==================== design 1
==> design_1/congestion.png <==
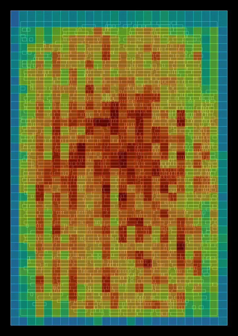

**config.mk**
```make
export PLATFORM = sky130hd
export DESIGN_NAME = noc_inject_buf
export DESIGN_NICKNAME = d
export VERILOG_FILES = /design/src/rtl/noc_inject_buf.sv
export SDC_FILE = /design/constraint.sdc
export NUM_CORES = 1
export LEC_CHECK = 0
export CAP_MARGIN = 20
export CORE_ASPECT_RATIO = 1.5
export CORE_MARGIN = 8
export CORE_UTILIZATION = 64
export CTS_BUF_LIST = sky130_fd_sc_hd__clkbuf_2
export CTS_CLUSTER_DIAMETER = 150
export DETAILED_ROUTE_END_ITERATION = 8
export PLACE_DENSITY = 0.79
export SLEW_MARGIN = 25
export SYNTH_ARGS = -nofsm -noshare
export SYNTH_HDL_FRONTEND = slang
export SYNTH_SLANG_ARGS = --single-unit
```
**constraint.sdc**
```tcl
create_clock -name clk -period 3.14 [get_ports clk]
set_input_delay 0.628 -clock clk [delete_from_list [all_inputs] [get_ports clk]]
set_output_delay 0.628 -clock clk [all_outputs]
set_load 0.02 [all_outputs]
```
**src/rtl/noc_inject_buf.sv**
```systemverilog
// rtl/noc_inject_buf.sv - NoC source-node flit injection buffer with preloadable RAM
`timescale 1ns/1ps
module noc_inject_buf #(
    parameter int DATA_W  = 20,
    parameter int PKT_LEN = 30,
    parameter int NUM_PKT = 1,
    parameter int ADDR_W  = 5,
    parameter int REPEAT  = 0
) (
    input  logic              clk,
    input  logic              RST,
    input  logic              enable,
    input  logic              clear,
    input  logic              wr_en,
    input  logic [ADDR_W-1:0] wr_addr,
    input  logic [DATA_W-1:0] wr_data,
    input  logic              out_ready,
    output logic [DATA_W-1:0] dataout,
    output logic              out_valid,
    output logic              out_sop,
    output logic              out_eop,
    output logic              busy,
    output logic              done
);

    localparam int                DEPTH     = PKT_LEN * NUM_PKT;
    localparam logic [ADDR_W:0]   DEPTH_W   = (ADDR_W + 1)'(DEPTH);
    localparam logic [ADDR_W-1:0] LAST_ADDR = ADDR_W'(DEPTH - 1);
    localparam logic [ADDR_W-1:0] LAST_IDX  = ADDR_W'(PKT_LEN - 1);

    typedef enum logic [1:0] {
        ST_IDLE,
        ST_RUN,
        ST_PAUSE,
        ST_DONE
    } state_t;

    state_t state_q, state_d;

    logic [DATA_W-1:0] mem [DEPTH];

    // Read-issue pointer, position within the current packet, and end-of-pass flag
    logic [ADDR_W-1:0] rd_addr_q, rd_addr_d;
    logic [ADDR_W-1:0] pkt_idx_q, pkt_idx_d;
    logic              issued_all_q, issued_all_d;

    // Stage 1: RAM output register plus its per-flit tags
    logic [DATA_W-1:0] rd_data_q;
    logic              s1_valid_q, s1_sop_q, s1_eop_q, s1_last_q;

    // Stage 2: the presented flit
    logic [DATA_W-1:0] dataout_q;
    logic              out_valid_q, out_sop_q, out_eop_q, out_last_q;

    logic issue;
    logic s2_free;
    logic xfer_last;
    logic wr_ok;

    // Stage 2 can take a new flit when empty or when its flit leaves this edge;
    // a read is issued only when its result is guaranteed a free slot.
    always_comb begin
        s2_free   = !out_valid_q || out_ready;
        issue     = (state_q == ST_RUN) && enable && !issued_all_q
                    && (!s1_valid_q || s2_free);
        xfer_last = out_valid_q && out_ready && out_last_q;
        wr_ok     = wr_en && ((state_q == ST_IDLE) || (state_q == ST_DONE))
                    && ({1'b0, wr_addr} < DEPTH_W);
    end

    // Next-state, read pointer and packet index; clear overrides everything
    always_comb begin
        state_d      = state_q;
        rd_addr_d    = rd_addr_q;
        pkt_idx_d    = pkt_idx_q;
        issued_all_d = issued_all_q;
        if (clear) begin
            state_d      = ST_IDLE;
            rd_addr_d    = '0;
            pkt_idx_d    = '0;
            issued_all_d = 1'b0;
        end else begin
            case (state_q)
                ST_IDLE:  if (enable) state_d = ST_RUN;
                ST_RUN: begin
                    if (xfer_last && (REPEAT == 0)) state_d = ST_DONE;
                    else if (!enable)               state_d = ST_PAUSE;
                end
                ST_PAUSE: begin
                    if (xfer_last && (REPEAT == 0)) state_d = ST_DONE;
                    else if (enable)                state_d = ST_RUN;
                end
                default:  state_d = state_q;
            endcase
            if (issue) begin
                pkt_idx_d = (pkt_idx_q == LAST_IDX) ? '0 : pkt_idx_q + 1'b1;
                if (rd_addr_q == LAST_ADDR) begin
                    rd_addr_d    = '0;
                    issued_all_d = (REPEAT == 0);
                end else begin
                    rd_addr_d = rd_addr_q + 1'b1;
                end
            end
        end
    end

    // Control state and read pointer registers
    always_ff @(posedge clk or negedge RST) begin
        if (!RST) begin
            state_q      <= ST_IDLE;
            rd_addr_q    <= '0;
            pkt_idx_q    <= '0;
            issued_all_q <= 1'b0;
        end else begin
            state_q      <= state_d;
            rd_addr_q    <= rd_addr_d;
            pkt_idx_q    <= pkt_idx_d;
            issued_all_q <= issued_all_d;
        end
    end

    // Preload write port; the array itself is never reset
    always_ff @(posedge clk) begin
        if (wr_ok) mem[wr_addr] <= wr_data;
    end

    // Synchronous RAM read, held while no new read is issued
    always_ff @(posedge clk) begin
        if (issue) rd_data_q <= mem[rd_addr_q];
    end

    // Two-entry read pipeline: stage 1 tags follow the RAM read, stage 2 presents
    always_ff @(posedge clk or negedge RST) begin
        if (!RST) begin
            s1_valid_q  <= 1'b0;
            s1_sop_q    <= 1'b0;
            s1_eop_q    <= 1'b0;
            s1_last_q   <= 1'b0;
            dataout_q   <= '0;
            out_valid_q <= 1'b0;
            out_sop_q   <= 1'b0;
            out_eop_q   <= 1'b0;
            out_last_q  <= 1'b0;
        end else if (clear) begin
            s1_valid_q  <= 1'b0;
            out_valid_q <= 1'b0;
            out_sop_q   <= 1'b0;
            out_eop_q   <= 1'b0;
            out_last_q  <= 1'b0;
        end else begin
            if (s2_free) begin
                out_valid_q <= s1_valid_q;
                if (s1_valid_q) begin
                    dataout_q  <= rd_data_q;
                    out_sop_q  <= s1_sop_q;
                    out_eop_q  <= s1_eop_q;
                    out_last_q <= s1_last_q;
                end else begin
                    out_sop_q  <= 1'b0;
                    out_eop_q  <= 1'b0;
                    out_last_q <= 1'b0;
                end
            end
            if (issue) begin
                s1_valid_q <= 1'b1;
                s1_sop_q   <= (pkt_idx_q == '0);
                s1_eop_q   <= (pkt_idx_q == LAST_IDX);
                s1_last_q  <= (rd_addr_q == LAST_ADDR);
            end else if (s2_free) begin
                s1_valid_q <= 1'b0;
            end
        end
    end

    assign dataout   = dataout_q;
    assign out_valid = out_valid_q;
    assign out_sop   = out_sop_q;
    assign out_eop   = out_eop_q;
    assign busy      = (state_q == ST_RUN) || (state_q == ST_PAUSE);
    assign done      = (state_q == ST_DONE);

endmodule

```
==================== design 2
**src/rtl/alarm_clock_pkg.sv**
```systemverilog
// Shared types, BCD limits and BCD helpers for the alarm clock time-of-day keeper.
package alarm_clock_pkg;

  typedef enum logic [1:0] {
    IDLE    = 2'd0,
    RINGING = 2'd1,
    SNOOZE  = 2'd2
  } alarm_state_t;

  localparam logic [7:0] MAX_HH_BCD = 8'h23;
  localparam logic [7:0] MAX_MM_BCD = 8'h59;

  function automatic logic bcd_valid(input logic [7:0] hh, input logic [7:0] mm);
    return (hh[7:4] <= 4'd9) && (hh[3:0] <= 4'd9) &&
           (mm[7:4] <= 4'd9) && (mm[3:0] <= 4'd9) &&
           (hh <= MAX_HH_BCD) && (mm <= MAX_MM_BCD);
  endfunction

  // Two-digit BCD increment that wraps to 00 after reaching max_bcd.
  function automatic logic [7:0] bcd_inc(input logic [7:0] v, input logic [7:0] max_bcd);
    if (v == max_bcd)
      return 8'h00;
    else if (v[3:0] == 4'd9)
      return {v[7:4] + 4'd1, 4'd0};
    else
      return {v[7:4], v[3:0] + 4'd1};
  endfunction

endpackage

```
**src/rtl/bcd_mod_counter.sv**
```systemverilog
// Two-digit BCD counter wrapping at MOD_BCD; load has priority over inc, carry marks the wrap.
module bcd_mod_counter
  import alarm_clock_pkg::*;
#(
  parameter logic [7:0] MOD_BCD = 8'h59
) (
  input  logic       clock,
  input  logic       reset,
  input  logic       i_inc,
  input  logic       i_load,
  input  logic [7:0] i_load_val,
  output logic [7:0] o_count,
  output logic       o_carry
);

  logic [7:0] r_count;

  always_ff @(posedge clock or posedge reset) begin
    if (reset)
      r_count <= 8'h00;
    else if (i_load)
      r_count <= i_load_val;
    else if (i_inc)
      r_count <= bcd_inc(r_count, MOD_BCD);
  end

  assign o_count = r_count;
  assign o_carry = i_inc & (r_count == MOD_BCD);

endmodule

```
**src/rtl/time_of_day_keeper.sv**
```systemverilog
// BCD HH:MM time of day, programmable alarm and IDLE/RINGING/SNOOZE alarm FSM with 1 Hz buzzer.
// Define ALARM_SNOOZE_EN to build the SNOOZE state; otherwise the snooze input is ignored.
module time_of_day_keeper
  import alarm_clock_pkg::*;
#(
  parameter int unsigned RING_MINUTES   = 5,
  parameter int unsigned SNOOZE_MINUTES = 9
) (
  input  logic       clock,
  input  logic       reset,
  input  logic       one_second,
  input  logic       one_minute,
  input  logic       load_time,
  input  logic       load_alarm,
  input  logic [7:0] set_hh,
  input  logic [7:0] set_mm,
  input  logic       alarm_en,
  input  logic       stop_alarm,
  input  logic       snooze,
  output logic [7:0] time_hh,
  output logic [7:0] time_mm,
  output logic [7:0] alarm_hh,
  output logic [7:0] alarm_mm,
  output logic       ringing,
  output logic       buzzer,
  output logic       load_err,
  output logic [1:0] dbg_state
);

  localparam logic [1:0] S_IDLE   = 2'(IDLE);
  localparam logic [1:0] S_RING   = 2'(RINGING);
  localparam logic [3:0] RING_LIM = 4'(RING_MINUTES);

  logic       w_set_ok, w_ld_time, w_ld_alarm;
  logic       w_min_inc, w_min_carry, w_match;
  logic [7:0] w_next_hh, w_next_mm;
  logic [3:0] w_ring_nxt;
  logic [7:0] r_alarm_hh, r_alarm_mm;
  logic       r_load_err, r_phase;
  logic [1:0] r_state;
  logic [3:0] r_ring_cnt;

  assign w_set_ok   = bcd_valid(set_hh, set_mm);
  assign w_ld_time  = load_time & w_set_ok;
  assign w_ld_alarm = load_alarm & w_set_ok;
  // A load_time strobe always swallows a coincident minute pulse, valid or not.
  assign w_min_inc  = one_minute & ~load_time;

  bcd_mod_counter #(.MOD_BCD(MAX_MM_BCD)) u_min (
    .clock      (clock),
    .reset      (reset),
    .i_inc      (w_min_inc),
    .i_load     (w_ld_time),
    .i_load_val (set_mm),
    .o_count    (time_mm),
    .o_carry    (w_min_carry)
  );

  bcd_mod_counter #(.MOD_BCD(MAX_HH_BCD)) u_hr (
    .clock      (clock),
    .reset      (reset),
    .i_inc      (w_min_carry),
    .i_load     (w_ld_time),
    .i_load_val (set_hh),
    .o_count    (time_hh),
    .o_carry    ()
  );

  // Match compares the time this minute pulse produces against the pre-edge alarm.
  assign w_next_mm = bcd_inc(time_mm, MAX_MM_BCD);
  assign w_next_hh = (time_mm == MAX_MM_BCD) ? bcd_inc(time_hh, MAX_HH_BCD) : time_hh;
  assign w_match   = w_min_inc & alarm_en & ({w_next_hh, w_next_mm} == {r_alarm_hh, r_alarm_mm});

  always_ff @(posedge clock or posedge reset) begin
    if (reset) begin
      r_alarm_hh <= 8'h00;
      r_alarm_mm <= 8'h00;
      r_load_err <= 1'b0;
    end else begin
      if (w_ld_alarm) begin
        r_alarm_hh <= set_hh;
        r_alarm_mm <= set_mm;
      end
      r_load_err <= (load_time | load_alarm) & ~w_set_ok;
    end
  end

  assign w_ring_nxt = (r_ring_cnt == 4'hF) ? r_ring_cnt : r_ring_cnt + 4'd1;

`ifdef ALARM_SNOOZE_EN
  localparam logic [1:0] S_SNOOZE = 2'(SNOOZE);
  localparam logic [3:0] SNZ_LIM  = 4'(SNOOZE_MINUTES);
  logic [3:0] r_snz_cnt;
  logic [3:0] w_snz_nxt;
  assign w_snz_nxt = (r_snz_cnt == 4'hF) ? r_snz_cnt : r_snz_cnt + 4'd1;
`else
  logic w_unused;
  assign w_unused = ^{snooze, SNOOZE_MINUTES};
`endif

  always_ff @(posedge clock or posedge reset) begin
    if (reset) begin
      r_state    <= S_IDLE;
      r_ring_cnt <= 4'd0;
      r_phase    <= 1'b0;
`ifdef ALARM_SNOOZE_EN
      r_snz_cnt  <= 4'd0;
`endif
    end else begin
      case (r_state)
        S_IDLE: begin
          if (w_match) begin
            r_state    <= S_RING;
            r_ring_cnt <= 4'd0;
            r_phase    <= 1'b1;
          end
        end
        S_RING: begin
          if (one_second)
            r_phase <= ~r_phase;
          if (stop_alarm || !alarm_en)
            r_state <= S_IDLE;
`ifdef ALARM_SNOOZE_EN
          else if (snooze) begin
            r_state   <= S_SNOOZE;
            r_snz_cnt <= 4'd0;
          end
`endif
          else if (one_minute) begin
            r_ring_cnt <= w_ring_nxt;
            if (w_ring_nxt >= RING_LIM)
              r_state <= S_IDLE;
          end
        end
`ifdef ALARM_SNOOZE_EN
        S_SNOOZE: begin
          if (stop_alarm || !alarm_en)
            r_state <= S_IDLE;
          else if (one_minute) begin
            r_snz_cnt <= w_snz_nxt;
            if (w_snz_nxt >= SNZ_LIM) begin
              r_state    <= S_RING;
              r_ring_cnt <= 4'd0;
              r_phase    <= 1'b1;
            end
          end
        end
`endif
        default: r_state <= S_IDLE;
      endcase
    end
  end

  assign alarm_hh  = r_alarm_hh;
  assign alarm_mm  = r_alarm_mm;
  assign load_err  = r_load_err;
  assign ringing   = (r_state == S_RING);
  assign buzzer    = ringing & r_phase;
  assign dbg_state = r_state;

endmodule

```
**config.mk**
```make
export PLATFORM = sky130hd
export DESIGN_NAME = time_of_day_keeper
export DESIGN_NICKNAME = d
export VERILOG_FILES = /design/src/rtl/alarm_clock_pkg.sv /design/src/rtl/bcd_mod_counter.sv /design/src/rtl/time_of_day_keeper.sv
export SDC_FILE = /design/constraint.sdc
export NUM_CORES = 1
export LEC_CHECK = 0
export CORE_UTILIZATION = 50
export CTS_CLUSTER_DIAMETER = 50
export CTS_CLUSTER_SIZE = 28
export DETAILED_ROUTE_END_ITERATION = 12
export PLACE_DENSITY_LB_ADDON = 0.12
export SYNTH_ARGS = -nofsm -noshare
export SYNTH_HDL_FRONTEND = slang
export SYNTH_SLANG_ARGS = --single-unit
```
**constraint.sdc**
```tcl
create_clock -name clock -period 3.5 [get_ports clock]
set_input_delay 0.7 -clock clock [delete_from_list [all_inputs] [get_ports clock]]
set_output_delay 0.7 -clock clock [all_outputs]
set_load 0.005 [all_outputs]
```
==> design_2/detail.png <==
Scale bar: 10 microns. Region (18, 3) to (58, 43) microns. Cells in gray, sequential cells in the stronger gray; small squares are vias.
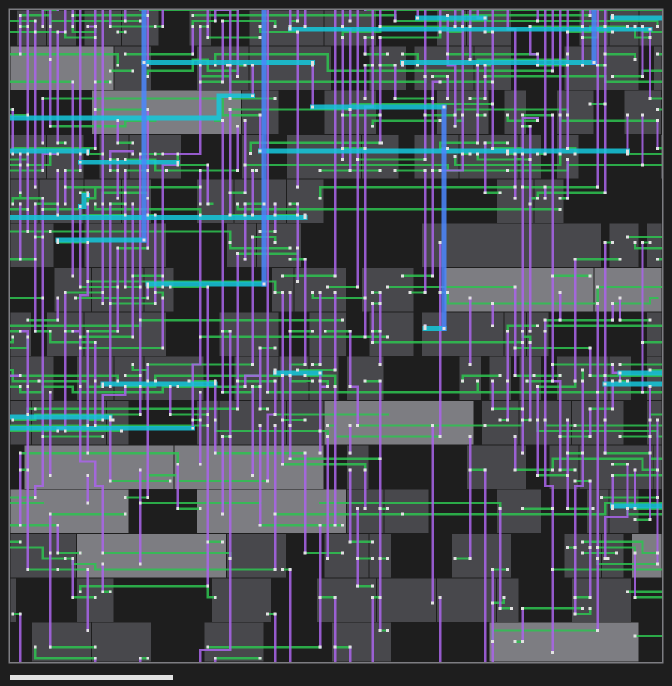
legend:
  green:
    layer: metal 1
  blue:
    layer: metal 4
  cyan:
    layer: metal 3
  purple:
    layer: metal 2
sequential cells in the window: 10
most frequent: clkdlybuf4s50_1 (12), dfrtp_1 (10), nand2_1 (9)
cells with their middle in the window: 127
netlist names of flops here include: u_min.o_count (4), alarm_mm (3)

==> design_2/congestion.png <==
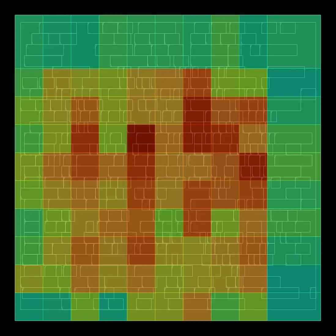
wire per inst: 16.8 microns
met3 GRT Util: 4.95%
Tot GR Track Use: 27.8%
Most Crowded Layer GR: met2

==> impl_metrics.csv, design 2 <==
group,metric,value,unit
global_routing,use_met1,37.0,%
sta,fin_ws,0.486,ns
sta,worst_pin_slew,0.526,ns
synthesis,syn_inst,298,
sta,maxSlewViolCount,0,
synthesis,xor_share,3.59,%
global_routing,gr-total-overflow,0,
global_routing,first_global_vias,2387,
synthesis,mux_share,6.20,%
global_routing,antenna_found_initial,0,
sta,slew_headroom,64.0,%
sta,hold_viol,0,
clock_tree,clock-sinks,39,
power,pwr-share-clk,23.5,%
final_layout,final-nonclk-buf-share,18.4,%
power,ir_worst_vdd,0.299,mV
synthesis,syn_area,2680,sq um
routing,first_pass_iters,4,
synthesis,adder_share,4.20,%
synthesis,yosys_register_bits,39,
power,p_leak,1.41,nW
run_status,outcome,"finished clean",
synthesis,ys_seq_share,36.4,%
worst_hold_path,hold_start,"r_phase$_DFFE_PP0P_",
placement,gp_congestion,0.879,
setup_path,critPathKind,"reg -> reg",
setup_path,cp-endpoint,"r_ring_cnt[3]$_DFFE_PP0P_",
routing,num_vias,2575,
power,p_int,1.12,mW
final_layout,clk_share,3.41,%
synthesis,netlist.area_leader.share,36.4,%
power,powerComb,0.633,mW
sta,tns,0,ns
synthesis,yosys_warnings,0,
setup_path,cp-end-kind,"flip-flop",
floorplan,rows,26,
synthesis,aoi_share,20.9,%
[design 2: cell usage after synthesis, types with 3 or more instances]
cell        n
a221o_1     3
clkbuf_1    5
nand3b_1    4
o22ai_1     6
buf_4       3
mux2_2     13
a21oi_1    15
a221oi_1    3
o2111ai_1   3
nor3b_1     3
nand2b_1    6
nand2_1    26
nand3_1    10
nor3_1      7
nand4b_1    4
inv_1      10
ha_1        9
dfrtp_1    39
nor2_1     22
o21ai_0    19
and2_1      6
xor2_1      4
o221ai_1    3
o31ai_1     4
or4_1       3
buf_2       4
xnor2_1     7
nor2b_1     8
nand4_1     4
[design 2: metrics by stage]
step | util, % | instance area, sq um | std cells | total power [mW]
floorplan | - | 2680 | 298 | 1.04
global placement | 64.8 | 3330 | 419 | 1.30
detailed placement | 64.8 | 3330 | 419 | 1.31
CTS | 67.1 | 3450 | 427 | 1.71
global route | 67.1 | 3450 | 427 | 1.81
finish | 67.1 | 3450 | 427 | 1.71
[design 2: worst max-delay path: stages, from the launching register on]
cell and delay [ns]:
dfrtp_1 0.50, ha_1 0.32, nand4b_1 0.28, or2_1 0.45, a31oi_1 0.23, o221ai_1 0.17, nor4_2 0.31, nand4_2 0.25
nand2_1 0.17, o2bb2a_1 0.22
==> design_1/layer_met2.png <==
Scale bar: 50 microns. Cells faint in the background.
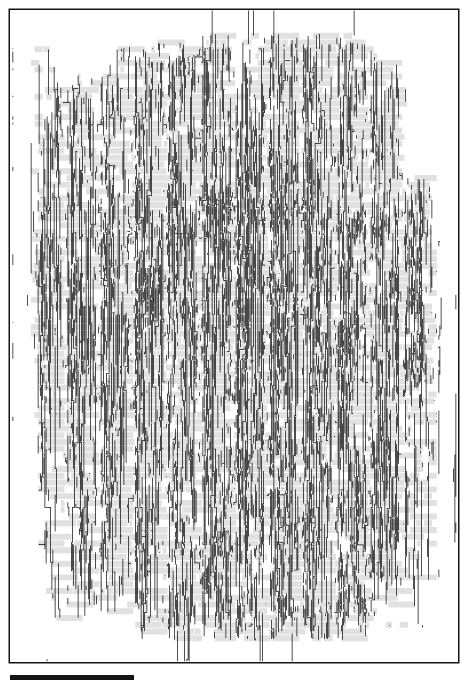
wire length on this layer: 30.8 mm
nets with wire on the layer: 1415
share of all routed wire: 51%
longest straight run: 93.3 microns
main direction: vertical

Notes on design_1/congestion.png above:
Tot GR Track Use: 26.6%
grt met1 use: 31.6%

==> impl_metrics.csv, design 1 <==
group,metric,value,unit
run_status,outcome,"finished clean",
sta,skew,0.0772,ns
sta,period_used_share,90.8,%
setup_path,critPathBufInv,1,
synthesis,yosys_register_bits,661,
clock_tree,clkLatencyLatePin,1.10,ns
synthesis,synthTopCellsByCount,"620 x edfxtp_1, 123 x mux4_2, 93 x mux2i_1",
routing,wl_per_cell,28.3,microns
sta,rsz0062_at_grt,"no",
synthesis,yosys.cell_types.count,52,
setup_path,r2r-start,"rd_addr_q[0]$_DFFE_PN0P_",
power,ir_worst_vdd,0.337,mV
clock_tree,cts_tree,"built",
routing,first_pass_iters,6,
power,p_leak,9.65,nW
setup_path,cp-start-kind,"flip-flop",
final_layout,sh_seq_area,67.1,%
power,total_power,17.3,mW
placement,dpl_worst_slack,0.367,ns
final_layout,diodes,1,
floorplan,taps,506,
final_layout,fin_cells,2149,
setup_path,r2r_cells,5,
floorplan,fp_util,64.6,%
final_layout,nClkBuffers,212,
final_layout,final_cell_mix,"620 x edfxtp_1, 213 x clkbuf_2, 123 x mux4_2",
power,p_int,13.0,mW
global_routing,gr-total-overflow,0,
routing,drt-initial-drc-count,1428,
synthesis,syn-num-nets,1323,
synthesis,netlist.area_leader.share,72.1,%
floorplan,die_x,180,microns
sta,worst_pin_slew,0.713,ns
clock_tree,path_clk_slew,0.11,ns
placement,gp_congestion,0.925,
final_layout,nNonClkInverters,12,
sta,tns,0,ns
setup_path,max_stage_delay,0.59,ns
final_layout,logic_gate_count,544,
setup_path,cpMaxStageDelayCell,"clkdlybuf4s50_1",
global_routing,grt_pass1_wl,90600,microns
routing,drt_wl_total,60900,microns
synthesis,syn_area,25800,sq um
final_layout,fillers,2339,
## design 1: power groups by stage
stage,clock network (mW),logic (mW),registers [mW]
after CTS,5.69,1.69,10.0
after global routing,6.11,1.76,10.0
after global placement,0,1.64,10.2
final,5.58,1.67,10.0
after detailed placement,0,1.68,10.2
after floorplan,0,0.724,10.3
## design 1: cells by family (layout without fill, tap and decap cells)
family,count (synthesis),after routing,share of synthesized area (%)
flip-flops,661,661,76.1
multiplexers,247,247,15.7
AND/OR/NAND/NOR,166,166,3.06
AND-OR/OR-AND,122,122,3.14
buffers and inverters,78,437,1.57
adder cells (fa/ha/maj),9,9,0.436
other,0,1,0
## design 1: registers in the layout, indices dropped and copies added, names as in the netlist, 2 cells and up
name and count:
rd_addr_q 5, pkt_idx_q 5, dataout 20, state_q 2
mem 600, rd_data_q 20
## design 1: what timing repair did
action,4_1_cts,5_1_grt
resized,1,2
buffers inserted,0,0
endpoints found under the setup margin,1,1
hold buffers,3,0
hold endpoints to repair,41,0
## design 1: layer usage
layer	share of wire [%]	track usage, %
met1	35	31.6
met2	51	44.8
met3	8.7	5.46
met4	5.5	16.3
met5	0	0

==================== design 3
==> design_3/detail.png <==
Scale bar: 10 microns. Region (91, 46) to (131, 86) microns. Cells in gray, sequential cells in the stronger gray; small squares are vias.
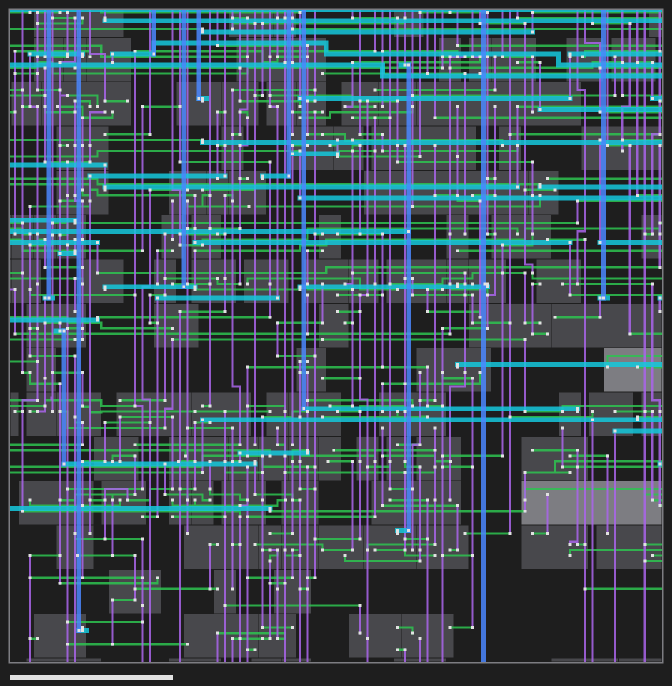

===== src/rtl/preg_free_list.sv =====
// Circular free list of physical register tags feeding the 3-wide rename stage.
// Build macro FREELIST_CHECK_EN adds a sticky overflow/underflow flag on err and saturates free_cnt.
module preg_free_list #(
   parameter int PREG_NUM = 64,
   parameter int AREG_NUM = 32,
   parameter int PREG_SEL = 6,
   parameter int FL_SEL   = 5
) (
   input  logic                clk,
   input  logic                reset_n,
   input  logic [1:0]          req_num,
   output logic                alloc_ok,
   output logic [PREG_SEL-1:0] alloc_preg1,
   output logic [PREG_SEL-1:0] alloc_preg2,
   output logic [PREG_SEL-1:0] alloc_preg3,
   input  logic [1:0]          commit_num,
   input  logic                rel_en1,
   input  logic                rel_en2,
   input  logic                rel_en3,
   input  logic [PREG_SEL-1:0] rel_preg1,
   input  logic [PREG_SEL-1:0] rel_preg2,
   input  logic [PREG_SEL-1:0] rel_preg3,
   input  logic                flush,
   output logic [FL_SEL:0]     free_cnt,
   output logic                err
);

   localparam int FL_DEPTH = PREG_NUM - AREG_NUM;

   typedef logic [PREG_SEL-1:0] tag_t;
   typedef logic [FL_SEL-1:0]   ptr_t;
   typedef logic [FL_SEL:0]     cnt_t;

   localparam cnt_t FL_FULL = cnt_t'(FL_DEPTH);

   tag_t mem [FL_DEPTH];
   ptr_t head;
   ptr_t chead;
   ptr_t tail;
   cnt_t spec_cnt;

   cnt_t req_ext;
   cnt_t commit_ext;
   cnt_t alloc_num;
   cnt_t rel_num;
   ptr_t wr_ptr2;
   ptr_t wr_ptr3;
   ptr_t head_nxt;
   ptr_t chead_nxt;
   cnt_t free_nxt;
   cnt_t spec_nxt;

   assign req_ext    = cnt_t'(req_num);
   assign commit_ext = cnt_t'(commit_num);
   assign alloc_ok   = !flush && (free_cnt >= req_ext);
   assign alloc_num  = alloc_ok ? req_ext : '0;
   assign rel_num    = cnt_t'(rel_en1) + cnt_t'(rel_en2) + cnt_t'(rel_en3);

   // Zero-cycle peek: tags are visible before the edge that consumes them.
   assign alloc_preg1 = mem[head];
   assign alloc_preg2 = mem[head + ptr_t'(1)];
   assign alloc_preg3 = mem[head + ptr_t'(2)];

   // Enabled releases are packed contiguously from tail in port order.
   assign wr_ptr2 = tail + ptr_t'(rel_en1);
   assign wr_ptr3 = wr_ptr2 + ptr_t'(rel_en2);

   assign chead_nxt = chead + ptr_t'(commit_num);
   assign head_nxt  = flush ? chead_nxt : head + ptr_t'(alloc_num);
   assign spec_nxt  = flush ? '0 : spec_cnt + alloc_num - commit_ext;

`ifdef FREELIST_CHECK_EN
   logic [FL_SEL+1:0] free_sum;
   logic              ovf;
   logic              unf;
   logic              err_q;

   always_comb begin
      free_sum = '0;
      if (flush) begin
         free_sum = {1'b0, free_cnt} + {1'b0, spec_cnt} - {1'b0, commit_ext} + {1'b0, rel_num};
      end else begin
         free_sum = {1'b0, free_cnt} - {1'b0, alloc_num} + {1'b0, rel_num};
      end
   end

   assign ovf      = free_sum > {1'b0, FL_FULL};
   assign unf      = commit_ext > spec_cnt;
   assign free_nxt = ovf ? FL_FULL : free_sum[FL_SEL:0];

   always_ff @(posedge clk or negedge reset_n) begin
      if (!reset_n) begin
         err_q <= 1'b0;
      end else if (ovf || unf) begin
         err_q <= 1'b1;
      end
   end

   assign err = err_q;
`else
   assign free_nxt = flush ? (free_cnt + spec_cnt - commit_ext + rel_num)
                           : (free_cnt - alloc_num + rel_num);
   assign err      = 1'b0;
`endif

   always_ff @(posedge clk or negedge reset_n) begin
      if (!reset_n) begin
         for (int i = 0; i < FL_DEPTH; i++) begin
            mem[i] <= tag_t'(AREG_NUM + i);
         end
         head     <= '0;
         chead    <= '0;
         tail     <= '0;
         free_cnt <= FL_FULL;
         spec_cnt <= '0;
      end else begin
         if (rel_en1) mem[tail]    <= rel_preg1;
         if (rel_en2) mem[wr_ptr2] <= rel_preg2;
         if (rel_en3) mem[wr_ptr3] <= rel_preg3;
         head     <= head_nxt;
         chead    <= chead_nxt;
         tail     <= tail + ptr_t'(rel_num);
         free_cnt <= free_nxt;
         spec_cnt <= spec_nxt;
      end
   end

endmodule


===== config.mk =====
export PLATFORM = sky130hd
export DESIGN_NAME = preg_free_list
export DESIGN_NICKNAME = d
export VERILOG_FILES = /design/src/rtl/preg_free_list.sv
export SDC_FILE = /design/constraint.sdc
export NUM_CORES = 1
export LEC_CHECK = 0
export CORE_MARGIN = 2
export CORE_UTILIZATION = 41
export DETAILED_ROUTE_END_ITERATION = 6
export SLEW_MARGIN = 40
export SYNTH_ARGS = -nofsm -noshare
export SYNTH_HDL_FRONTEND = slang
export SYNTH_SLANG_ARGS = --single-unit

===== constraint.sdc =====
create_clock -name clk -period 5.1 [get_ports clk]
set_clock_uncertainty 0.1 [all_clocks]
set_input_delay 1.02 -clock clk [delete_from_list [all_inputs] [get_ports clk]]
set_output_delay 1.02 -clock clk [all_outputs]
set_load 0.005 [all_outputs]

==================== design 4
==> src/rtl/adder_pkg.sv <==
// -----------------------------------------------------------------------------
// adder_pkg
//   Shared definitions for the pipelined carry-chain adder.
//   - MAX_STAGES  : largest pipeline depth the adder accepts.
//   - slice_width : width of one carry-chain slice for a given N / STAGES.
//   The stage-register struct depends on N, so it is declared inside
//   n_bit_pipe_adder, where N is known.
// -----------------------------------------------------------------------------
package adder_pkg;

    localparam int unsigned MAX_STAGES = 64;

    function automatic int unsigned slice_width(input int unsigned n,
                                                input int unsigned stages);
        return (stages == 0) ? 0 : n / stages;
    endfunction

endpackage

==> src/rtl/adder_slice.sv <==
// -----------------------------------------------------------------------------
// adder_slice
//   Combinational W-bit ripple-carry adder: one slice of the pipelined chain.
//   Ports:
//     a, b  in  [W-1:0]  slice operands
//     cin   in  1        carry into bit 0 of the slice
//     s     out [W-1:0]  slice sum
//     cout  out 1        carry out of bit W-1 of the slice
// -----------------------------------------------------------------------------
module adder_slice
    import adder_pkg::*;
#(
    parameter int unsigned W = 8
) (
    input  logic [W-1:0] a,
    input  logic [W-1:0] b,
    input  logic         cin,
    output logic [W-1:0] s,
    output logic         cout
);

    logic [W:0] c;

    always_comb begin
        c    = '0;
        s    = '0;
        c[0] = cin;
        for (int unsigned i = 0; i < W; i++) begin
            s[i]   = a[i] ^ b[i] ^ c[i];
            c[i+1] = (a[i] & b[i]) | (c[i] & (a[i] ^ b[i]));
        end
        cout = c[W];
    end

endmodule

==> src/rtl/n_bit_pipe_adder.sv <==
// -----------------------------------------------------------------------------
// n_bit_pipe_adder
//   Pipelined N-bit carry-chain adder. The chain is cut into STAGES slices of
//   W = N/STAGES bits with a register after every slice. One operand pair is
//   accepted per cycle under valid/ready; the result appears STAGES enabled
//   cycles later. The whole pipe advances together (no bubble collapsing), so
//   in_ready depends only on out_valid/out_ready.
//
//   Optional build macro: PIPE_ADDER_OVF_EN adds the registered signed
//   overflow output ovf.
//
//   Ports:
//     clk        in   rising-edge clock
//     rst_n      in   asynchronous active-low reset
//     a, b       in   [N-1:0] operands
//     cin        in   carry into bit 0
//     in_valid   in   a/b/cin valid
//     in_ready   out  operand pair accepted this cycle when in_valid
//     s          out  [N-1:0] registered (a+b+cin) mod 2^N
//     cout       out  carry out of bit N-1
//     out_valid  out  s/cout valid
//     out_ready  in   downstream accepts this cycle
//     ovf        out  signed overflow (only with PIPE_ADDER_OVF_EN)
// -----------------------------------------------------------------------------
module n_bit_pipe_adder
    import adder_pkg::*;
#(
    parameter int unsigned N      = 32,
    parameter int unsigned STAGES = 4
) (
    input  logic         clk,
    input  logic         rst_n,
    input  logic [N-1:0] a,
    input  logic [N-1:0] b,
    input  logic         cin,
    input  logic         in_valid,
    output logic         in_ready,
    output logic [N-1:0] s,
    output logic         cout,
    output logic         out_valid,
    input  logic         out_ready
`ifdef PIPE_ADDER_OVF_EN
    ,
    output logic         ovf
`endif
);

    localparam int unsigned W = slice_width(N, STAGES);

    if (N < 1 || STAGES < 1 || STAGES > N || STAGES > MAX_STAGES ||
        (N % STAGES) != 0) begin : g_bad_params
        $error("n_bit_pipe_adder: illegal N/STAGES combination");
    end

    // Stage register contents. sum bits above the slices already added and
    // a_rem/b_rem bits below the next slice are don't-care.
    typedef struct packed {
        logic         valid;
        logic         carry;
        logic [N-1:0] sum;
        logic [N-1:0] a_rem;
        logic [N-1:0] b_rem;
    } stage_t;

    stage_t       src   [STAGES];  // input side of slice k
    stage_t       stg_d [STAGES];  // next value of stage register k
    stage_t       stg_q [STAGES];  // stage register k (after slice k)
    logic [W-1:0] sl_s  [STAGES];
    logic         sl_c  [STAGES];
    logic         en;

    // Single global enable: every stage moves or every stage holds.
    assign en       = !stg_q[STAGES-1].valid || out_ready;
    assign in_ready = en;

    // Slice 0 is fed straight from the ports; slice k from stage register k-1.
    always_comb begin
        src[0] = '{valid: in_valid, carry: cin, sum: '0, a_rem: a, b_rem: b};
        for (int unsigned k = 1; k < STAGES; k++) begin
            src[k] = stg_q[k-1];
        end
    end

    for (genvar k = 0; k < STAGES; k++) begin : g_slice
        adder_slice #(
            .W (W)
        ) u_slice (
            .a    (src[k].a_rem[k*W +: W]),
            .b    (src[k].b_rem[k*W +: W]),
            .cin  (src[k].carry),
            .s    (sl_s[k]),
            .cout (sl_c[k])
        );
    end

    always_comb begin
        for (int unsigned k = 0; k < STAGES; k++) begin
            stg_d[k]                   = src[k];
            stg_d[k].sum[k*W +: W]     = sl_s[k];
            stg_d[k].carry             = sl_c[k];
        end
    end

    always_ff @(posedge clk or negedge rst_n) begin
        if (!rst_n) begin
            for (int unsigned k = 0; k < STAGES; k++) begin
                stg_q[k] <= '0;
            end
        end else if (en) begin
            for (int unsigned k = 0; k < STAGES; k++) begin
                stg_q[k] <= stg_d[k];
            end
        end
    end

    assign s         = stg_q[STAGES-1].sum;
    assign cout      = stg_q[STAGES-1].carry;
    assign out_valid = stg_q[STAGES-1].valid;

`ifdef PIPE_ADDER_OVF_EN
    // Carry into the MSB is recovered from the MSB sum bit: s ^ a ^ b.
    logic ovf_d;
    logic ovf_q;

    always_comb begin
        ovf_d = sl_c[STAGES-1] ^ (sl_s[STAGES-1][W-1] ^
                                  src[STAGES-1].a_rem[N-1] ^
                                  src[STAGES-1].b_rem[N-1]);
    end

    always_ff @(posedge clk or negedge rst_n) begin
        if (!rst_n) begin
            ovf_q <= 1'b0;
        end else if (en) begin
            ovf_q <= ovf_d;
        end
    end

    assign ovf = ovf_q;
`endif

endmodule

==> config.mk <==
export PLATFORM = sky130hd
export DESIGN_NAME = n_bit_pipe_adder
export DESIGN_NICKNAME = d
export VERILOG_FILES = /design/src/rtl/adder_pkg.sv /design/src/rtl/adder_slice.sv /design/src/rtl/n_bit_pipe_adder.sv
export SDC_FILE = /design/constraint.sdc
export NUM_CORES = 1
export LEC_CHECK = 0
export CORE_ASPECT_RATIO = 0.8
export CORE_MARGIN = 4
export CORE_UTILIZATION = 56
export CTS_CLUSTER_DIAMETER = 150
export DETAILED_ROUTE_END_ITERATION = 7
export PLACE_DENSITY = 0.8
export SETUP_SLACK_MARGIN = 0.02
export SYNTH_ARGS = -nofsm -noshare
export SYNTH_HDL_FRONTEND = slang
export SYNTH_HIERARCHICAL = 1
export SYNTH_SLANG_ARGS = --single-unit
==> constraint.sdc <==
create_clock -name clk -period 4.2 [get_ports clk]
set_clock_uncertainty 0.15 [all_clocks]
set_input_delay 0.63 -clock clk [delete_from_list [all_inputs] [get_ports clk]]
set_output_delay 0.63 -clock clk [all_outputs]
set_load 0.03 [all_outputs]
==> design_4/layer_met1.png <==
Scale bar: 50 microns. Supply wires on this layer in gray. Cells faint in the background.
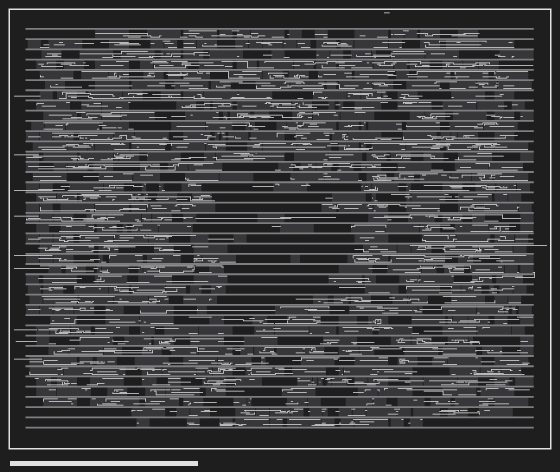
nets with wire on the layer: 610
main direction: horizontal
longest straight run: 40.9 microns
wire length on this layer: 6010 microns

==> impl_metrics.csv, design 4 <==
group,metric,value,unit
clock_tree,numCtsBuffers,17,
floorplan,taps,184,
final_layout,sh_seq_area,46.5,%
setup_path,cp-end-kind,"flip-flop",
final_layout,fillers,935,
clock_tree,clock-sinks,184,
setup_path,cp-start-kind,"primary input",
final_layout,area_delta_synth_final,20.1,%
global_routing,grt_pass1_wl,21700,microns
final_layout,final_nets,669,
power,ir_worst_vdd,0.583,mV
final_layout,buffers,108,
power,pg_clk,1.48,mW
placement,place.port_buffers,103,
synthesis,postSynthAreaPerCell,17.9,sq um
worst_hold_path,worst_hold_path_type,"in -> async",
final_layout,lay_top_count,"dfrtp_1",
global_routing,use_met2,24.9,%
synthesis,syn_inst,462,
final_layout,final_util,69.1,%
setup_path,r2r-start,"src[236]$_DFFE_PN0P_",
power,power_density,776,nW/um^2
power,p_int,5.31,mW
run_status,outcome,"finished clean",
clock_tree,path_clk_slew,0.07,ns
clock_tree,cts-resized-gates,1,
sta,maxSlewViolCount,0,
routing,viasPerCell,5.03,
## design 4: logic make-up (layout without fill, tap and decap cells)
kind of cell	after synthesis	in the layout	synth area share (%)
flops	184	184	55.8
mux	183	183	31.7
buf+inv	61	180	4.46
fa+ha+maj	32	32	7.77
simple gates	2	2	0.243
## design 4: metrics by stage
step	instance area [sq um]	total power, mW	hold slack, ns	setup slack, ns	TNS [ns]
6_report	9910	7.69	0.184	0.140	0
5_1_grt	9910	8.19	0.265	0.0431	0
4_1_cts	9900	7.80	0.232	0.0729	0
3_5_place_dp	9350	6.27	0.302	-0.442	-0.913
3_3_place_gp	9350	6.13	0.304	-0.350	-0.679
2_1_floorplan	8250	5.44	0.184	0.208	0
## design 4: synth_stat cells, drive strengths merged
cell,instances,area share [%]
dfrtp,184,56
inv,40,1.8
fa,32,7.8
buf,21,2.6
nand2b,2,0.24
mux2,183,32
## design 4: critical path, cell delays in order
cell and delay [ns]:
clkdlybuf4s50_1 0.43, fa_1 0.42, inv_1 0.07, fa_1 0.16, inv_1 0.05, fa_2 0.34
fa_1 0.38, fa_1 0.39, fa_2 0.35, fa_1 0.36, inv_1 0.08, fa_1 0.41
inv_1 0.06, mux2_2 0.14
==> design_3/layer_met1.png <==
Scale bar: 50 microns. Supply wires on this layer in gray. Cells faint in the background.
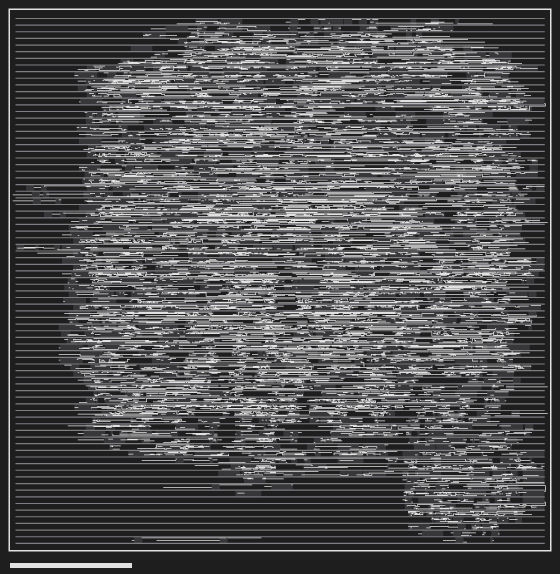
main direction: horizontal
nets with wire on the layer: 1583

Notes on design_3/detail.png above:
legend:
  green:
    layer: metal 1
  purple:
    layer: metal 2
  cyan:
    layer: metal 3
  blue:
    layer: metal 4
cells with their middle in the window: 112
most frequent: nand2_1 (17), buf_4 (13), nor3_1 (8)
netlist names of flops here include: mem (1)
sequential cells in the window: 1

==> impl_metrics.csv, design 3 <==
group,metric,value,unit
clock_tree,holdBufCountCts,0,
setup_path,max_stage_delay,0.59,ns
sta,whs,0.211,ns
floorplan,fp_util,41.5,%
synthesis,synthArstFlopShare,100,%
setup_path,critPathMaxFanout,23,
placement,gp_congestion,0.986,
setup_path,worst_r2r_endpoint,"mem[122]$_DFF_PN0_",
setup_path,cp-start-kind,"flip-flop",
run_status,violations,"design-rule violations",
sta,fin_ws,0.103,ns
placement,place.port_buffers,52,
floorplan,ios,54,
routing,drcViolationCount,1,
setup_path,required,3.98,ns
setup_path,critPathLaunch,"head[0]$_DFF_PN0_",
sta,period_used_share,98.0,%
floorplan,rows,79,
sta,rsz0062_at_grt,"no",
run_status,outcome,"finished, violations left",
sta,fin_crit,5.00,ns
final_layout,fin_cells,2264,
floorplan,die_area,48900,sq um
placement,place_inst,2208,
clock_tree,clkLatencyLatePin,0.57,ns
synthesis,netlist_top_cells_area,"mux2_2 22%, mux4_2 21%, dfstp_2 15%, dfrtp_1 14%, mux2i_1 4.9%",
final_layout,top_register,"mem",
[design 3: area by class of cell]
class                           count  area (sq um)  share of cell area, %
Inverter                           48           180                  0.826
Clock buffer                       39           803                   3.68
Timing Repair Buffer              128          1190                   5.44
Sequential cell                   219          5630                   25.8
Clock inverter                     14           251                   1.15
Tap cell                          607           759                   3.48
Multi-Input combinational cell   1209         13000                   59.6
[design 3: power breakdown]
group	internal (mW)	total, mW	switching, mW
Sequential	2.97	4.14	1.18
Combinational	6.31	11.8	5.46
Clock	1.45	2.32	0.872
[design 3: routing by layer]
layer | part of all wire (%) | global-route usage, % | wire, microns | vias to the layer above
met3 | 11 | 6.84 | 7730 | 210
li1 | - | - | - | 6191
met2 | 45 | 44.2 | 32000 | 1010
met1 | 39 | 38.8 | 28200 | 7659
met4 | 5.0 | 12.2 | 3560 | 2
met5 | 0.022 | 0 | 16 | -
[design 3: cell families after synthesis]
family	Yosys count	share of synthesized area (%)
compound gates	166	4.84
xor+xnor	35	1.82
fa+ha+maj	52	3.83
buf+inv	186	3.74
flops	219	29.1
mux	681	49.6
other cells	1	0.0194
simple gates	274	7.05

## Gallery

Routing congestion map.
panel A
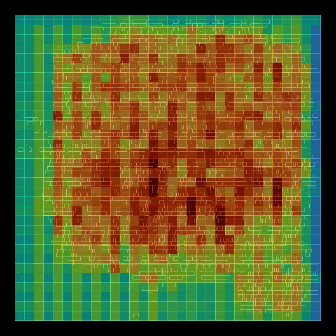
panel B
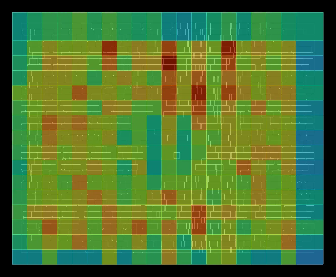
design 3 -> panel A
design 4 -> panel B


==================== design 5
==> design_5/detail.png <==
Scale bar: 10 microns. Region (23, 6) to (63, 46) microns. Cells in gray, sequential cells in the stronger gray; small squares are vias.
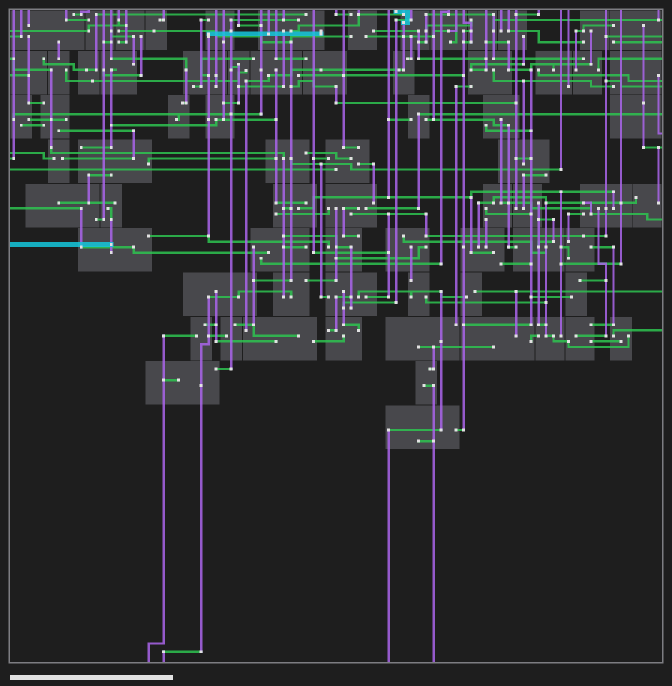

**src/rtl/alu_pkg.sv**
```systemverilog
`default_nettype none
// ============================================================================
// Module      : alu_pkg
// Description : Opcode encodings and default sizing shared by the ALU files.
// Revision    : 1.0
// ============================================================================
package alu_pkg;

    localparam int c_DEFAULT_WIDTH = 8;
    localparam int c_DEFAULT_DEPTH = 3;

    typedef enum logic [2:0] {
        OP_ADD = 3'b000,
        OP_SUB = 3'b001,
        OP_AND = 3'b010,
        OP_OR  = 3'b011,
        OP_XOR = 3'b100,
        OP_NOT = 3'b101,
        OP_SHL = 3'b110,
        OP_SHR = 3'b111
    } opcode_e;

endpackage
`default_nettype wire

```
**src/rtl/alu_datapath.sv**
```systemverilog
`default_nettype none
// ============================================================================
// Module      : alu_datapath
// Description : Combinational ALU core producing next result and status flags.
// Revision    : 1.0
// ============================================================================
module alu_datapath
    import alu_pkg::*;
#(
    parameter int WIDTH = c_DEFAULT_WIDTH,
    parameter int DEPTH = c_DEFAULT_DEPTH
) (
    input  logic [WIDTH-1:0] i_a,
    input  logic [WIDTH-1:0] i_b,
    input  logic [DEPTH-1:0] i_opcode,
    output logic [WIDTH-1:0] o_y,
    output logic             o_carry,
    output logic             o_overflow,
    output logic             o_zero
);

    localparam int c_MSB = WIDTH - 1;

    logic             w_op_valid;
    opcode_e          w_op;
    logic [WIDTH:0]   w_sum;
    logic [WIDTH:0]   w_diff;
    logic [WIDTH-1:0] w_y;
    logic             w_carry;
    logic             w_overflow;

    // Codes beyond the 3-bit map only exist when the opcode is wider than 3 bits.
    generate
        if (DEPTH > 3) begin : g_wide_opcode
            assign w_op_valid = (i_opcode[DEPTH-1:3] == '0);
        end else begin : g_narrow_opcode
            assign w_op_valid = 1'b1;
        end
    endgenerate

    assign w_op   = opcode_e'(i_opcode[2:0]);
    assign w_sum  = {1'b0, i_a} + {1'b0, i_b};
    // The extra top bit of the widened difference is the unsigned borrow.
    assign w_diff = {1'b0, i_a} - {1'b0, i_b};

    always_comb begin
        w_y        = '0;
        w_carry    = 1'b0;
        w_overflow = 1'b0;
        if (w_op_valid) begin
            case (w_op)
                OP_ADD: begin
                    w_y        = w_sum[WIDTH-1:0];
                    w_carry    = w_sum[WIDTH];
                    w_overflow = (i_a[c_MSB] == i_b[c_MSB]) && (w_sum[c_MSB] != i_a[c_MSB]);
                end
                OP_SUB: begin
                    w_y        = w_diff[WIDTH-1:0];
                    w_carry    = w_diff[WIDTH];
                    w_overflow = (i_a[c_MSB] != i_b[c_MSB]) && (w_diff[c_MSB] != i_a[c_MSB]);
                end
                OP_AND: w_y = i_a & i_b;
                OP_OR:  w_y = i_a | i_b;
                OP_XOR: w_y = i_a ^ i_b;
                OP_NOT: w_y = ~i_a;
                OP_SHL: begin
                    w_y     = {i_a[WIDTH-2:0], 1'b0};
                    w_carry = i_a[c_MSB];
                end
                OP_SHR: begin
                    w_y     = {1'b0, i_a[WIDTH-1:1]};
                    w_carry = i_a[0];
                end
                default: ;
            endcase
        end
    end

    assign o_y        = w_y;
    assign o_carry    = w_carry;
    assign o_overflow = w_overflow;
    assign o_zero     = (w_y == '0);

endmodule
`default_nettype wire

```
**src/rtl/alu.sv**
```systemverilog
`default_nettype none
// ============================================================================
// Module      : alu
// Description : Registered ALU, one-cycle latency, one operation per clock.
// Revision    : 1.0
// ============================================================================
module alu
    import alu_pkg::*;
#(
    parameter int WIDTH = c_DEFAULT_WIDTH,
    parameter int DEPTH = c_DEFAULT_DEPTH
) (
    input  logic             clk,
    input  logic             rst_n,
    input  logic [WIDTH-1:0] operand_a,
    input  logic [WIDTH-1:0] operand_b,
    input  logic [DEPTH-1:0] opcode,
    output logic [WIDTH-1:0] y,
    output logic             carry,
    output logic             zero,
    output logic             overflow
);

    logic [WIDTH-1:0] w_y;
    logic             w_carry;
    logic             w_overflow;
    logic             w_zero;

    logic [WIDTH-1:0] r_y;
    logic             r_carry;
    logic             r_overflow;
    logic             r_zero;

    alu_datapath #(
        .WIDTH (WIDTH),
        .DEPTH (DEPTH)
    ) u_datapath (
        .i_a        (operand_a),
        .i_b        (operand_b),
        .i_opcode   (opcode),
        .o_y        (w_y),
        .o_carry    (w_carry),
        .o_overflow (w_overflow),
        .o_zero     (w_zero)
    );

    always_ff @(posedge clk) begin
        if (!rst_n) begin
            r_y        <= '0;
            r_carry    <= 1'b0;
            r_overflow <= 1'b0;
            r_zero     <= 1'b1;
        end else begin
            r_y        <= w_y;
            r_carry    <= w_carry;
            r_overflow <= w_overflow;
            r_zero     <= w_zero;
        end
    end

    assign y        = r_y;
    assign carry    = r_carry;
    assign zero     = r_zero;
    assign overflow = r_overflow;

endmodule
`default_nettype wire

```
**config.mk**
```make
export PLATFORM = sky130hd
export DESIGN_NAME = alu
export DESIGN_NICKNAME = d
export VERILOG_FILES = /design/src/rtl/alu_pkg.sv /design/src/rtl/alu_datapath.sv /design/src/rtl/alu.sv
export SDC_FILE = /design/constraint.sdc
export NUM_CORES = 1
export LEC_CHECK = 0
export CORE_MARGIN = 4
export CORE_UTILIZATION = 29
export DETAILED_ROUTE_END_ITERATION = 10
export DONT_BUFFER_PORTS = 1
export SLEW_MARGIN = 25
export SYNTH_ARGS = -nofsm -noshare
export SYNTH_HDL_FRONTEND = slang
export SYNTH_SLANG_ARGS = --single-unit
```
**constraint.sdc**
```tcl
create_clock -name clk -period 5.35 [get_ports clk]
set_input_delay 1.07 -clock clk [delete_from_list [all_inputs] [get_ports clk]]
set_output_delay 1.07 -clock clk [all_outputs]
set_load 0.1 [all_outputs]
```
==================== design 6
File: src/rtl/clk_period_meter_if.sv
// clk_period_meter_if: measured square wave in, period/high-time results out.
interface clk_period_meter_if #(
    parameter int CNT_WIDTH = 32
);
    logic                 sig_in;
    logic [CNT_WIDTH-1:0] period;
    logic [CNT_WIDTH-1:0] high_time;
    logic                 period_valid;
    logic                 timeout;
    modport master (output sig_in, input period, high_time, period_valid, timeout);
    modport slave (input sig_in, output period, high_time, period_valid, timeout);
endinterface

File: src/rtl/clk_period_meter.sv
// clk_period_meter: measures period/high time of a slow async wave in clk_in cycles, flags loss of signal.
// Define CLK_PERIOD_METER_AVG4_EN to report the truncated average of every four periods instead.
module clk_period_meter #(
    parameter int              CNT_WIDTH = 32,
    parameter longint unsigned TIMEOUT   = 100_000_000
) (
    input logic                clk_in,
    input logic                reset,
    clk_period_meter_if.slave  bus
);
    localparam logic [CNT_WIDTH-1:0] TMO = CNT_WIDTH'(TIMEOUT);
    typedef enum logic {WAIT_EDGE, MEASURE} state_t;
    state_t state, state_nxt;
    logic s1, s2, s3, rise, fall;
    logic [CNT_WIDTH-1:0] cnt, cnt_nxt, hi_cap, hi_cap_nxt;
    logic [CNT_WIDTH-1:0] period_q, period_nxt, high_q, high_nxt;
    logic pv_q, pv_nxt, to_q, to_nxt;
`ifdef CLK_PERIOD_METER_AVG4_EN
    logic [CNT_WIDTH+1:0] acc_p, acc_p_nxt, acc_h, acc_h_nxt, sum_p, sum_h;
    logic [1:0] sub, sub_nxt;
`endif
    assign rise = s2 & ~s3;
    assign fall = ~s2 & s3;
    assign bus.period       = period_q;
    assign bus.high_time    = high_q;
    assign bus.period_valid = pv_q;
    assign bus.timeout      = to_q;
    always_ff @(posedge clk_in) begin
        if (!reset) begin
            {s1, s2, s3} <= 3'b000;
            state        <= WAIT_EDGE;
            cnt          <= '0;
            hi_cap       <= '0;
            period_q     <= '0;
            high_q       <= '0;
            pv_q         <= 1'b0;
            to_q         <= 1'b0;
`ifdef CLK_PERIOD_METER_AVG4_EN
            acc_p        <= '0;
            acc_h        <= '0;
            sub          <= '0;
`endif
        end else begin
            {s1, s2, s3} <= {bus.sig_in, s1, s2};
            state        <= state_nxt;
            cnt          <= cnt_nxt;
            hi_cap       <= hi_cap_nxt;
            period_q     <= period_nxt;
            high_q       <= high_nxt;
            pv_q         <= pv_nxt;
            to_q         <= to_nxt;
`ifdef CLK_PERIOD_METER_AVG4_EN
            acc_p        <= acc_p_nxt;
            acc_h        <= acc_h_nxt;
            sub          <= sub_nxt;
`endif
        end
    end
    always_comb begin
        state_nxt  = state;
        cnt_nxt    = cnt;
        hi_cap_nxt = fall ? cnt : hi_cap;
        period_nxt = period_q;
        high_nxt   = high_q;
        pv_nxt     = 1'b0;
        to_nxt     = to_q;
`ifdef CLK_PERIOD_METER_AVG4_EN
        acc_p_nxt  = acc_p;
        acc_h_nxt  = acc_h;
        sub_nxt    = sub;
        sum_p      = acc_p + {2'b00, cnt};
        sum_h      = acc_h + {2'b00, hi_cap};
`endif
        if (state == WAIT_EDGE) begin
            cnt_nxt = '0;
            if (rise) begin
                state_nxt = MEASURE;
                cnt_nxt   = CNT_WIDTH'(1);
                to_nxt    = 1'b0;
            end
        end else if (rise) begin
            cnt_nxt = CNT_WIDTH'(1);
`ifdef CLK_PERIOD_METER_AVG4_EN
            sub_nxt = sub + 2'd1;
            if (sub == 2'd3) begin
                period_nxt = sum_p[CNT_WIDTH+1:2];
                high_nxt   = sum_h[CNT_WIDTH+1:2];
                pv_nxt     = 1'b1;
                acc_p_nxt  = '0;
                acc_h_nxt  = '0;
            end else begin
                acc_p_nxt  = sum_p;
                acc_h_nxt  = sum_h;
            end
`else
            period_nxt = cnt;
            high_nxt   = hi_cap;
            pv_nxt     = 1'b1;
`endif
        end else if (cnt == TMO) begin
            // A rise in the same cycle takes the branch above, so P == TIMEOUT stays valid
            state_nxt = WAIT_EDGE;
            cnt_nxt   = '0;
            to_nxt    = 1'b1;
`ifdef CLK_PERIOD_METER_AVG4_EN
            acc_p_nxt = '0;
            acc_h_nxt = '0;
            sub_nxt   = '0;
`endif
        end else begin
            cnt_nxt = cnt + 1'b1;
        end
    end
endmodule
File: src/flat_wrapper.sv
// flat-port wrapper written by rule: the top's interface ports become plain ports
module clk_period_meter_flat 
#(
    parameter int              CNT_WIDTH = 32,
    parameter longint unsigned TIMEOUT   = 100_000_000
)
  (clk_in, reset, bus_sig_in, bus_period, bus_high_time, bus_period_valid, bus_timeout);
  clk_period_meter_if #(.CNT_WIDTH(CNT_WIDTH)) bus_i ();
  input logic clk_in;
  input logic reset;
  input wire logic [$bits(bus_i.sig_in)-1:0] bus_sig_in;
  output wire logic [$bits(bus_i.period)-1:0] bus_period;
  output wire logic [$bits(bus_i.high_time)-1:0] bus_high_time;
  output wire logic [$bits(bus_i.period_valid)-1:0] bus_period_valid;
  output wire logic [$bits(bus_i.timeout)-1:0] bus_timeout;
  assign bus_i.sig_in = bus_sig_in;
  assign bus_period = bus_i.period;
  assign bus_high_time = bus_i.high_time;
  assign bus_period_valid = bus_i.period_valid;
  assign bus_timeout = bus_i.timeout;
  clk_period_meter #(.CNT_WIDTH(CNT_WIDTH), .TIMEOUT(TIMEOUT)) u_core (.clk_in(clk_in), .reset(reset), .bus(bus_i));
endmodule
File: config.mk
export PLATFORM = sky130hd
export DESIGN_NAME = clk_period_meter_flat
export DESIGN_NICKNAME = d
export VERILOG_FILES = /design/src/rtl/clk_period_meter_if.sv /design/src/rtl/clk_period_meter.sv /design/src/flat_wrapper.sv
export SDC_FILE = /design/constraint.sdc
export NUM_CORES = 1
export LEC_CHECK = 0
export CAP_MARGIN = 10
export CORE_ASPECT_RATIO = 0.5
export CORE_MARGIN = 1
export CORE_UTILIZATION = 44
export CTS_CLUSTER_SIZE = 10
export DETAILED_ROUTE_END_ITERATION = 8
export PLACE_DENSITY = 0.73
export SYNTH_ARGS = -nofsm -noshare
export SYNTH_HDL_FRONTEND = slang
export SYNTH_SLANG_ARGS = --single-unit
File: constraint.sdc
create_clock -name clk_in -period 3.25 [get_ports clk_in]
set_input_delay 0.65 -clock clk_in [delete_from_list [all_inputs] [get_ports clk_in]]
set_output_delay 0.65 -clock clk_in [all_outputs]
set_load 0.02 [all_outputs]
==================== design 7
===== src/rtl/wb_port_arbiter_pkg.sv =====
// Shared types for the regfile write-port arbiter: grant source encoding,
// the MDU pending-entry layout and a destination decode helper.
package wb_port_arbiter_pkg;

  localparam int REG_W  = 5;
  localparam int DATA_W = 64;
  localparam int NREGS  = 32;

  typedef enum logic [1:0] {
    WB_NONE = 2'd0,
    WB_PIPE = 2'd1,
    WB_MDU  = 2'd2
  } wb_src_t;

  typedef struct packed {
    logic              valid;
    logic [REG_W-1:0]  dst;
    logic [DATA_W-1:0] data;
  } pend_entry_t;

  function automatic logic [NREGS-1:0] dst_onehot(input logic [REG_W-1:0] dst);
    logic [NREGS-1:0] oh;
    oh      = '0;
    oh[dst] = 1'b1;
    return oh;
  endfunction

endpackage


===== src/rtl/wb_pend_fifo.sv =====
// Pending FIFO for MDU results. Entries carry a valid bit that a younger
// pipeline write can clear in place (kill-by-dst); cleared entries stay in
// order and are popped by the arbiter without using the write port.
module wb_pend_fifo
  import wb_port_arbiter_pkg::*;
#(
  parameter int DEPTH = 4
) (
  input  logic              clk,
  input  logic              reset,
  input  logic              push_en,
  input  logic [REG_W-1:0]  push_dst,
  input  logic [DATA_W-1:0] push_data,
  input  logic              pop_en,
  input  logic              kill_en,
  input  logic [REG_W-1:0]  kill_dst,
  output pend_entry_t       head,
  output logic              empty,
  output logic              full,
  output logic [NREGS-1:0]  busy
);

  localparam int AW = (DEPTH > 1) ? $clog2(DEPTH) : 1;
  localparam logic [AW:0] PTR_ONE = (AW+1)'(1);

  logic [DEPTH-1:0]  valid_q, valid_d;
  logic [REG_W-1:0]  dst_q  [DEPTH];
  logic [REG_W-1:0]  dst_d  [DEPTH];
  logic [DATA_W-1:0] data_q [DEPTH];
  logic [DATA_W-1:0] data_d [DEPTH];
  logic [AW:0]       wr_ptr_q, wr_ptr_d;
  logic [AW:0]       rd_ptr_q, rd_ptr_d;
  logic [AW-1:0]     wr_idx, rd_idx;
  logic              do_push, do_pop;

  // The extra pointer bit distinguishes full from empty when indices match.
  assign wr_idx  = wr_ptr_q[AW-1:0];
  assign rd_idx  = rd_ptr_q[AW-1:0];
  assign empty   = (wr_ptr_q == rd_ptr_q);
  assign full    = (wr_ptr_q[AW] != rd_ptr_q[AW]) && (wr_idx == rd_idx);
  assign do_push = push_en && !full;
  assign do_pop  = pop_en && !empty;

  assign head.valid = valid_q[rd_idx];
  assign head.dst   = dst_q[rd_idx];
  assign head.data  = data_q[rd_idx];

  // Next state: kill matching stored entries, retire the head, then append.
  // The append lands in a free slot, so a same-cycle push is never killed.
  always_comb begin
    valid_d  = valid_q;
    dst_d    = dst_q;
    data_d   = data_q;
    wr_ptr_d = wr_ptr_q;
    rd_ptr_d = rd_ptr_q;
    if (kill_en) begin
      for (int i = 0; i < DEPTH; i++) begin
        if (valid_q[i] && (dst_q[i] == kill_dst)) begin
          valid_d[i] = 1'b0;
        end
      end
    end
    if (do_pop) begin
      valid_d[rd_idx] = 1'b0;
      rd_ptr_d        = rd_ptr_q + PTR_ONE;
    end
    if (do_push) begin
      valid_d[wr_idx] = 1'b1;
      dst_d[wr_idx]   = push_dst;
      data_d[wr_idx]  = push_data;
      wr_ptr_d        = wr_ptr_q + PTR_ONE;
    end
  end

  // Busy vector: every live stored entry plus the entry arriving this cycle.
  always_comb begin
    busy = '0;
    for (int i = 0; i < DEPTH; i++) begin
      if (valid_q[i]) begin
        busy = busy | dst_onehot(dst_q[i]);
      end
    end
    if (do_push) begin
      busy = busy | dst_onehot(push_dst);
    end
  end

  // Control state: pointers and live bits, cleared by reset.
  always_ff @(posedge clk) begin
    if (reset) begin
      valid_q  <= '0;
      wr_ptr_q <= '0;
      rd_ptr_q <= '0;
    end else begin
      valid_q  <= valid_d;
      wr_ptr_q <= wr_ptr_d;
      rd_ptr_q <= rd_ptr_d;
    end
  end

  // Payload storage: only meaningful under a live bit, so not reset.
  always_ff @(posedge clk) begin
    dst_q  <= dst_d;
    data_q <= data_d;
  end

endmodule


===== src/rtl/wb_port_arbiter.sv =====
// Regfile write-port arbiter between the in-order writeback stage and the
// MDU result path. Grants one source per cycle, kills stale MDU results on
// a younger pipeline write, forces a drain when the MDU side starves, and
// registers the winning write onto the regfile port.
module wb_port_arbiter
  import wb_port_arbiter_pkg::*;
#(
  parameter int PEND_DEPTH = 4,
  parameter int MAX_WAIT   = 8
) (
  input  logic              clk,
  input  logic              reset,
  input  logic              wb_valid,
  input  logic              wb_wen,
  input  logic [REG_W-1:0]  wb_dst,
  input  logic [DATA_W-1:0] wb_data,
  output logic              wb_stall,
  input  logic              mdu_valid,
  input  logic [REG_W-1:0]  mdu_dst,
  input  logic [DATA_W-1:0] mdu_data,
  output logic              mdu_ready,
  output logic              rf_wen,
  output logic [REG_W-1:0]  rf_wa,
  output logic [DATA_W-1:0] rf_wd,
  output logic [NREGS-1:0]  pend_busy
);

  localparam int WAIT_W = $clog2(MAX_WAIT + 1);
  localparam logic [WAIT_W-1:0] WAIT_MAX = WAIT_W'(MAX_WAIT);

  function automatic logic [WAIT_W-1:0] sat_inc(input logic [WAIT_W-1:0] v);
    return (v >= WAIT_MAX) ? WAIT_MAX : v + 1'b1;
  endfunction

  pend_entry_t       head;
  logic              fifo_empty, fifo_full;
  logic              head_live;
  logic              wb_req_p0;
  wb_src_t           src_p0;
  logic              push_p0, pop_p0, kill_p0;
  logic [WAIT_W-1:0] wait_cnt_q, wait_cnt_d;
  logic              vld_p0, vld_p1;
  logic [REG_W-1:0]  wa_p0, wa_p1;
  logic [DATA_W-1:0] wd_p0, wd_p1;

  assign wb_req_p0 = wb_valid && wb_wen && (wb_dst != '0);
  assign head_live = !fifo_empty && head.valid;
  assign mdu_ready = !fifo_full;
  // Results for x0 complete the handshake but never occupy a slot.
  assign push_p0   = mdu_valid && mdu_ready && (mdu_dst != '0);
  assign kill_p0   = (src_p0 == WB_PIPE);
  // Dead heads retire for free; a live head retires only when granted.
  assign pop_p0    = !fifo_empty && (!head.valid || (src_p0 == WB_MDU));

  wb_pend_fifo #(
    .DEPTH(PEND_DEPTH)
  ) u_fifo (
    .clk       (clk),
    .reset     (reset),
    .push_en   (push_p0),
    .push_dst  (mdu_dst),
    .push_data (mdu_data),
    .pop_en    (pop_p0),
    .kill_en   (kill_p0),
    .kill_dst  (wb_dst),
    .head      (head),
    .empty     (fifo_empty),
    .full      (fifo_full),
    .busy      (pend_busy)
  );

  // Stage p0: priority grant (force drain, full drain, pipeline, idle drain).
  // Uses only state and writeback inputs so wb_stall never sees mdu_valid.
  always_comb begin
    src_p0   = WB_NONE;
    wb_stall = 1'b0;
    if (head_live && (wait_cnt_q == WAIT_MAX)) begin
      src_p0   = WB_MDU;
      wb_stall = wb_req_p0;
    end else if (fifo_full && head_live) begin
      src_p0   = WB_MDU;
      wb_stall = wb_req_p0;
    end else if (wb_req_p0) begin
      src_p0 = WB_PIPE;
    end else if (head_live) begin
      src_p0 = WB_MDU;
    end
  end

  // Stage p0: starvation counter for a live head that keeps losing the port.
  always_comb begin
    wait_cnt_d = wait_cnt_q;
    if ((src_p0 == WB_MDU) || fifo_empty) begin
      wait_cnt_d = '0;
    end else if (head_live) begin
      wait_cnt_d = sat_inc(wait_cnt_q);
    end
  end

  // Stage p0: select the winning write for the output register.
  always_comb begin
    vld_p0 = (src_p0 != WB_NONE);
    wa_p0  = wa_p1;
    wd_p0  = wd_p1;
    if (src_p0 == WB_PIPE) begin
      wa_p0 = wb_dst;
      wd_p0 = wb_data;
    end else if (src_p0 == WB_MDU) begin
      wa_p0 = head.dst;
      wd_p0 = head.data;
    end
  end

  always_ff @(posedge clk) begin
    if (reset) begin
      wait_cnt_q <= '0;
    end else begin
      wait_cnt_q <= wait_cnt_d;
    end
  end

  // Stage p1: registered regfile write port; data cleared on reset too so the
  // port reads all-zero after reset.
  always_ff @(posedge clk) begin
    if (reset) begin
      vld_p1 <= 1'b0;
      wa_p1  <= '0;
      wd_p1  <= '0;
    end else begin
      vld_p1 <= vld_p0;
      wa_p1  <= wa_p0;
      wd_p1  <= wd_p0;
    end
  end

  // A write granted just before reset is dropped rather than issued during it.
  assign rf_wen = vld_p1 && !reset;
  assign rf_wa  = wa_p1;
  assign rf_wd  = wd_p1;

endmodule

===== config.mk =====
export PLATFORM = sky130hd
export DESIGN_NAME = wb_port_arbiter
export DESIGN_NICKNAME = d
export VERILOG_FILES = /design/src/rtl/wb_port_arbiter_pkg.sv /design/src/rtl/wb_pend_fifo.sv /design/src/rtl/wb_port_arbiter.sv
export SDC_FILE = /design/constraint.sdc
export NUM_CORES = 1
export LEC_CHECK = 0
export CAP_MARGIN = 20
export CELL_PAD_IN_SITES_DETAIL_PLACEMENT = 0
export CELL_PAD_IN_SITES_GLOBAL_PLACEMENT = 1
export CORE_ASPECT_RATIO = 2
export CORE_UTILIZATION = 40
export CTS_CLUSTER_SIZE = 40
export DETAILED_ROUTE_END_ITERATION = 6
export PLACE_DENSITY = 0.86
export SLEW_MARGIN = 10
export SYNTH_ARGS = -nofsm -noshare
export SYNTH_HDL_FRONTEND = slang
export SYNTH_SLANG_ARGS = --single-unit

===== constraint.sdc =====
create_clock -name clk -period 3.9 [get_ports clk]
set_input_delay 0.39 -clock clk [delete_from_list [all_inputs] [get_ports clk]]
set_output_delay 0.39 -clock clk [all_outputs]
set_load 0.02 [all_outputs]


==> notes/layouts.md <==
Pictures saved along the way, in no particular order.

Routing congestion map.
Plate I
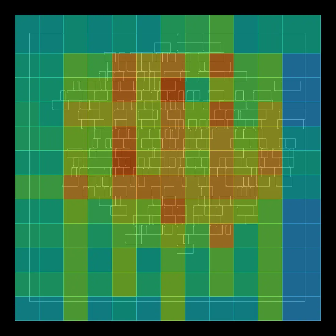
Plate II
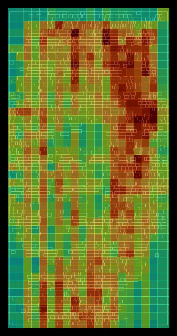
Plate III
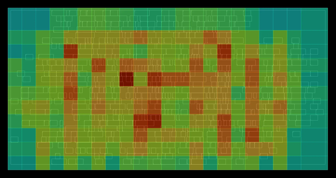
| picture | from |
|---|---|
| Plate III | design 6 |
| Plate I | design 5 |
| Plate II | design 7 |
The one with the highest track usage is Plate II.
The one with the most wire per cell is Plate II.

==> design_7/sizes.png <==
Scale bar: 50 microns.
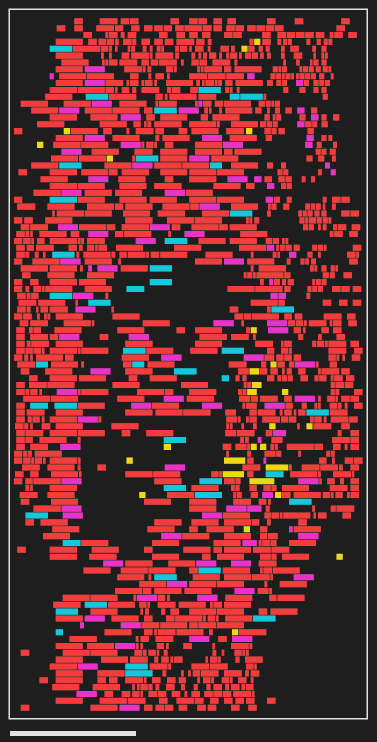
legend:
  red:
    size: _0 and _1 cells
    cells: 1185
    share: 88%
  magenta:
    size: _2 cells
    cells: 98
    share: 7.2%
  cyan:
    size: _6 and larger
    cells: 44
    share: 3.2%
  yellow:
    size: _3 and _4 cells
    cells: 27
    share: 2.0%

==> impl_metrics.csv, design 7 <==
group,metric,value,unit
run,warning_count,36,
clock_tree,clk_path_buf_depth,3,
floorplan,taps,515,
final_layout,dominant-cell-class,"flip-flops and latches",
final_layout,fillers,3259,
setup_path,critPathKind,"reg -> out",
sta,skew,0.0288,ns
global_routing,first_global_vias,10700,
final_layout,area_delta_synth_final,25.9,%
final_layout,lay_top_count,"edfxtp_1",
floorplan,die_area,39600,sq um
final_layout,final_area,19500,sq um
setup_path,cp-endpoint,"pend_busy[19]",
sta,setup_viol,0,
clock_tree,root_buffer,"clkbuf_16",
global_routing,grt_use_total,21.4,%
routing,drcViolationCount,0,
final_layout,nNonClkInverters,85,
clock_tree,cts-resized-gates,0,
clock_tree,postCtsSetupRepairBufs,0,
sta,worst_pin_slew,1.03,ns
placement,place.port_buffers,246,
global_routing,grt_start_max_net_pins,87,
setup_path,r2r_cells,7,
run_status,outcome,"finished clean",
sta,fmax,0.273,GHz
clock_tree,numCtsBuffers,30,
final_layout,buffers,266,
power,power_density,533,nW/um^2
floorplan,rows,101,
synthesis,synthArstFlopShare,0,%
floorplan,core,38000,sq um
floorplan,die_h,281,microns
setup_path,cpLargestDelayFamily,"AND-OR/OR-AND gates",
placement,place_inst,1813,
final_layout,logic_gate_count,587,
worst_hold_path,hold-path-endpoint,"vld_p1$_SDFF_PP0_",
final_layout,final_cell_mix,"276 x edfxtp_1, 245 x clkdlybuf4s50_1, 83 x inv_1",
final_layout,drive_gt1_share,12.5,%
placement,gp_congestion,0.934,
synthesis,yosys_register_bits,360,
-- design 7: worst register-to-register path: cells and delay by family, from the launching register on --
family	cells	cell delay [ns]
AOI/OAI and AO/OA	4	1.17
DFF	1	0.52
muxes	1	0.65
adders and majority gates	1	0.39
buffers and inverters	1	0.27
-- design 7: sequential cells by signal (all words and copies together), names as in the netlist --
name	count
u_fifo.valid_q	4
rf_wa	5
wait_cnt_q	4
u_fifo.rd_ptr_q	3
rf_wd	64
u_fifo.dst_q	20
u_fifo.wr_ptr_q	3
u_fifo.data_q	256
vld_p1	1
-- design 7: where the power goes --
part | internal [mW] | switching [mW] | leakage (nW)
registers | 4.47 | 0.198 | 3.23
clock network | 1.72 | 1.37 | 0.498
logic | 1.27 | 1.40 | 2.64
-- design 7: cell families after synthesis --
group	Yosys count	share of synthesized area, %
DFF	360	64.2
AOI/OAI and AO/OA	260	11.3
and+or+nand+nor	215	7.10
buffers and inverters	167	4.39
muxes	72	10.3
xor gates and xnor gates	26	1.56
adders and majority gates	14	1.13
-- design 7: per-layer routing --
metal	global-route usage (%)	wire length, microns	share of wire (%)
met5	0	8	0.019
met4	12.8	1990	4.7
met3	2.80	2240	5.2
met2	40.4	23900	56
met1	22.3	14600	34
==> design_6/detail.png <==
Scale bar: 10 microns. Region (59, 4) to (99, 44) microns. Cells in gray, sequential cells in the stronger gray; small squares are vias.
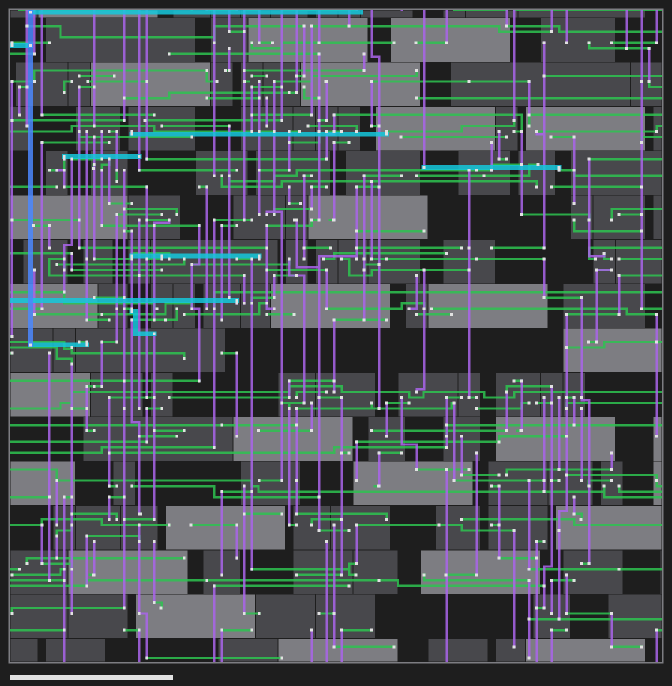
legend:
  blue:
    layer: metal 4
  green:
    layer: metal 1
  cyan:
    layer: metal 3
  purple:
    layer: metal 2
netlist names of flops here include: u_core.cnt (10), u_core.bus.period (5), u_core.bus.high_time (3)
most frequent: dfxtp_1 (24), nand2_1 (12), clkdlybuf4s50_1 (10)
cells with their middle in the window: 114
sequential cells in the window: 24

==> design_6/sizes.png <==
Scale bar: 50 microns.
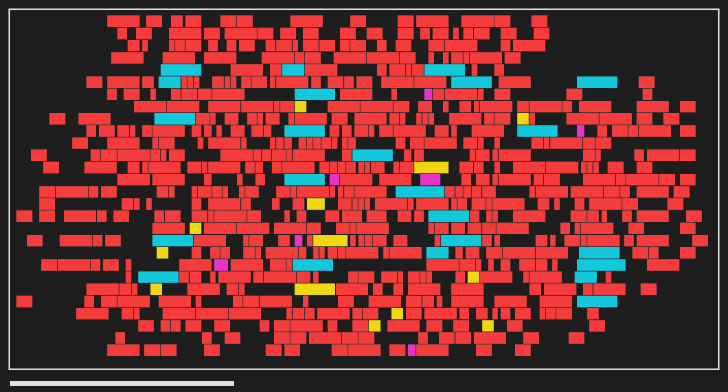
legend:
  magenta:
    size: _2 cells
    cells: 7
    share: 1.1%
  yellow:
    size: _3 and _4 cells
    cells: 13
    share: 2.1%
  red:
    size: _0 and _1 cells
    cells: 574
    share: 93%
  cyan:
    size: _6 and larger
    cells: 23
    share: 3.7%

==> impl_metrics.csv, design 6 <==
group,metric,value,unit
run_status,outcome,"finished clean",
final_layout,buffers,74,
placement,dpl_worst_slack,1.07,ns
clock_tree,clock-sinks,134,
routing,wl_met3,424,microns
global_routing,busiest_layer,"met1",
routing,drtAntennaViolNets,0,
routing,wl_met2,4340,microns
final_layout,area_delta_synth_final,25.0,%
clock_tree,clk_path_buf_depth,2,
global_routing,grt_start_max_net_pins,66,
floorplan,taps,165,
sta,fmax,0.453,GHz
floorplan,rows,28,
final_layout,final_cell_mix,"134 x dfxtp_1, 77 x nand2_1, 67 x clkdlybuf4s50_1",
==> design 6: cells in the mapped netlist <==
master and instances:
dfxtp_1 134, nand2_1 77, nor2b_1 65, mux2i_1 64, a21boi_0 33, nor2_1 32
clkbuf_1 21, xnor2_1 17, xor2_1 11, nand3_1 10, buf_2 9, nand4_1 8
and3_1 7, inv_1 7, and2_1 6, nor3_1 6, nor4_1 6, and4_1 5
buf_6 4, ha_1 3, nand2b_1 3, nor4b_1 3, a21oi_1 2, buf_1 2
clkbuf_2 2, nand4_4 2, o21ai_0 2, a41oi_1 1, and3b_1 1, nand4_2 1
nand4b_1 1, o211ai_1 1, or2_2 1, or3_1 1, or4_1 1, or4_4 1
==> design 6: final timing paths <==
check | endpoint | slack, ns | cells past startpoint
setup / recovery | u_core.cnt[2]$_SDFF_PP0_ | 1.04 | 5
hold / removal | u_core.s2$_SDFF_PN0_ | 0.44 | 1
setup reg to reg | u_core.cnt[2]$_SDFF_PP0_ | 1.04 | 5
hold reg to reg | u_core.s2$_SDFF_PN0_ | 0.44 | 1
==> design 6: power breakdown <==
part	internal (mW)	switching, mW
sequential	1.65	0.00384
clock	1.20	0.693
combinational	0.0282	0.0367
total	2.88	0.734
==> design_5/layer_met1.png <==
Scale bar: 20 microns. Supply wires on this layer in gray. Cells faint in the background.
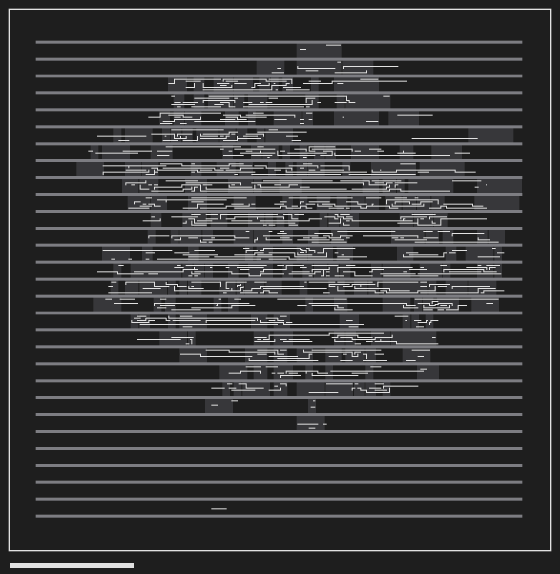
main direction: horizontal
nets with wire on the layer: 240
longest straight run: 30.4 microns
share of all routed wire: 47%
wire length on this layer: 2160 microns

Notes on design_5/detail.png above:
legend:
  purple:
    layer: metal 2
  green:
    layer: metal 1
  cyan:
    layer: metal 3
most frequent: ha_1 (12), inv_1 (11), a21oi_1 (7)
sequential cells in the window: 0
cells with their middle in the window: 69

==> impl_metrics.csv, design 5 <==
group,metric,value,unit
synthesis,postSynthAreaPerCell,7.56,sq um
run_status,outcome,"finished clean",
final_layout,lay_top_count,"inv_1",
power,p_comb_share,35.4,%
power,p_leak,0.774,nW
synthesis,yosys_register_bits,11,
synthesis,synth_stat.cells,238,
floorplan,die_h,86.8,microns
power,swShare,44.0,%
clock_tree,postCtsSetupRepairBufs,0,
clock_tree,cts_max_level,1,
final_layout,sh_seq_area,12.0,%
setup_path,critPathLaunch,"operand_a[0]",
setup_path,cp-endpoint,"zero$_SDFF_PN1_",
synthesis,synthArstFlopShare,0,%
synthesis,ys_seq_share,12.2,%
## design 5: sequential cells by signal, summed over array words and instances (netlist names)
register / cells
carry: 1
overflow: 1
y: 8
zero: 1
## design 5: worst max-delay path: stages
cell      delay [ns]
inv_1           0.04
ha_1            0.23
fa_1            0.41
xor2_1          0.15
o21ai_0         0.14
o311ai_0        0.19
or4_1           0.56
o31ai_1         0.20
nor3b_2         0.18
## design 5: per-layer routing
layer	up-vias	wire, microns	global-route usage, %
met5	-	0	0
met1	774	2160	16.5
met3	0	304	2.95
met2	38	2130	20.7
met4	0	0	1.27
li1	826	-	-
## design 5: synthesized netlist by cell type, types with 6 or more instances
cell type,number
inv_1,26
ha_1,24
a21oi_1,21
nand2_1,13
o21ai_0,13
dfxtp_1,11
nor2_1,10
nor3_1,10
buf_2,8
mux2i_1,7
nand3_1,7
nor2b_1,7
and2_1,6

==================== design 8
==> design_8/layer_met1.png <==
Scale bar: 50 microns. Supply wires on this layer in gray. Cells faint in the background.
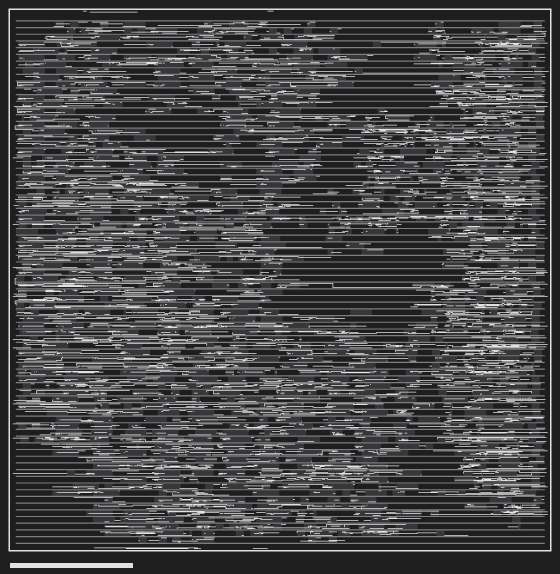

**src/rtl/mult_pkg.sv**
```systemverilog
// Shared types for the multiply-issue block.
//   DATA_W / PROD_W / TAG_W : operand, product and tag widths
//   state_e                 : issue FSM states
//   op_t                    : one queued request {a, b, tag}
package mult_pkg;

  localparam int DATA_W = 32;
  localparam int PROD_W = 64;
  localparam int TAG_W  = 4;

  typedef enum logic [1:0] {
    ST_IDLE   = 2'd0,
    ST_START  = 2'd1,
    ST_SETTLE = 2'd2,
    ST_WAIT   = 2'd3
  } state_e;

  typedef struct packed {
    logic [DATA_W-1:0] a;
    logic [DATA_W-1:0] b;
    logic [TAG_W-1:0]  tag;
  } op_t;

endpackage

```
**src/rtl/mult_op_fifo.sv**
```systemverilog
// Operand FIFO for mult_issue: DEPTH entries of op_t, wrapping pointers,
// occupancy count 0..DEPTH.
//   clk, reset_n        : clock, async active-low reset
//   push, push_data     : write one entry (accepted when not full, or when a
//                         pop happens in the same cycle)
//   pop, pop_data       : pop_data is the head; pop removes it (ignored when empty)
//   full, empty, count  : occupancy status
module mult_op_fifo
  import mult_pkg::*;
#(
  parameter int DEPTH = 4
) (
  input  logic                   clk,
  input  logic                   reset_n,
  input  logic                   push,
  input  op_t                    push_data,
  input  logic                   pop,
  output op_t                    pop_data,
  output logic                   full,
  output logic                   empty,
  output logic [$clog2(DEPTH):0] count
);

  localparam int PTR_W = $clog2(DEPTH);

  op_t              mem_q [DEPTH];
  logic [PTR_W-1:0] wr_ptr_q, wr_ptr_d;
  logic [PTR_W-1:0] rd_ptr_q, rd_ptr_d;
  logic [PTR_W:0]   count_q, count_d;
  logic             push_en, pop_en;

  assign full     = (count_q == (PTR_W+1)'(DEPTH));
  assign empty    = (count_q == '0);
  assign count    = count_q;
  assign pop_data = mem_q[rd_ptr_q];

  // A push into a full FIFO is legal only when the head leaves in the same
  // cycle; the head is read out before the overwrite lands.
  assign push_en = push && (!full || pop);
  assign pop_en  = pop && !empty;

  always_comb begin
    // NOTE: every always_comb output gets a default first so no path can
    // leave it unassigned and infer a latch.
    wr_ptr_d = wr_ptr_q;
    rd_ptr_d = rd_ptr_q;
    count_d  = count_q;
    // DEPTH is a power of two, so the pointers wrap by plain overflow.
    if (push_en) wr_ptr_d = wr_ptr_q + PTR_W'(1);
    if (pop_en)  rd_ptr_d = rd_ptr_q + PTR_W'(1);
    unique case ({push_en, pop_en})
      2'b10:   count_d = count_q + (PTR_W+1)'(1);
      2'b01:   count_d = count_q - (PTR_W+1)'(1);
      default: count_d = count_q;
    endcase
  end

  always_ff @(posedge clk or negedge reset_n) begin
    // NOTE: sequential state is updated with non-blocking assignments so all
    // flops sample pre-edge values regardless of statement order.
    if (!reset_n) begin
      wr_ptr_q <= '0;
      rd_ptr_q <= '0;
      count_q  <= '0;
    end else begin
      wr_ptr_q <= wr_ptr_d;
      rd_ptr_q <= rd_ptr_d;
      count_q  <= count_d;
    end
  end

  // NOTE: the storage array has no reset; entries are only read after being
  // written, and leaving it unreset lets it map to plain registers or RAM.
  always_ff @(posedge clk) begin
    if (push_en) mem_q[wr_ptr_q] <= push_data;
  end

endmodule

```
**src/rtl/mult_issue.sv**
```systemverilog
// Queues multiply requests and issues them one at a time to a downstream
// sequential multiplier, returning results in request order with a timeout
// guard on the multiplier.
//   clk, reset_n                         : clock, async active-low reset
//   in_valid/in_ready/in_a/in_b/in_tag   : request handshake (ready = FIFO not full)
//   mul_start/mul_a/mul_b                : one-cycle start pulse plus held operands
//   mul_done/mul_product                 : level done and product from multiplier
//   res_valid/res_ready/res_product/
//   res_tag/res_err                      : result handshake; err=1 marks a timeout
module mult_issue
  import mult_pkg::*;
#(
  parameter int DEPTH   = 4,
  parameter int TIMEOUT = 64
) (
  input  logic              clk,
  input  logic              reset_n,
  input  logic              in_valid,
  output logic              in_ready,
  input  logic [DATA_W-1:0] in_a,
  input  logic [DATA_W-1:0] in_b,
  input  logic [TAG_W-1:0]  in_tag,
  output logic              mul_start,
  output logic [DATA_W-1:0] mul_a,
  output logic [DATA_W-1:0] mul_b,
  input  logic              mul_done,
  input  logic [PROD_W-1:0] mul_product,
  output logic              res_valid,
  input  logic              res_ready,
  output logic [PROD_W-1:0] res_product,
  output logic [TAG_W-1:0]  res_tag,
  output logic              res_err
);

  localparam int CNT_W = (TIMEOUT > 1) ? $clog2(TIMEOUT) : 1;

  state_e            state_q, state_d;
  logic [DATA_W-1:0] mul_a_q, mul_a_d;
  logic [DATA_W-1:0] mul_b_q, mul_b_d;
  logic [TAG_W-1:0]  tag_q, tag_d;
  logic [CNT_W-1:0]  wait_cnt_q, wait_cnt_d;
  logic              res_valid_q, res_valid_d;
  logic [PROD_W-1:0] res_product_q, res_product_d;
  logic [TAG_W-1:0]  res_tag_q, res_tag_d;
  logic              res_err_q, res_err_d;

  logic              issue;
  logic              fifo_full, fifo_empty;
  op_t               fifo_head, fifo_in;
  // Occupancy is carried for visibility only; control uses full/empty.
  logic [$clog2(DEPTH):0] unused_fifo_count;

  assign fifo_in  = '{a: in_a, b: in_b, tag: in_tag};
  assign in_ready = !fifo_full;

  mult_op_fifo #(.DEPTH(DEPTH)) u_fifo (
    .clk       (clk),
    .reset_n   (reset_n),
    .push      (in_valid && in_ready),
    .push_data (fifo_in),
    .pop       (issue),
    .pop_data  (fifo_head),
    .full      (fifo_full),
    .empty     (fifo_empty),
    .count     (unused_fifo_count)
  );

  always_comb begin
    state_d       = state_q;
    mul_a_d       = mul_a_q;
    mul_b_d       = mul_b_q;
    tag_d         = tag_q;
    wait_cnt_d    = wait_cnt_q;
    res_valid_d   = res_valid_q && !res_ready;
    res_product_d = res_product_q;
    res_tag_d     = res_tag_q;
    res_err_d     = res_err_q;
    issue         = 1'b0;

    unique case (state_q)
      ST_IDLE: begin
        // Only issue when the result register will be free, so a finished
        // operation never has to overwrite an unconsumed result.
        if (!fifo_empty && (!res_valid_q || res_ready)) begin
          issue   = 1'b1;
          mul_a_d = fifo_head.a;
          mul_b_d = fifo_head.b;
          tag_d   = fifo_head.tag;
          state_d = ST_START;
        end
      end
      // START and SETTLE ignore mul_done: a level left high by the previous
      // operation must not be taken as this operation's completion.
      ST_START:  state_d = ST_SETTLE;
      ST_SETTLE: begin
        wait_cnt_d = '0;
        state_d    = ST_WAIT;
      end
      ST_WAIT: begin
        if (mul_done) begin
          res_valid_d   = 1'b1;
          res_product_d = mul_product;
          res_tag_d     = tag_q;
          res_err_d     = 1'b0;
          wait_cnt_d    = '0;
          state_d       = ST_IDLE;
        end else if (wait_cnt_q == CNT_W'(TIMEOUT - 1)) begin
          res_valid_d   = 1'b1;
          res_product_d = '0;
          res_tag_d     = tag_q;
          res_err_d     = 1'b1;
          wait_cnt_d    = '0;
          state_d       = ST_IDLE;
        end else begin
          wait_cnt_d = wait_cnt_q + CNT_W'(1);
        end
      end
      default: state_d = ST_IDLE;
    endcase
  end

  always_ff @(posedge clk or negedge reset_n) begin
    if (!reset_n) begin
      state_q       <= ST_IDLE;
      mul_a_q       <= '0;
      mul_b_q       <= '0;
      tag_q         <= '0;
      wait_cnt_q    <= '0;
      res_valid_q   <= 1'b0;
      res_product_q <= '0;
      res_tag_q     <= '0;
      res_err_q     <= 1'b0;
    end else begin
      state_q       <= state_d;
      mul_a_q       <= mul_a_d;
      mul_b_q       <= mul_b_d;
      tag_q         <= tag_d;
      wait_cnt_q    <= wait_cnt_d;
      res_valid_q   <= res_valid_d;
      res_product_q <= res_product_d;
      res_tag_q     <= res_tag_d;
      res_err_q     <= res_err_d;
    end
  end

  assign mul_start   = (state_q == ST_START);
  assign mul_a       = mul_a_q;
  assign mul_b       = mul_b_q;
  assign res_valid   = res_valid_q;
  assign res_product = res_product_q;
  assign res_tag     = res_tag_q;
  assign res_err     = res_err_q;

endmodule
```
**config.mk**
```make
export PLATFORM = sky130hd
export DESIGN_NAME = mult_issue
export DESIGN_NICKNAME = d
export VERILOG_FILES = /design/src/rtl/mult_pkg.sv /design/src/rtl/mult_op_fifo.sv /design/src/rtl/mult_issue.sv
export SDC_FILE = /design/constraint.sdc
export NUM_CORES = 1
export LEC_CHECK = 0
export CELL_PAD_IN_SITES_DETAIL_PLACEMENT = 2
export CELL_PAD_IN_SITES_GLOBAL_PLACEMENT = 2
export CORE_MARGIN = 2
export CORE_UTILIZATION = 35
export CTS_CLUSTER_DIAMETER = 120
export DETAILED_ROUTE_END_ITERATION = 16
export PLACE_DENSITY = 0.77
export SYNTH_ARGS = -nofsm -noshare
export SYNTH_HDL_FRONTEND = slang
export SYNTH_SLANG_ARGS = --single-unit
```
**constraint.sdc**
```tcl
create_clock -name clk -period 2.5 [get_ports clk]
set_input_delay 0.5 -clock clk [delete_from_list [all_inputs] [get_ports clk]]
set_output_delay 0.5 -clock clk [all_outputs]
set_load 0.005 [all_outputs]
```
==================== design 9
[src/rtl/mdu_sequencer_pkg.sv]
// mdu_sequencer_pkg: shared MDU operation codes, state encodings and helpers
package mdu_sequencer_pkg;

    typedef enum logic [2:0] {
        MDU_NONE,
        MDU_MULT,
        MDU_MULTU,
        MDU_DIV,
        MDU_DIVU,
        MDU_MTHI,
        MDU_MTLO
    } mdu_op_t;

    localparam int MDU_DIV_STEPS = 32;

    typedef logic [1:0] mdu_state_t;

    localparam logic [1:0] ST_IDLE = 2'd0;
    localparam logic [1:0] ST_MUL  = 2'd1;
    localparam logic [1:0] ST_DIV  = 2'd2;
    localparam logic [1:0] ST_FIX  = 2'd3;

    function automatic logic [31:0] mag(input logic [31:0] v, input logic sgn);
        return (sgn && v[31]) ? -v : v;
    endfunction

endpackage

[src/rtl/mdu_divider.sv]
// mdu_divider: 32-step unsigned restoring divider core, magnitudes only
module mdu_divider
    import mdu_sequencer_pkg::*;
(
    input  logic        clock,
    input  logic        resetN,
    input  logic        start,
    input  logic [31:0] dividend,
    input  logic [31:0] divisor,
    output logic [31:0] quotient,
    output logic [31:0] remainder,
    output logic        valid
);

    logic [31:0] d;
    logic [4:0]  n;
    logic        run;
    logic [33:0] trial;

    // remainder < divisor always holds, so the shifted remainder fits 33 bits and bit 33 is the borrow
    assign trial = {1'b0, remainder, quotient[31]} - {2'b0, d};

    // load on start, then one shift/subtract step per cycle; valid marks the cycle after the last step
    always_ff @(posedge clock or negedge resetN) begin
        if (!resetN) begin
            quotient  <= '0;
            remainder <= '0;
            d         <= '0;
            n         <= '0;
            run       <= 1'b0;
            valid     <= 1'b0;
        end else if (start) begin
            quotient  <= dividend;
            remainder <= '0;
            d         <= divisor;
            n         <= 5'(MDU_DIV_STEPS - 1);
            run       <= 1'b1;
            valid     <= 1'b0;
        end else if (run) begin
            quotient  <= {quotient[30:0], ~trial[33]};
            remainder <= trial[33] ? {remainder[30:0], quotient[31]} : trial[31:0];
            n         <= n - 5'd1;
            run       <= |n;
            valid     <= ~|n;
        end else begin
            valid     <= 1'b0;
        end
    end

endmodule

[src/rtl/mdu_sequencer.sv]
// mdu_sequencer: multi-cycle multiply/divide sequencer owning the HI/LO registers
module mdu_sequencer
    import mdu_sequencer_pkg::*;
#(
    parameter int MULT_CYCLES = 5
) (
    input  logic        clock,
    input  logic        resetN,
    input  logic        start,
    input  mdu_op_t     mduOp,
    input  logic [31:0] operandA,
    input  logic [31:0] operandB,
    output logic        busy,
    output logic        done,
    output logic [31:0] hi,
    output logic [31:0] lo
);

    mdu_state_t  state;
    logic [4:0]  cnt;
    logic [31:0] mul_a;
    logic [31:0] mul_b;
    logic        mul_signed;
    logic        quo_neg;
    logic        rem_neg;
    logic        is_mul;
    logic        is_div;
    logic        div_signed;
    logic        div_start;
    logic [63:0] ext_a;
    logic [63:0] ext_b;
    logic [63:0] product;
    logic [31:0] quotient;
    logic [31:0] remainder;
    logic        div_valid;

    assign is_mul     = mduOp == MDU_MULT || mduOp == MDU_MULTU;
    assign is_div     = mduOp == MDU_DIV || mduOp == MDU_DIVU;
    assign div_signed = mduOp == MDU_DIV;
    assign div_start  = start && state == ST_IDLE && is_div;
    assign busy       = state != ST_IDLE;

    // low 64 bits of a 64x64 product of extended operands give the signed or unsigned 32x32 result
    assign ext_a   = mul_signed ? {{32{mul_a[31]}}, mul_a} : {32'b0, mul_a};
    assign ext_b   = mul_signed ? {{32{mul_b[31]}}, mul_b} : {32'b0, mul_b};
    assign product = ext_a * ext_b;

    mdu_divider u_div (
        .clock     (clock),
        .resetN    (resetN),
        .start     (div_start),
        .dividend  (mag(operandA, div_signed)),
        .divisor   (mag(operandB, div_signed)),
        .quotient  (quotient),
        .remainder (remainder),
        .valid     (div_valid)
    );

    // FSM: launch from IDLE, count down the multiplier, step the divider, then apply the sign fix-up
    always_ff @(posedge clock or negedge resetN) begin
        if (!resetN) begin
            state      <= ST_IDLE;
            cnt        <= '0;
            hi         <= '0;
            lo         <= '0;
            done       <= 1'b0;
            mul_a      <= '0;
            mul_b      <= '0;
            mul_signed <= 1'b0;
            quo_neg    <= 1'b0;
            rem_neg    <= 1'b0;
        end else begin
            done <= 1'b0;
            case (state)
                ST_IDLE: if (start) begin
                    if (is_mul) begin
                        mul_a      <= operandA;
                        mul_b      <= operandB;
                        mul_signed <= mduOp == MDU_MULT;
                        cnt        <= 5'(MULT_CYCLES - 1);
                        state      <= ST_MUL;
                    end
                    // a zero divisor keeps the quotient all-ones and the remainder equal to the dividend
                    if (is_div) begin
                        rem_neg <= div_signed & operandA[31];
                        quo_neg <= div_signed & (operandA[31] ^ operandB[31]) & |operandB;
                        cnt     <= 5'(MDU_DIV_STEPS - 1);
                        state   <= ST_DIV;
                    end
                    if (mduOp == MDU_MTHI) hi <= operandA;
                    if (mduOp == MDU_MTLO) lo <= operandA;
                end
                ST_MUL: begin
                    cnt <= cnt - 5'd1;
                    if (cnt == 5'd0) begin
                        {hi, lo} <= product;
                        done     <= 1'b1;
                        state    <= ST_IDLE;
                    end
                end
                ST_DIV: begin
                    cnt <= cnt - 5'd1;
                    if (cnt == 5'd0) state <= ST_FIX;
                end
                ST_FIX: if (div_valid) begin
                    lo    <= quo_neg ? -quotient : quotient;
                    hi    <= rem_neg ? -remainder : remainder;
                    done  <= 1'b1;
                    state <= ST_IDLE;
                end
            endcase
        end
    end

endmodule

[config.mk]
export PLATFORM = sky130hd
export DESIGN_NAME = mdu_sequencer
export DESIGN_NICKNAME = d
export VERILOG_FILES = /design/src/rtl/mdu_sequencer_pkg.sv /design/src/rtl/mdu_divider.sv /design/src/rtl/mdu_sequencer.sv
export SDC_FILE = /design/constraint.sdc
export NUM_CORES = 2
export LEC_CHECK = 0
export ABC_AREA = 1
export CORE_MARGIN = 2
export CORE_UTILIZATION = 40
export DETAILED_ROUTE_END_ITERATION = 6
export PLACE_DENSITY_LB_ADDON = 0.25
export SYNTH_ARGS = -nofsm -noshare
export SYNTH_HDL_FRONTEND = slang
export SYNTH_SLANG_ARGS = --single-unit
[constraint.sdc]
create_clock -name clock -period 8.01 [get_ports clock]
set_input_delay 1.602 -clock clock [delete_from_list [all_inputs] [get_ports clock]]
set_output_delay 1.602 -clock clock [all_outputs]
set_load 0.01 [all_outputs]
==> design_8/sizes.png <==
Scale bar: 50 microns.
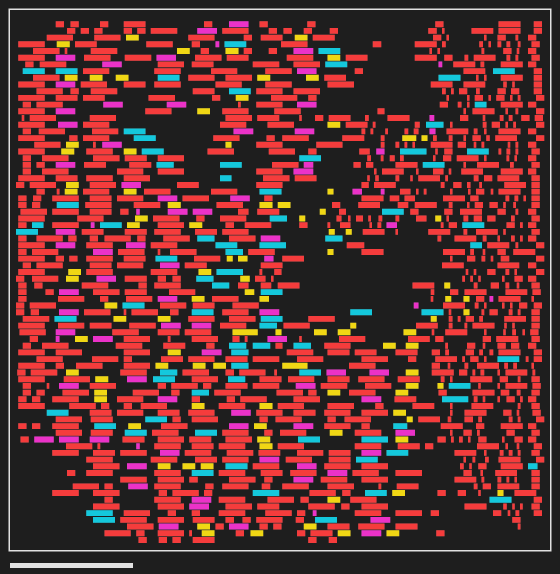
legend:
  magenta:
    size: _2 cells
    cells: 85
    share: 6.9%
  cyan:
    size: _6 and larger
    cells: 79
    share: 6.4%
  red:
    size: _0 and _1 cells
    cells: 966
    share: 79%
  yellow:
    size: _3 and _4 cells
    cells: 98
    share: 8.0%

Notes on design_8/layer_met1.png above:
longest straight run: 69.0 microns
wire length on this layer: 17800 microns
share of all routed wire: 41%
main direction: horizontal

==> impl_metrics.csv, design 8 <==
group,metric,value,unit
placement,dp_hpwl,28500,microns
final_layout,final_util,47.3,%
setup_path,critPathMaxFanout,4,
routing,wl_per_cell,23.8,microns
synthesis,ys_top_logic_family,"multiplexers",
placement,place.port_buffers,272,
synthesis,yosys_warnings,0,
clock_tree,numCtsBuffers,47,
synthesis,yosys_register_bits,425,
floorplan,fp_util,35.6,%
setup_path,r2r_cells,8,
synthesis,syn_area,16200,sq um
routing,viasPerCell,4.89,
placement,place_area,19900,sq um
floorplan,ios,273,
sta,slew_headroom,54.9,%
setup_path,critPathLaunch,"state_q[1]$_DFFE_PN0P_",
clock_tree,clk_path_buf_depth,3,
global_routing,grt_start_max_net_pins,65,
sta,whs,0.436,ns
synthesis,netlist.area_leader.share,50.3,%
setup_path,worst_r2r_endpoint,"u_fifo.count[2]$_DFFE_PN0P_",
synthesis,synth_stat.cells,878,
run,drv_cap,0,
synthesis,xor_share,0.432,%
routing,num_vias,8934,
routing,drtAntennaViolNets,0,
routing,drcViolationCount,0,
run_status,outcome,"finished clean",
final_layout,final_nets,1338,
synthesis,edf_count,272,
synthesis,synth_top_cell_by_count,"edfxtp_1",
final_layout,area_delta_synth_final,32.9,%
[design 8: cell usage in the layout, fill, tap and decap left out, types with 4 or more instances in the layout]
cell type and n:
buf_12 17, clkinv_1 4, inv_1 6, nand2_1 137, xnor2_1 4, clkinv_2 9, clkbuf_8 4, bufinv_16 6
buf_4 17, edfxtp_1 272, dfrtp_1 151, ha_1 11, clkdlybuf4s50_1 271, o21ai_0 72, xor2_1 4, and3_4 4
mux4_2 68, clkbuf_1 11, clkbuf_16 49, mux2_4 71, nor2_1 7
[design 8: layer usage]
layer | global-route usage [%] | part of all wire [%] | wire length, microns
met1 | 22.4 | 41 | 17800
met2 | 31.9 | 50 | 21600
met3 | 6.18 | 7.8 | 3420
met4 | 3.83 | 1.4 | 622
met5 | 0 | 0.21 | 91
[design 8: area by class of cell]
class                           count  area [sq um]
Inverter                            6          22.5
Fill cell                        4200         24000
Tap cell                          600           751
Multi-Input combinational cell    402          3960
Sequential cell                   425         12000
Clock buffer                       64          1320
Clock inverter                     24           309
Timing Repair Buffer              307          3200
[design 8: critical path, stage by stage, from the launching register on]
cell and delay, ns:
dfrtp_1 0.42, inv_1 0.13, ha_1 0.20, clkdlybuf4s50_1 0.54
==> design_9/detail.png <==
Scale bar: 10 microns. Region (185, 103) to (225, 143) microns. Cells in gray, sequential cells in the stronger gray; small squares are vias.
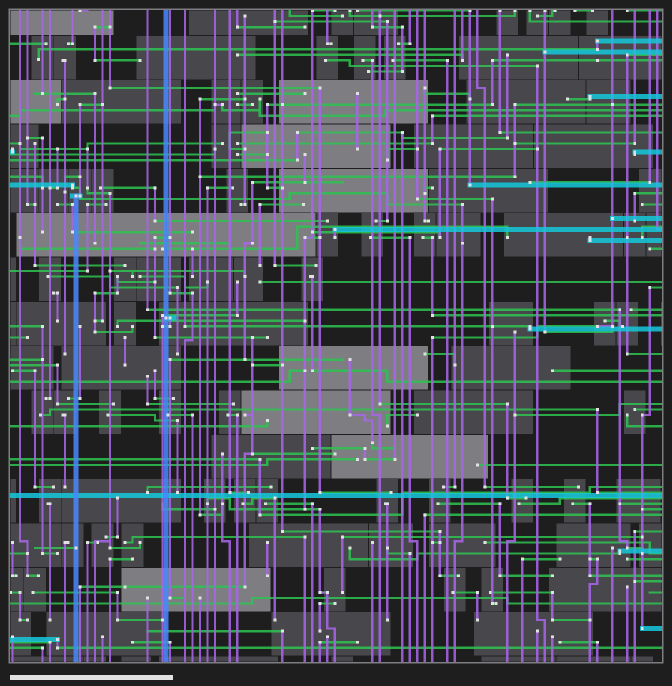
legend:
  green:
    layer: metal 1
  cyan:
    layer: metal 3
  purple:
    layer: metal 2
  blue:
    layer: metal 4
netlist names of flops here include: mul_a (7), mul_b (3)
cells with their middle in the window: 92
most frequent: inv_1 (32), nand2_1 (14), buf_12 (12)
sequential cells in the window: 10

==> design_9/layer_met2.png <==
Scale bar: 100 microns. Cells faint in the background.
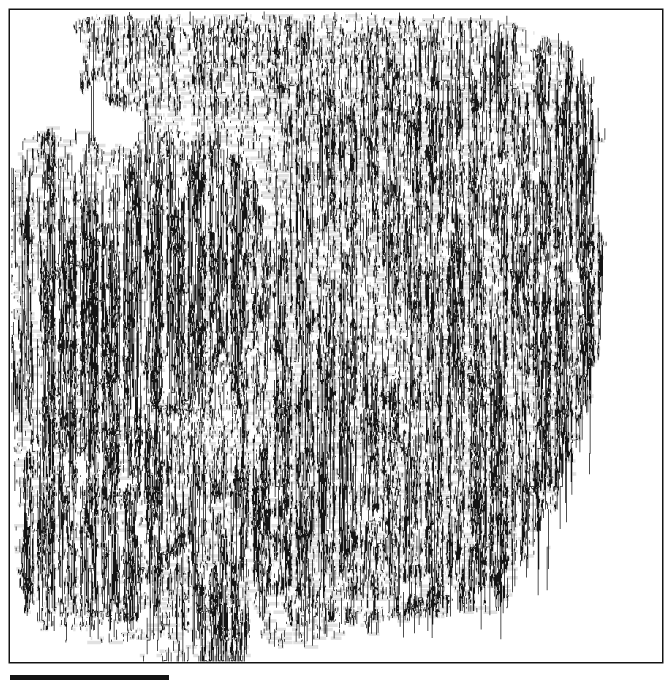
share of all routed wire: 45%
wire length on this layer: 109 mm
longest straight run: 170 microns

==> impl_metrics.csv, design 9 <==
group,metric,value,unit
global_routing,grt_start_max_net_pins,92,
clock_tree,cts-resized-gates,313,
sta,tns,-6.21,ns
worst_hold_path,hold-path-endpoint,"lo[21]$_DFFE_PN0P_",
setup_path,critPathMostFrequentCell,"fa_1",
sta,maxSlewViolCount,0,
global_routing,first_global_vias,59800,
final_layout,final_util,48.7,%
sta,setup_viol,38,
worst_hold_path,worst_hold_path_type,"reg -> reg",
sta,fin_ws,-0.522,ns
setup_path,path_depth,30,
floorplan,core,164000,sq um
run_status,violations,"negative setup slack",
floorplan,die_area,168000,sq um
final_layout,final_cell_mix,"2467 x inv_1, 1710 x nand2_1, 1337 x fa_1",
setup_path,r2r_cells,30,
global_routing,grt_use_total,29.6,%
setup_path,cpLargestDelayFamily,"adder cells",
setup_path,cpMaxStageDelayCell,"fa_2",
final_layout,final_nets,10900,
clock_tree,cts_max_level,2,
setup_path,critPathKind,"reg -> reg",
clock_tree,root_buffer,"clkbuf_16",
setup_path,max_stage_delay,0.69,ns
synthesis,syn-num-nets,10200,
placement,gp_congestion,0.972,
clock_tree,clock-sinks,242,
floorplan,fp_util,40.1,%
global_routing,use_met2,46.2,%
synthesis,netlist.area_leader.share,43.1,%
clock_tree,clkLatencyLatePin,0.62,ns
run_status,outcome,"finished, violations left",
setup_path,cp-endpoint,"hi[31]$_DFFE_PN0P_",
sta,period_used_share,107,%
run,drv_cap,0,
routing,drt-initial-drc-count,4940,
setup_path,r2r-start,"mul_a[31]$_DFFE_PN0P_",
routing,drcViolationCount,0,
setup_path,critPathLaunch,"mul_a[31]$_DFFE_PN0P_",
[design 9: area by class of cell]
cell class                      count  share of cell area [%]
Antenna cell                        5                  0.0156
Clock buffer                       45                    1.24
Clock inverter                     17                   0.367
Inverter                         2543                    11.9
Multi-Input combinational cell   5251                    63.7
Sequential cell                   242                    7.58
Tap cell                         2189                    3.42
Timing Repair Buffer             1033                    11.8
[design 9: through the flow]
step,worst slack (ns),instances
floorplan,-0.00886,8385
global placement,-1.00,11200
detailed placement,-0.993,11200
CTS,-0.439,11300
global route,-0.722,11300
finish,-0.522,11300
[design 9: cells by family after synthesis]
family	share of synthesized area [%]
buf+inv	16.6
simple gates	16.4
fa+ha+maj	49.7
compound gates	6.83
flops	9.17
xor+xnor	1.15
mux	0.136

==================== design 10
==> design_10/detail.png <==
Scale bar: 10 microns. Region (36, 14) to (76, 54) microns. Cells in gray, sequential cells in the stronger gray; small squares are vias.
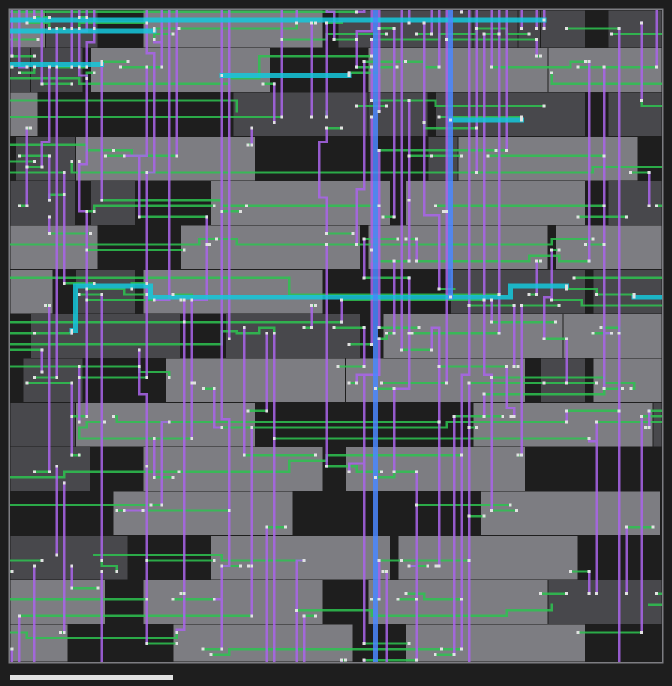

### src/rtl/fifo_sync_param.sv
// fifo_sync_param: single-clock FIFO with configurable width and depth.
// Provides occupancy count, almost-full/almost-empty thresholds, an optional
// first-word-fall-through read port, and a synchronous flush. A write while
// full is accepted when a read is accepted in the same cycle.
module fifo_sync_param #(
  parameter int WIDTH     = 8,
  parameter int DEPTH     = 16,
  parameter int PTR_WIDTH = 4,
  parameter int AF_THRESH = 12,
  parameter int AE_THRESH = 4,
  parameter int FWFT      = 0
) (
  input  logic                 clk_i,
  input  logic                 rst_n_i,
  input  logic                 clr_i,
  input  logic                 wr_en_i,
  input  logic [WIDTH-1:0]     wdata_i,
  input  logic                 rd_en_i,
  output logic [WIDTH-1:0]     rdata_o,
  output logic                 rvalid_o,
  output logic                 full_o,
  output logic                 empty_o,
  output logic                 almost_full_o,
  output logic                 almost_empty_o,
  output logic [PTR_WIDTH:0]   count_o,
  output logic                 wr_error_o,
  output logic                 rd_error_o
);

  localparam logic [PTR_WIDTH:0] CNT_DEPTH = (PTR_WIDTH+1)'(DEPTH);
  localparam logic [PTR_WIDTH:0] CNT_AF    = (PTR_WIDTH+1)'(AF_THRESH);
  localparam logic [PTR_WIDTH:0] CNT_AE    = (PTR_WIDTH+1)'(AE_THRESH);
  localparam logic [PTR_WIDTH:0] CNT_ONE   = (PTR_WIDTH+1)'(1);
  localparam logic [PTR_WIDTH-1:0] PTR_ONE = PTR_WIDTH'(1);

  logic [WIDTH-1:0]     mem_q [DEPTH];
  logic [PTR_WIDTH-1:0] wr_ptr_q, wr_ptr_d;
  logic [PTR_WIDTH-1:0] rd_ptr_q, rd_ptr_d;
  logic [PTR_WIDTH:0]   count_q, count_d;
  logic                 wr_err_q, wr_err_d;
  logic                 rd_err_q, rd_err_d;
  logic                 rd_acc, wr_acc;

  // Flags are decoded from the registered count only, so no request input
  // reaches a flag combinationally.
  assign full_o         = (count_q == CNT_DEPTH);
  assign empty_o        = (count_q == '0);
  assign almost_full_o  = (count_q >= CNT_AF);
  assign almost_empty_o = (count_q <= CNT_AE);
  assign count_o        = count_q;
  assign wr_error_o     = wr_err_q;
  assign rd_error_o     = rd_err_q;

  // Acceptance against pre-edge occupancy; a read frees the slot for a write while full.
  assign rd_acc = rd_en_i & ~empty_o;
  assign wr_acc = wr_en_i & (~full_o | rd_acc);

  // Next-state for pointers, count and error pulses; flush overrides everything.
  always_comb begin
    // NOTE: every output of this block gets a default first, so no path
    // leaves a signal unassigned and no latch is inferred.
    wr_ptr_d = wr_ptr_q;
    rd_ptr_d = rd_ptr_q;
    count_d  = count_q;
    wr_err_d = wr_en_i & ~wr_acc;
    rd_err_d = rd_en_i & ~rd_acc;
    if (clr_i) begin
      wr_ptr_d = '0;
      rd_ptr_d = '0;
      count_d  = '0;
      wr_err_d = 1'b0;
      rd_err_d = 1'b0;
    end else begin
      if (wr_acc) wr_ptr_d = wr_ptr_q + PTR_ONE;
      if (rd_acc) rd_ptr_d = rd_ptr_q + PTR_ONE;
      case ({wr_acc, rd_acc})
        2'b10:   count_d = count_q + CNT_ONE;
        2'b01:   count_d = count_q - CNT_ONE;
        default: count_d = count_q;
      endcase
    end
  end

  // Control state register with asynchronous reset.
  always_ff @(posedge clk_i or negedge rst_n_i) begin
    // NOTE: sequential state uses non-blocking assignments so every register
    // samples pre-edge values regardless of statement order.
    if (!rst_n_i) begin
      wr_ptr_q <= '0;
      rd_ptr_q <= '0;
      count_q  <= '0;
      wr_err_q <= 1'b0;
      rd_err_q <= 1'b0;
    end else begin
      wr_ptr_q <= wr_ptr_d;
      rd_ptr_q <= rd_ptr_d;
      count_q  <= count_d;
      wr_err_q <= wr_err_d;
      rd_err_q <= rd_err_d;
    end
  end

  // Storage array write port.
  always_ff @(posedge clk_i) begin
    // NOTE: the array has no reset; contents are only meaningful between the
    // pointers, and leaving it unreset lets it map onto plain RAM.
    if (wr_acc && !clr_i) mem_q[wr_ptr_q] <= wdata_i;
  end

  if (FWFT != 0) begin : g_fwft
    // Head word is presented directly; rd_en_i acknowledges it.
    assign rdata_o  = mem_q[rd_ptr_q];
    assign rvalid_o = ~empty_o;
  end else begin : g_std
    logic [WIDTH-1:0] rdata_q;
    logic             rvalid_q;

    // Registered read port: data loads on an accepted pop and holds otherwise.
    always_ff @(posedge clk_i or negedge rst_n_i) begin
      if (!rst_n_i) begin
        rdata_q  <= '0;
        rvalid_q <= 1'b0;
      end else if (clr_i) begin
        rvalid_q <= 1'b0;
      end else begin
        rvalid_q <= rd_acc;
        if (rd_acc) rdata_q <= mem_q[rd_ptr_q];
      end
    end

    assign rdata_o  = rdata_q;
    assign rvalid_o = rvalid_q;
  end

endmodule

### config.mk
export PLATFORM = sky130hd
export DESIGN_NAME = fifo_sync_param
export DESIGN_NICKNAME = d
export VERILOG_FILES = /design/src/rtl/fifo_sync_param.sv
export SDC_FILE = /design/constraint.sdc
export NUM_CORES = 1
export LEC_CHECK = 0
export CAP_MARGIN = 40
export CORE_MARGIN = 2
export CORE_UTILIZATION = 53
export CTS_CLUSTER_DIAMETER = 150
export CTS_CLUSTER_SIZE = 40
export DETAILED_ROUTE_END_ITERATION = 12
export GPL_ROUTABILITY_DRIVEN = 0
export GPL_TIMING_DRIVEN = 0
export PLACE_DENSITY = 0.75
export SYNTH_ARGS = -nofsm -noshare
export SYNTH_HDL_FRONTEND = slang
export SYNTH_SLANG_ARGS = --single-unit
export TNS_END_PERCENT = 10
### constraint.sdc
create_clock -name clk_i -period 2.4 [get_ports clk_i]
set_input_delay 0.48 -clock clk_i [delete_from_list [all_inputs] [get_ports clk_i]]
set_output_delay 0.48 -clock clk_i [all_outputs]
set_load 0.03 [all_outputs]
==================== design 11
<file path="config.mk">
export PLATFORM = sky130hd
export DESIGN_NAME = sign_ext
export DESIGN_NICKNAME = d
export VERILOG_FILES = /design/src/rtl/sign_ext.sv
export SDC_FILE = /design/constraint.sdc
export NUM_CORES = 1
export LEC_CHECK = 0
export CAP_MARGIN = 25
export CORE_MARGIN = 5
export CORE_UTILIZATION = 25
export DETAILED_ROUTE_END_ITERATION = 8
export PLACE_DENSITY = 0.67
export SYNTH_ARGS = -nofsm -noshare
export SYNTH_HDL_FRONTEND = slang
export SYNTH_SLANG_ARGS = --single-unit
</file>
<file path="constraint.sdc">
create_clock -name clk -period 9.5 [get_ports clk]
set_input_delay 2.375 -clock clk [delete_from_list [all_inputs] [get_ports clk]]
set_output_delay 2.375 -clock clk [all_outputs]
set_load 0.01 [all_outputs]
</file>
<file path="src/rtl/sign_ext.sv">
// LEGv8 immediate sign-extension: decodes D/CB/B formats from the opcode and
// sign-extends the immediate to 64 bits, with a one-cycle registered copy.
module sign_ext (
  input  logic        clk,
  input  logic        reset,
  input  logic [31:0] a,
  output logic [63:0] y,
  output logic [1:0]  fmt,
  output logic [63:0] y_r,
  output logic [1:0]  fmt_r
);

  typedef enum logic [1:0] {
    FMT_NONE = 2'b00,
    FMT_D    = 2'b01,
    FMT_CB   = 2'b10,
    FMT_B    = 2'b11
  } fmt_e;

  typedef struct packed {
    fmt_e        fmt;
    logic [63:0] y;
  } imm_rsp_t;

  localparam logic [10:0] OP_LDUR = 11'h7C2;
  localparam logic [10:0] OP_STUR = 11'h7C0;
  localparam logic [7:0]  OP_CBZ  = 8'hB4;
  localparam logic [7:0]  OP_CBNZ = 8'hB5;
  localparam logic [5:0]  OP_B    = 6'b000101;
  localparam logic [5:0]  OP_BL   = 6'b100101;

  imm_rsp_t rsp;
  logic     is_d, is_cb, is_b;

  assign is_d  = (a[31:21] == OP_LDUR) || (a[31:21] == OP_STUR);
  assign is_cb = (a[31:24] == OP_CBZ)  || (a[31:24] == OP_CBNZ);
  assign is_b  = (a[31:26] == OP_B)    || (a[31:26] == OP_BL);

  // Opcode sets are disjoint, so the order of these tests carries no priority.
  always_comb begin
    rsp.fmt = FMT_NONE;
    rsp.y   = 64'h0;
    if (is_d) begin
      rsp.fmt = FMT_D;
      rsp.y   = {{55{a[20]}}, a[20:12]};
    end else if (is_cb) begin
      rsp.fmt = FMT_CB;
      rsp.y   = {{45{a[23]}}, a[23:5]};
    end else if (is_b) begin
      rsp.fmt = FMT_B;
      rsp.y   = {{38{a[25]}}, a[25:0]};
    end
  end

  assign y   = rsp.y;
  assign fmt = rsp.fmt;

  logic [63:0] y_d, y_q;
  logic [1:0]  fmt_d, fmt_q;

  always_comb begin
    y_d   = rsp.y;
    fmt_d = rsp.fmt;
  end

  always_ff @(posedge clk or negedge reset) begin
    if (!reset) begin
      y_q   <= 64'h0;
      fmt_q <= 2'b00;
    end else begin
      y_q   <= y_d;
      fmt_q <= fmt_d;
    end
  end

  assign y_r   = y_q;
  assign fmt_r = fmt_q;

endmodule

</file>
==> design_10/layer_met2.png <==
Scale bar: 20 microns. Cells faint in the background.
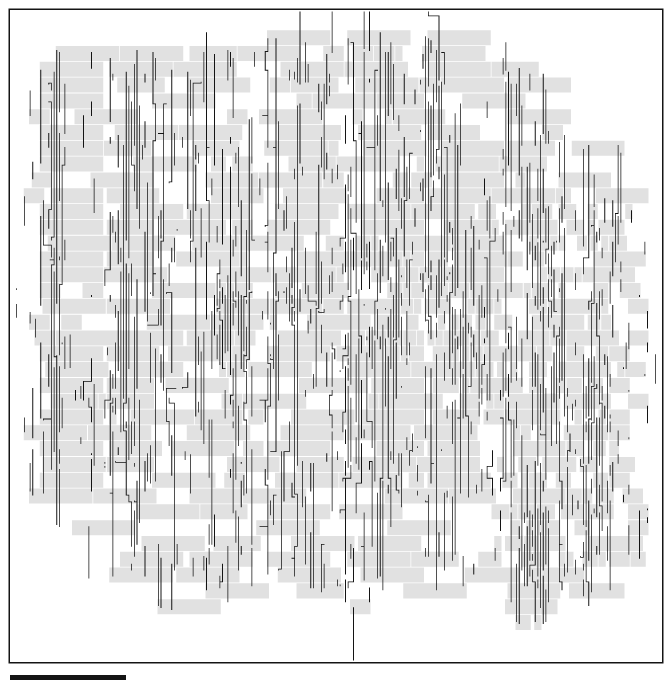
longest straight run: 61.9 microns
share of all routed wire: 51%
nets with wire on the layer: 379
wire length on this layer: 6150 microns
main direction: vertical

==> design_10/layer_met1.png <==
Scale bar: 20 microns. Supply wires on this layer in gray. Cells faint in the background.
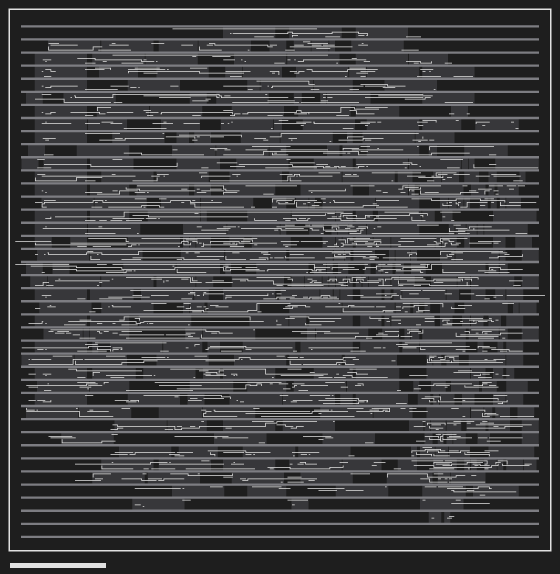
longest straight run: 48.5 microns
share of all routed wire: 42%
wire length on this layer: 5080 microns

## Picture notes: design_10/detail.png
legend:
  green:
    layer: metal 1
  blue:
    layer: metal 4
  cyan:
    layer: metal 3
  purple:
    layer: metal 2
most frequent: edfxtp_1 (29), mux4_2 (7), mux2i_1 (4)
netlist names of flops here include: mem_q (29)
cells with their middle in the window: 53
sequential cells in the window: 29

==> impl_metrics.csv, design 10 <==
group,metric,value,unit
setup_path,r2r-start,"count_o[4]$_DFFE_PN0P_",
sta,fin_ws,-0.0773,ns
clock_tree,postCtsSetupRepairBufs,7,
run_status,violations,"negative setup slack",
synthesis,synthTopCellsByCount,"128 x edfxtp_1, 32 x mux4_2, 24 x dfrtp_1",
placement,dp_hpwl,8090,microns
worst_hold_path,worst_hold_path_type,"in -> async",
run_status,outcome,"finished, violations left",
clock_tree,path_clk_slew,0.06,ns
synthesis,postSynthAreaPerCell,18.1,sq um
synthesis,ys_area,6200,sq um
sta,hold_viol,0,
sta,setup_viol,18,
clock_tree,cts_tree,"built",
final_layout,logic_gate_count,165,
global_routing,grt_use_total,20.8,%
setup_path,cpLargestDelayFamily,"simple AND/OR/NAND/NOR gates",
-- design 10: power groups by stage --
stage / Combinational (mW) / Sequential, mW / Clock, mW
final: 1.87 / 3.13 / 2.42
after CTS: 1.87 / 3.13 / 2.45
after global routing: 2.00 / 3.15 / 2.54
after floorplan: 0.993 / 3.38 / 0
after global placement: 1.72 / 3.21 / 0
after detailed placement: 1.76 / 3.21 / 0
-- design 10: state kept, by name, indices dropped and copies added (netlist names) --
register,flops
rd_error_o,1
rd_ptr_q,4
wr_ptr_q,4
rdata_o,8
rvalid_o,1
mem_q,128
wr_error_o,1
count_o,5
==> design_11/layer_met2.png <==
Scale bar: 20 microns. Cells faint in the background.
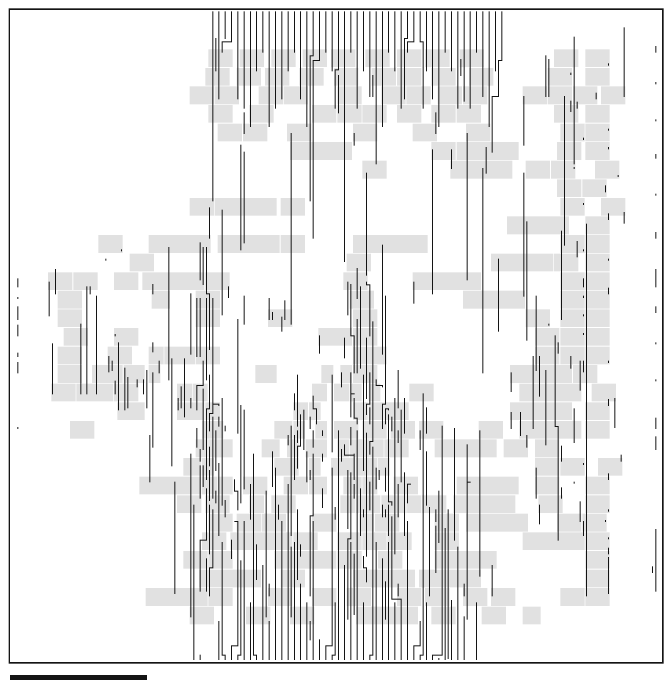
share of all routed wire: 51%
wire length on this layer: 3030 microns
nets with wire on the layer: 272

==> impl_metrics.csv, design 11 <==
group,metric,value,unit
floorplan,fp_util,25.4,%
synthesis,syn_inst,175,
setup_path,required,7.13,ns
synthesis,ys_area,1830,sq um
synthesis,syn-num-nets,209,
final_layout,diodes,0,
power,swShare,21.9,%
final_layout,final_util,42.7,%
global_routing,grt_start_max_net_pins,41,
global_routing,grt_pass1_wl,8340,microns
run_status,outcome,"finished clean",
clock_tree,numCtsBuffers,3,
routing,first_pass_iters,4,
worst_hold_path,worst_hold_path_type,"in -> async",
power,powerComb,0.0477,mW
global_routing,gr-total-overflow,0,
final_layout,area_delta_synth_final,67.9,%
floorplan,core,7180,sq um
clock_tree,cts_max_level,1,
[design 11: final cells by class]
class / instances / share of cell area (%)
well taps: 99 / 4.04
multi-input cells: 62 / 15.7
flip-flops and latches: 28 / 22.9
repair buffers: 167 / 55.0
clock buffers: 3 / 1.35
clock inverters: 1 / 0.980
[design 11: worst paths after layout]
kind	from	to	slack (ns)	cells after the start
setup / recovery	a[30]	y[27]	1.99	6
hold / removal	reset	y_r[14]$_DFF_PN0_	2.47	2
max in group asynchronous	reset	y_r[23]$_DFF_PN0_	6.75	2
min in group clk	a[0]	y_r[0]$_DFF_PN0_	2.74	2
[design 11: per-stage QoR]
stage	hold WS (ns)	std cells	worst slack, ns	instance area, sq um	total power, mW
2_1_floorplan	2.08	175	2.91	1830	0.143
3_3_place_gp	2.78	355	1.53	2970	0.171
3_5_place_dp	2.79	355	1.39	2970	0.172
4_1_cts	2.48	359	1.40	3040	0.269
5_1_grt	2.51	360	1.83	3060	0.275
6_report	2.47	360	1.99	3060	0.263
[design 11: synth_stat cells (2+ instances only)]
master and number:
buf_6 4, a21oi_1 8, buf_4 77, a211o_1 2, nor2b_1 2, and3_1 10
o21ai_0 6, a221o_1 16, dfrtp_1 28, buf_2 4, and2b_1 5

==> gallery <==
Routing congestion map.
picture 1
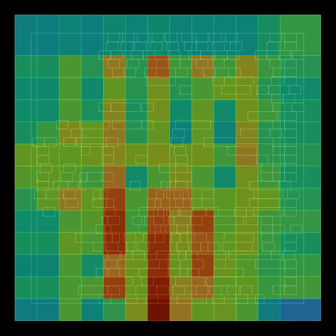
picture 2
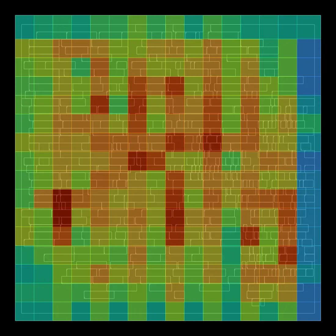
design 10 -> picture 2
design 11 -> picture 1
- highest utilization: picture 2
- highest track usage: picture 2



==> notes/layouts.md <==
Pictures saved along the way, in no particular order.

Drive-strength map.
(a)
Scale bar: 50 microns.
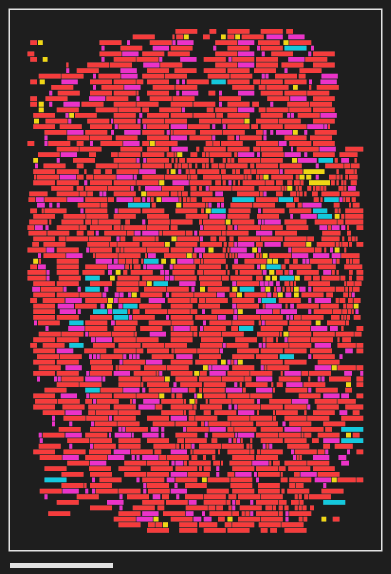
(b)
Scale bar: 20 microns.
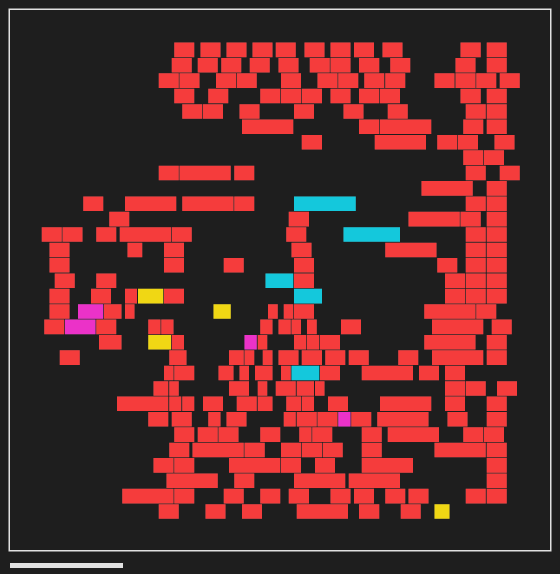
(c)
Scale bar: 20 microns.
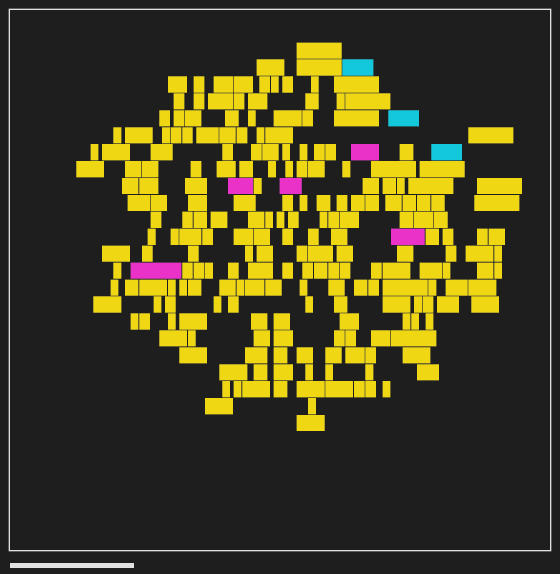
(d)
Scale bar: 50 microns.
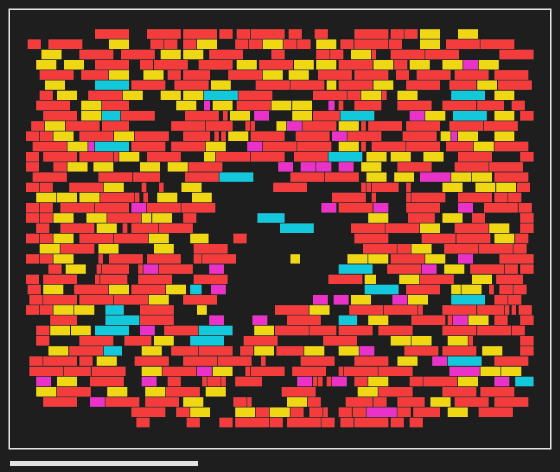
(e)
Scale bar: 100 microns.
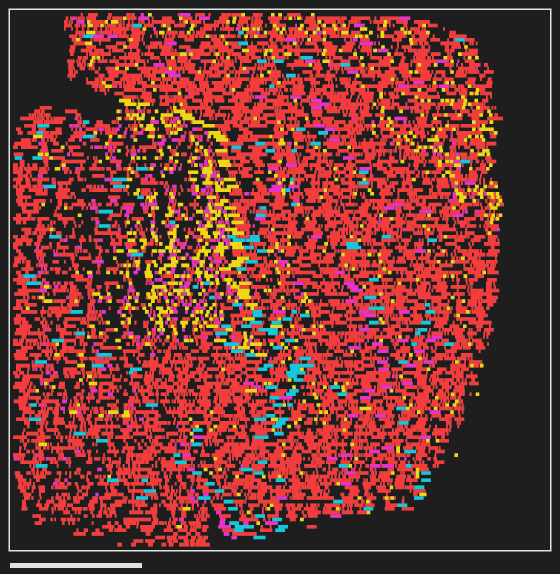
(f)
Scale bar: 20 microns.
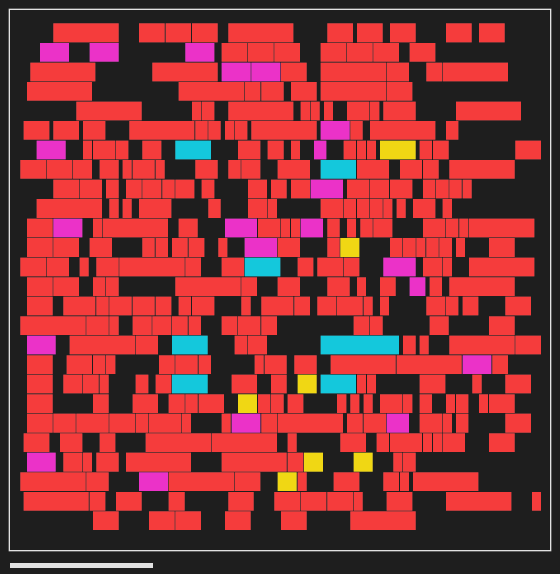
Design 2 is (f).
Design 5 is (c).
Design 1 is (a).
Design 9 is (e).
Design 11 is (b).
Design 4 is (d).
- smallest die: (f)


==> gallery <==
Met2 routing.
shot_01.png
Scale bar: 50 microns. Cells faint in the background.
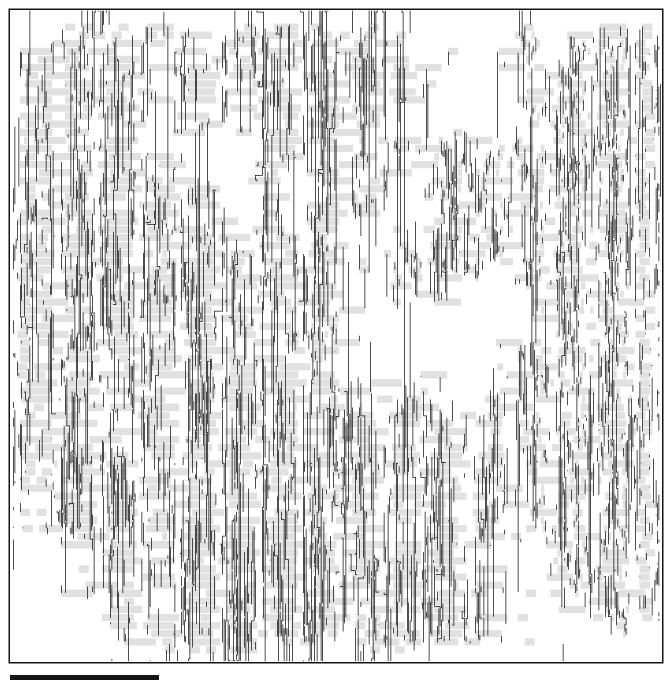
shot_02.png
Scale bar: 50 microns. Cells faint in the background.
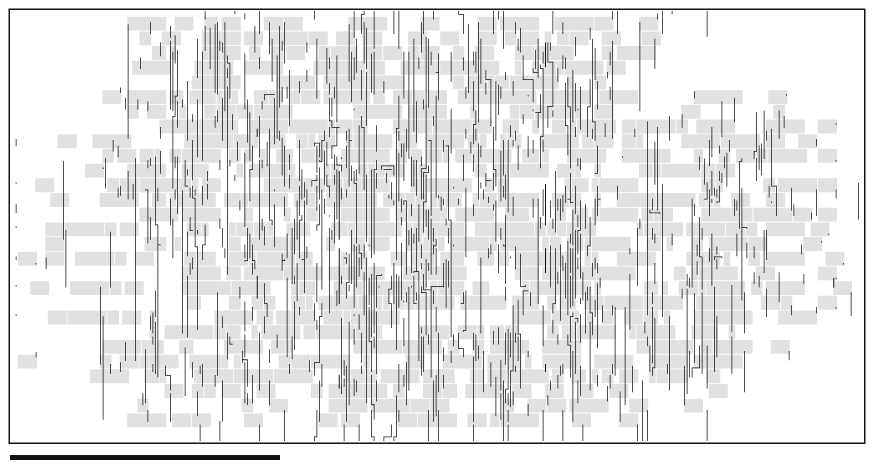
shot_02.png: design 6
shot_01.png: design 8
The one with the largest die is shot_01.png.

Power figures rest on the tool's default switching activity, not on a simulated workload.
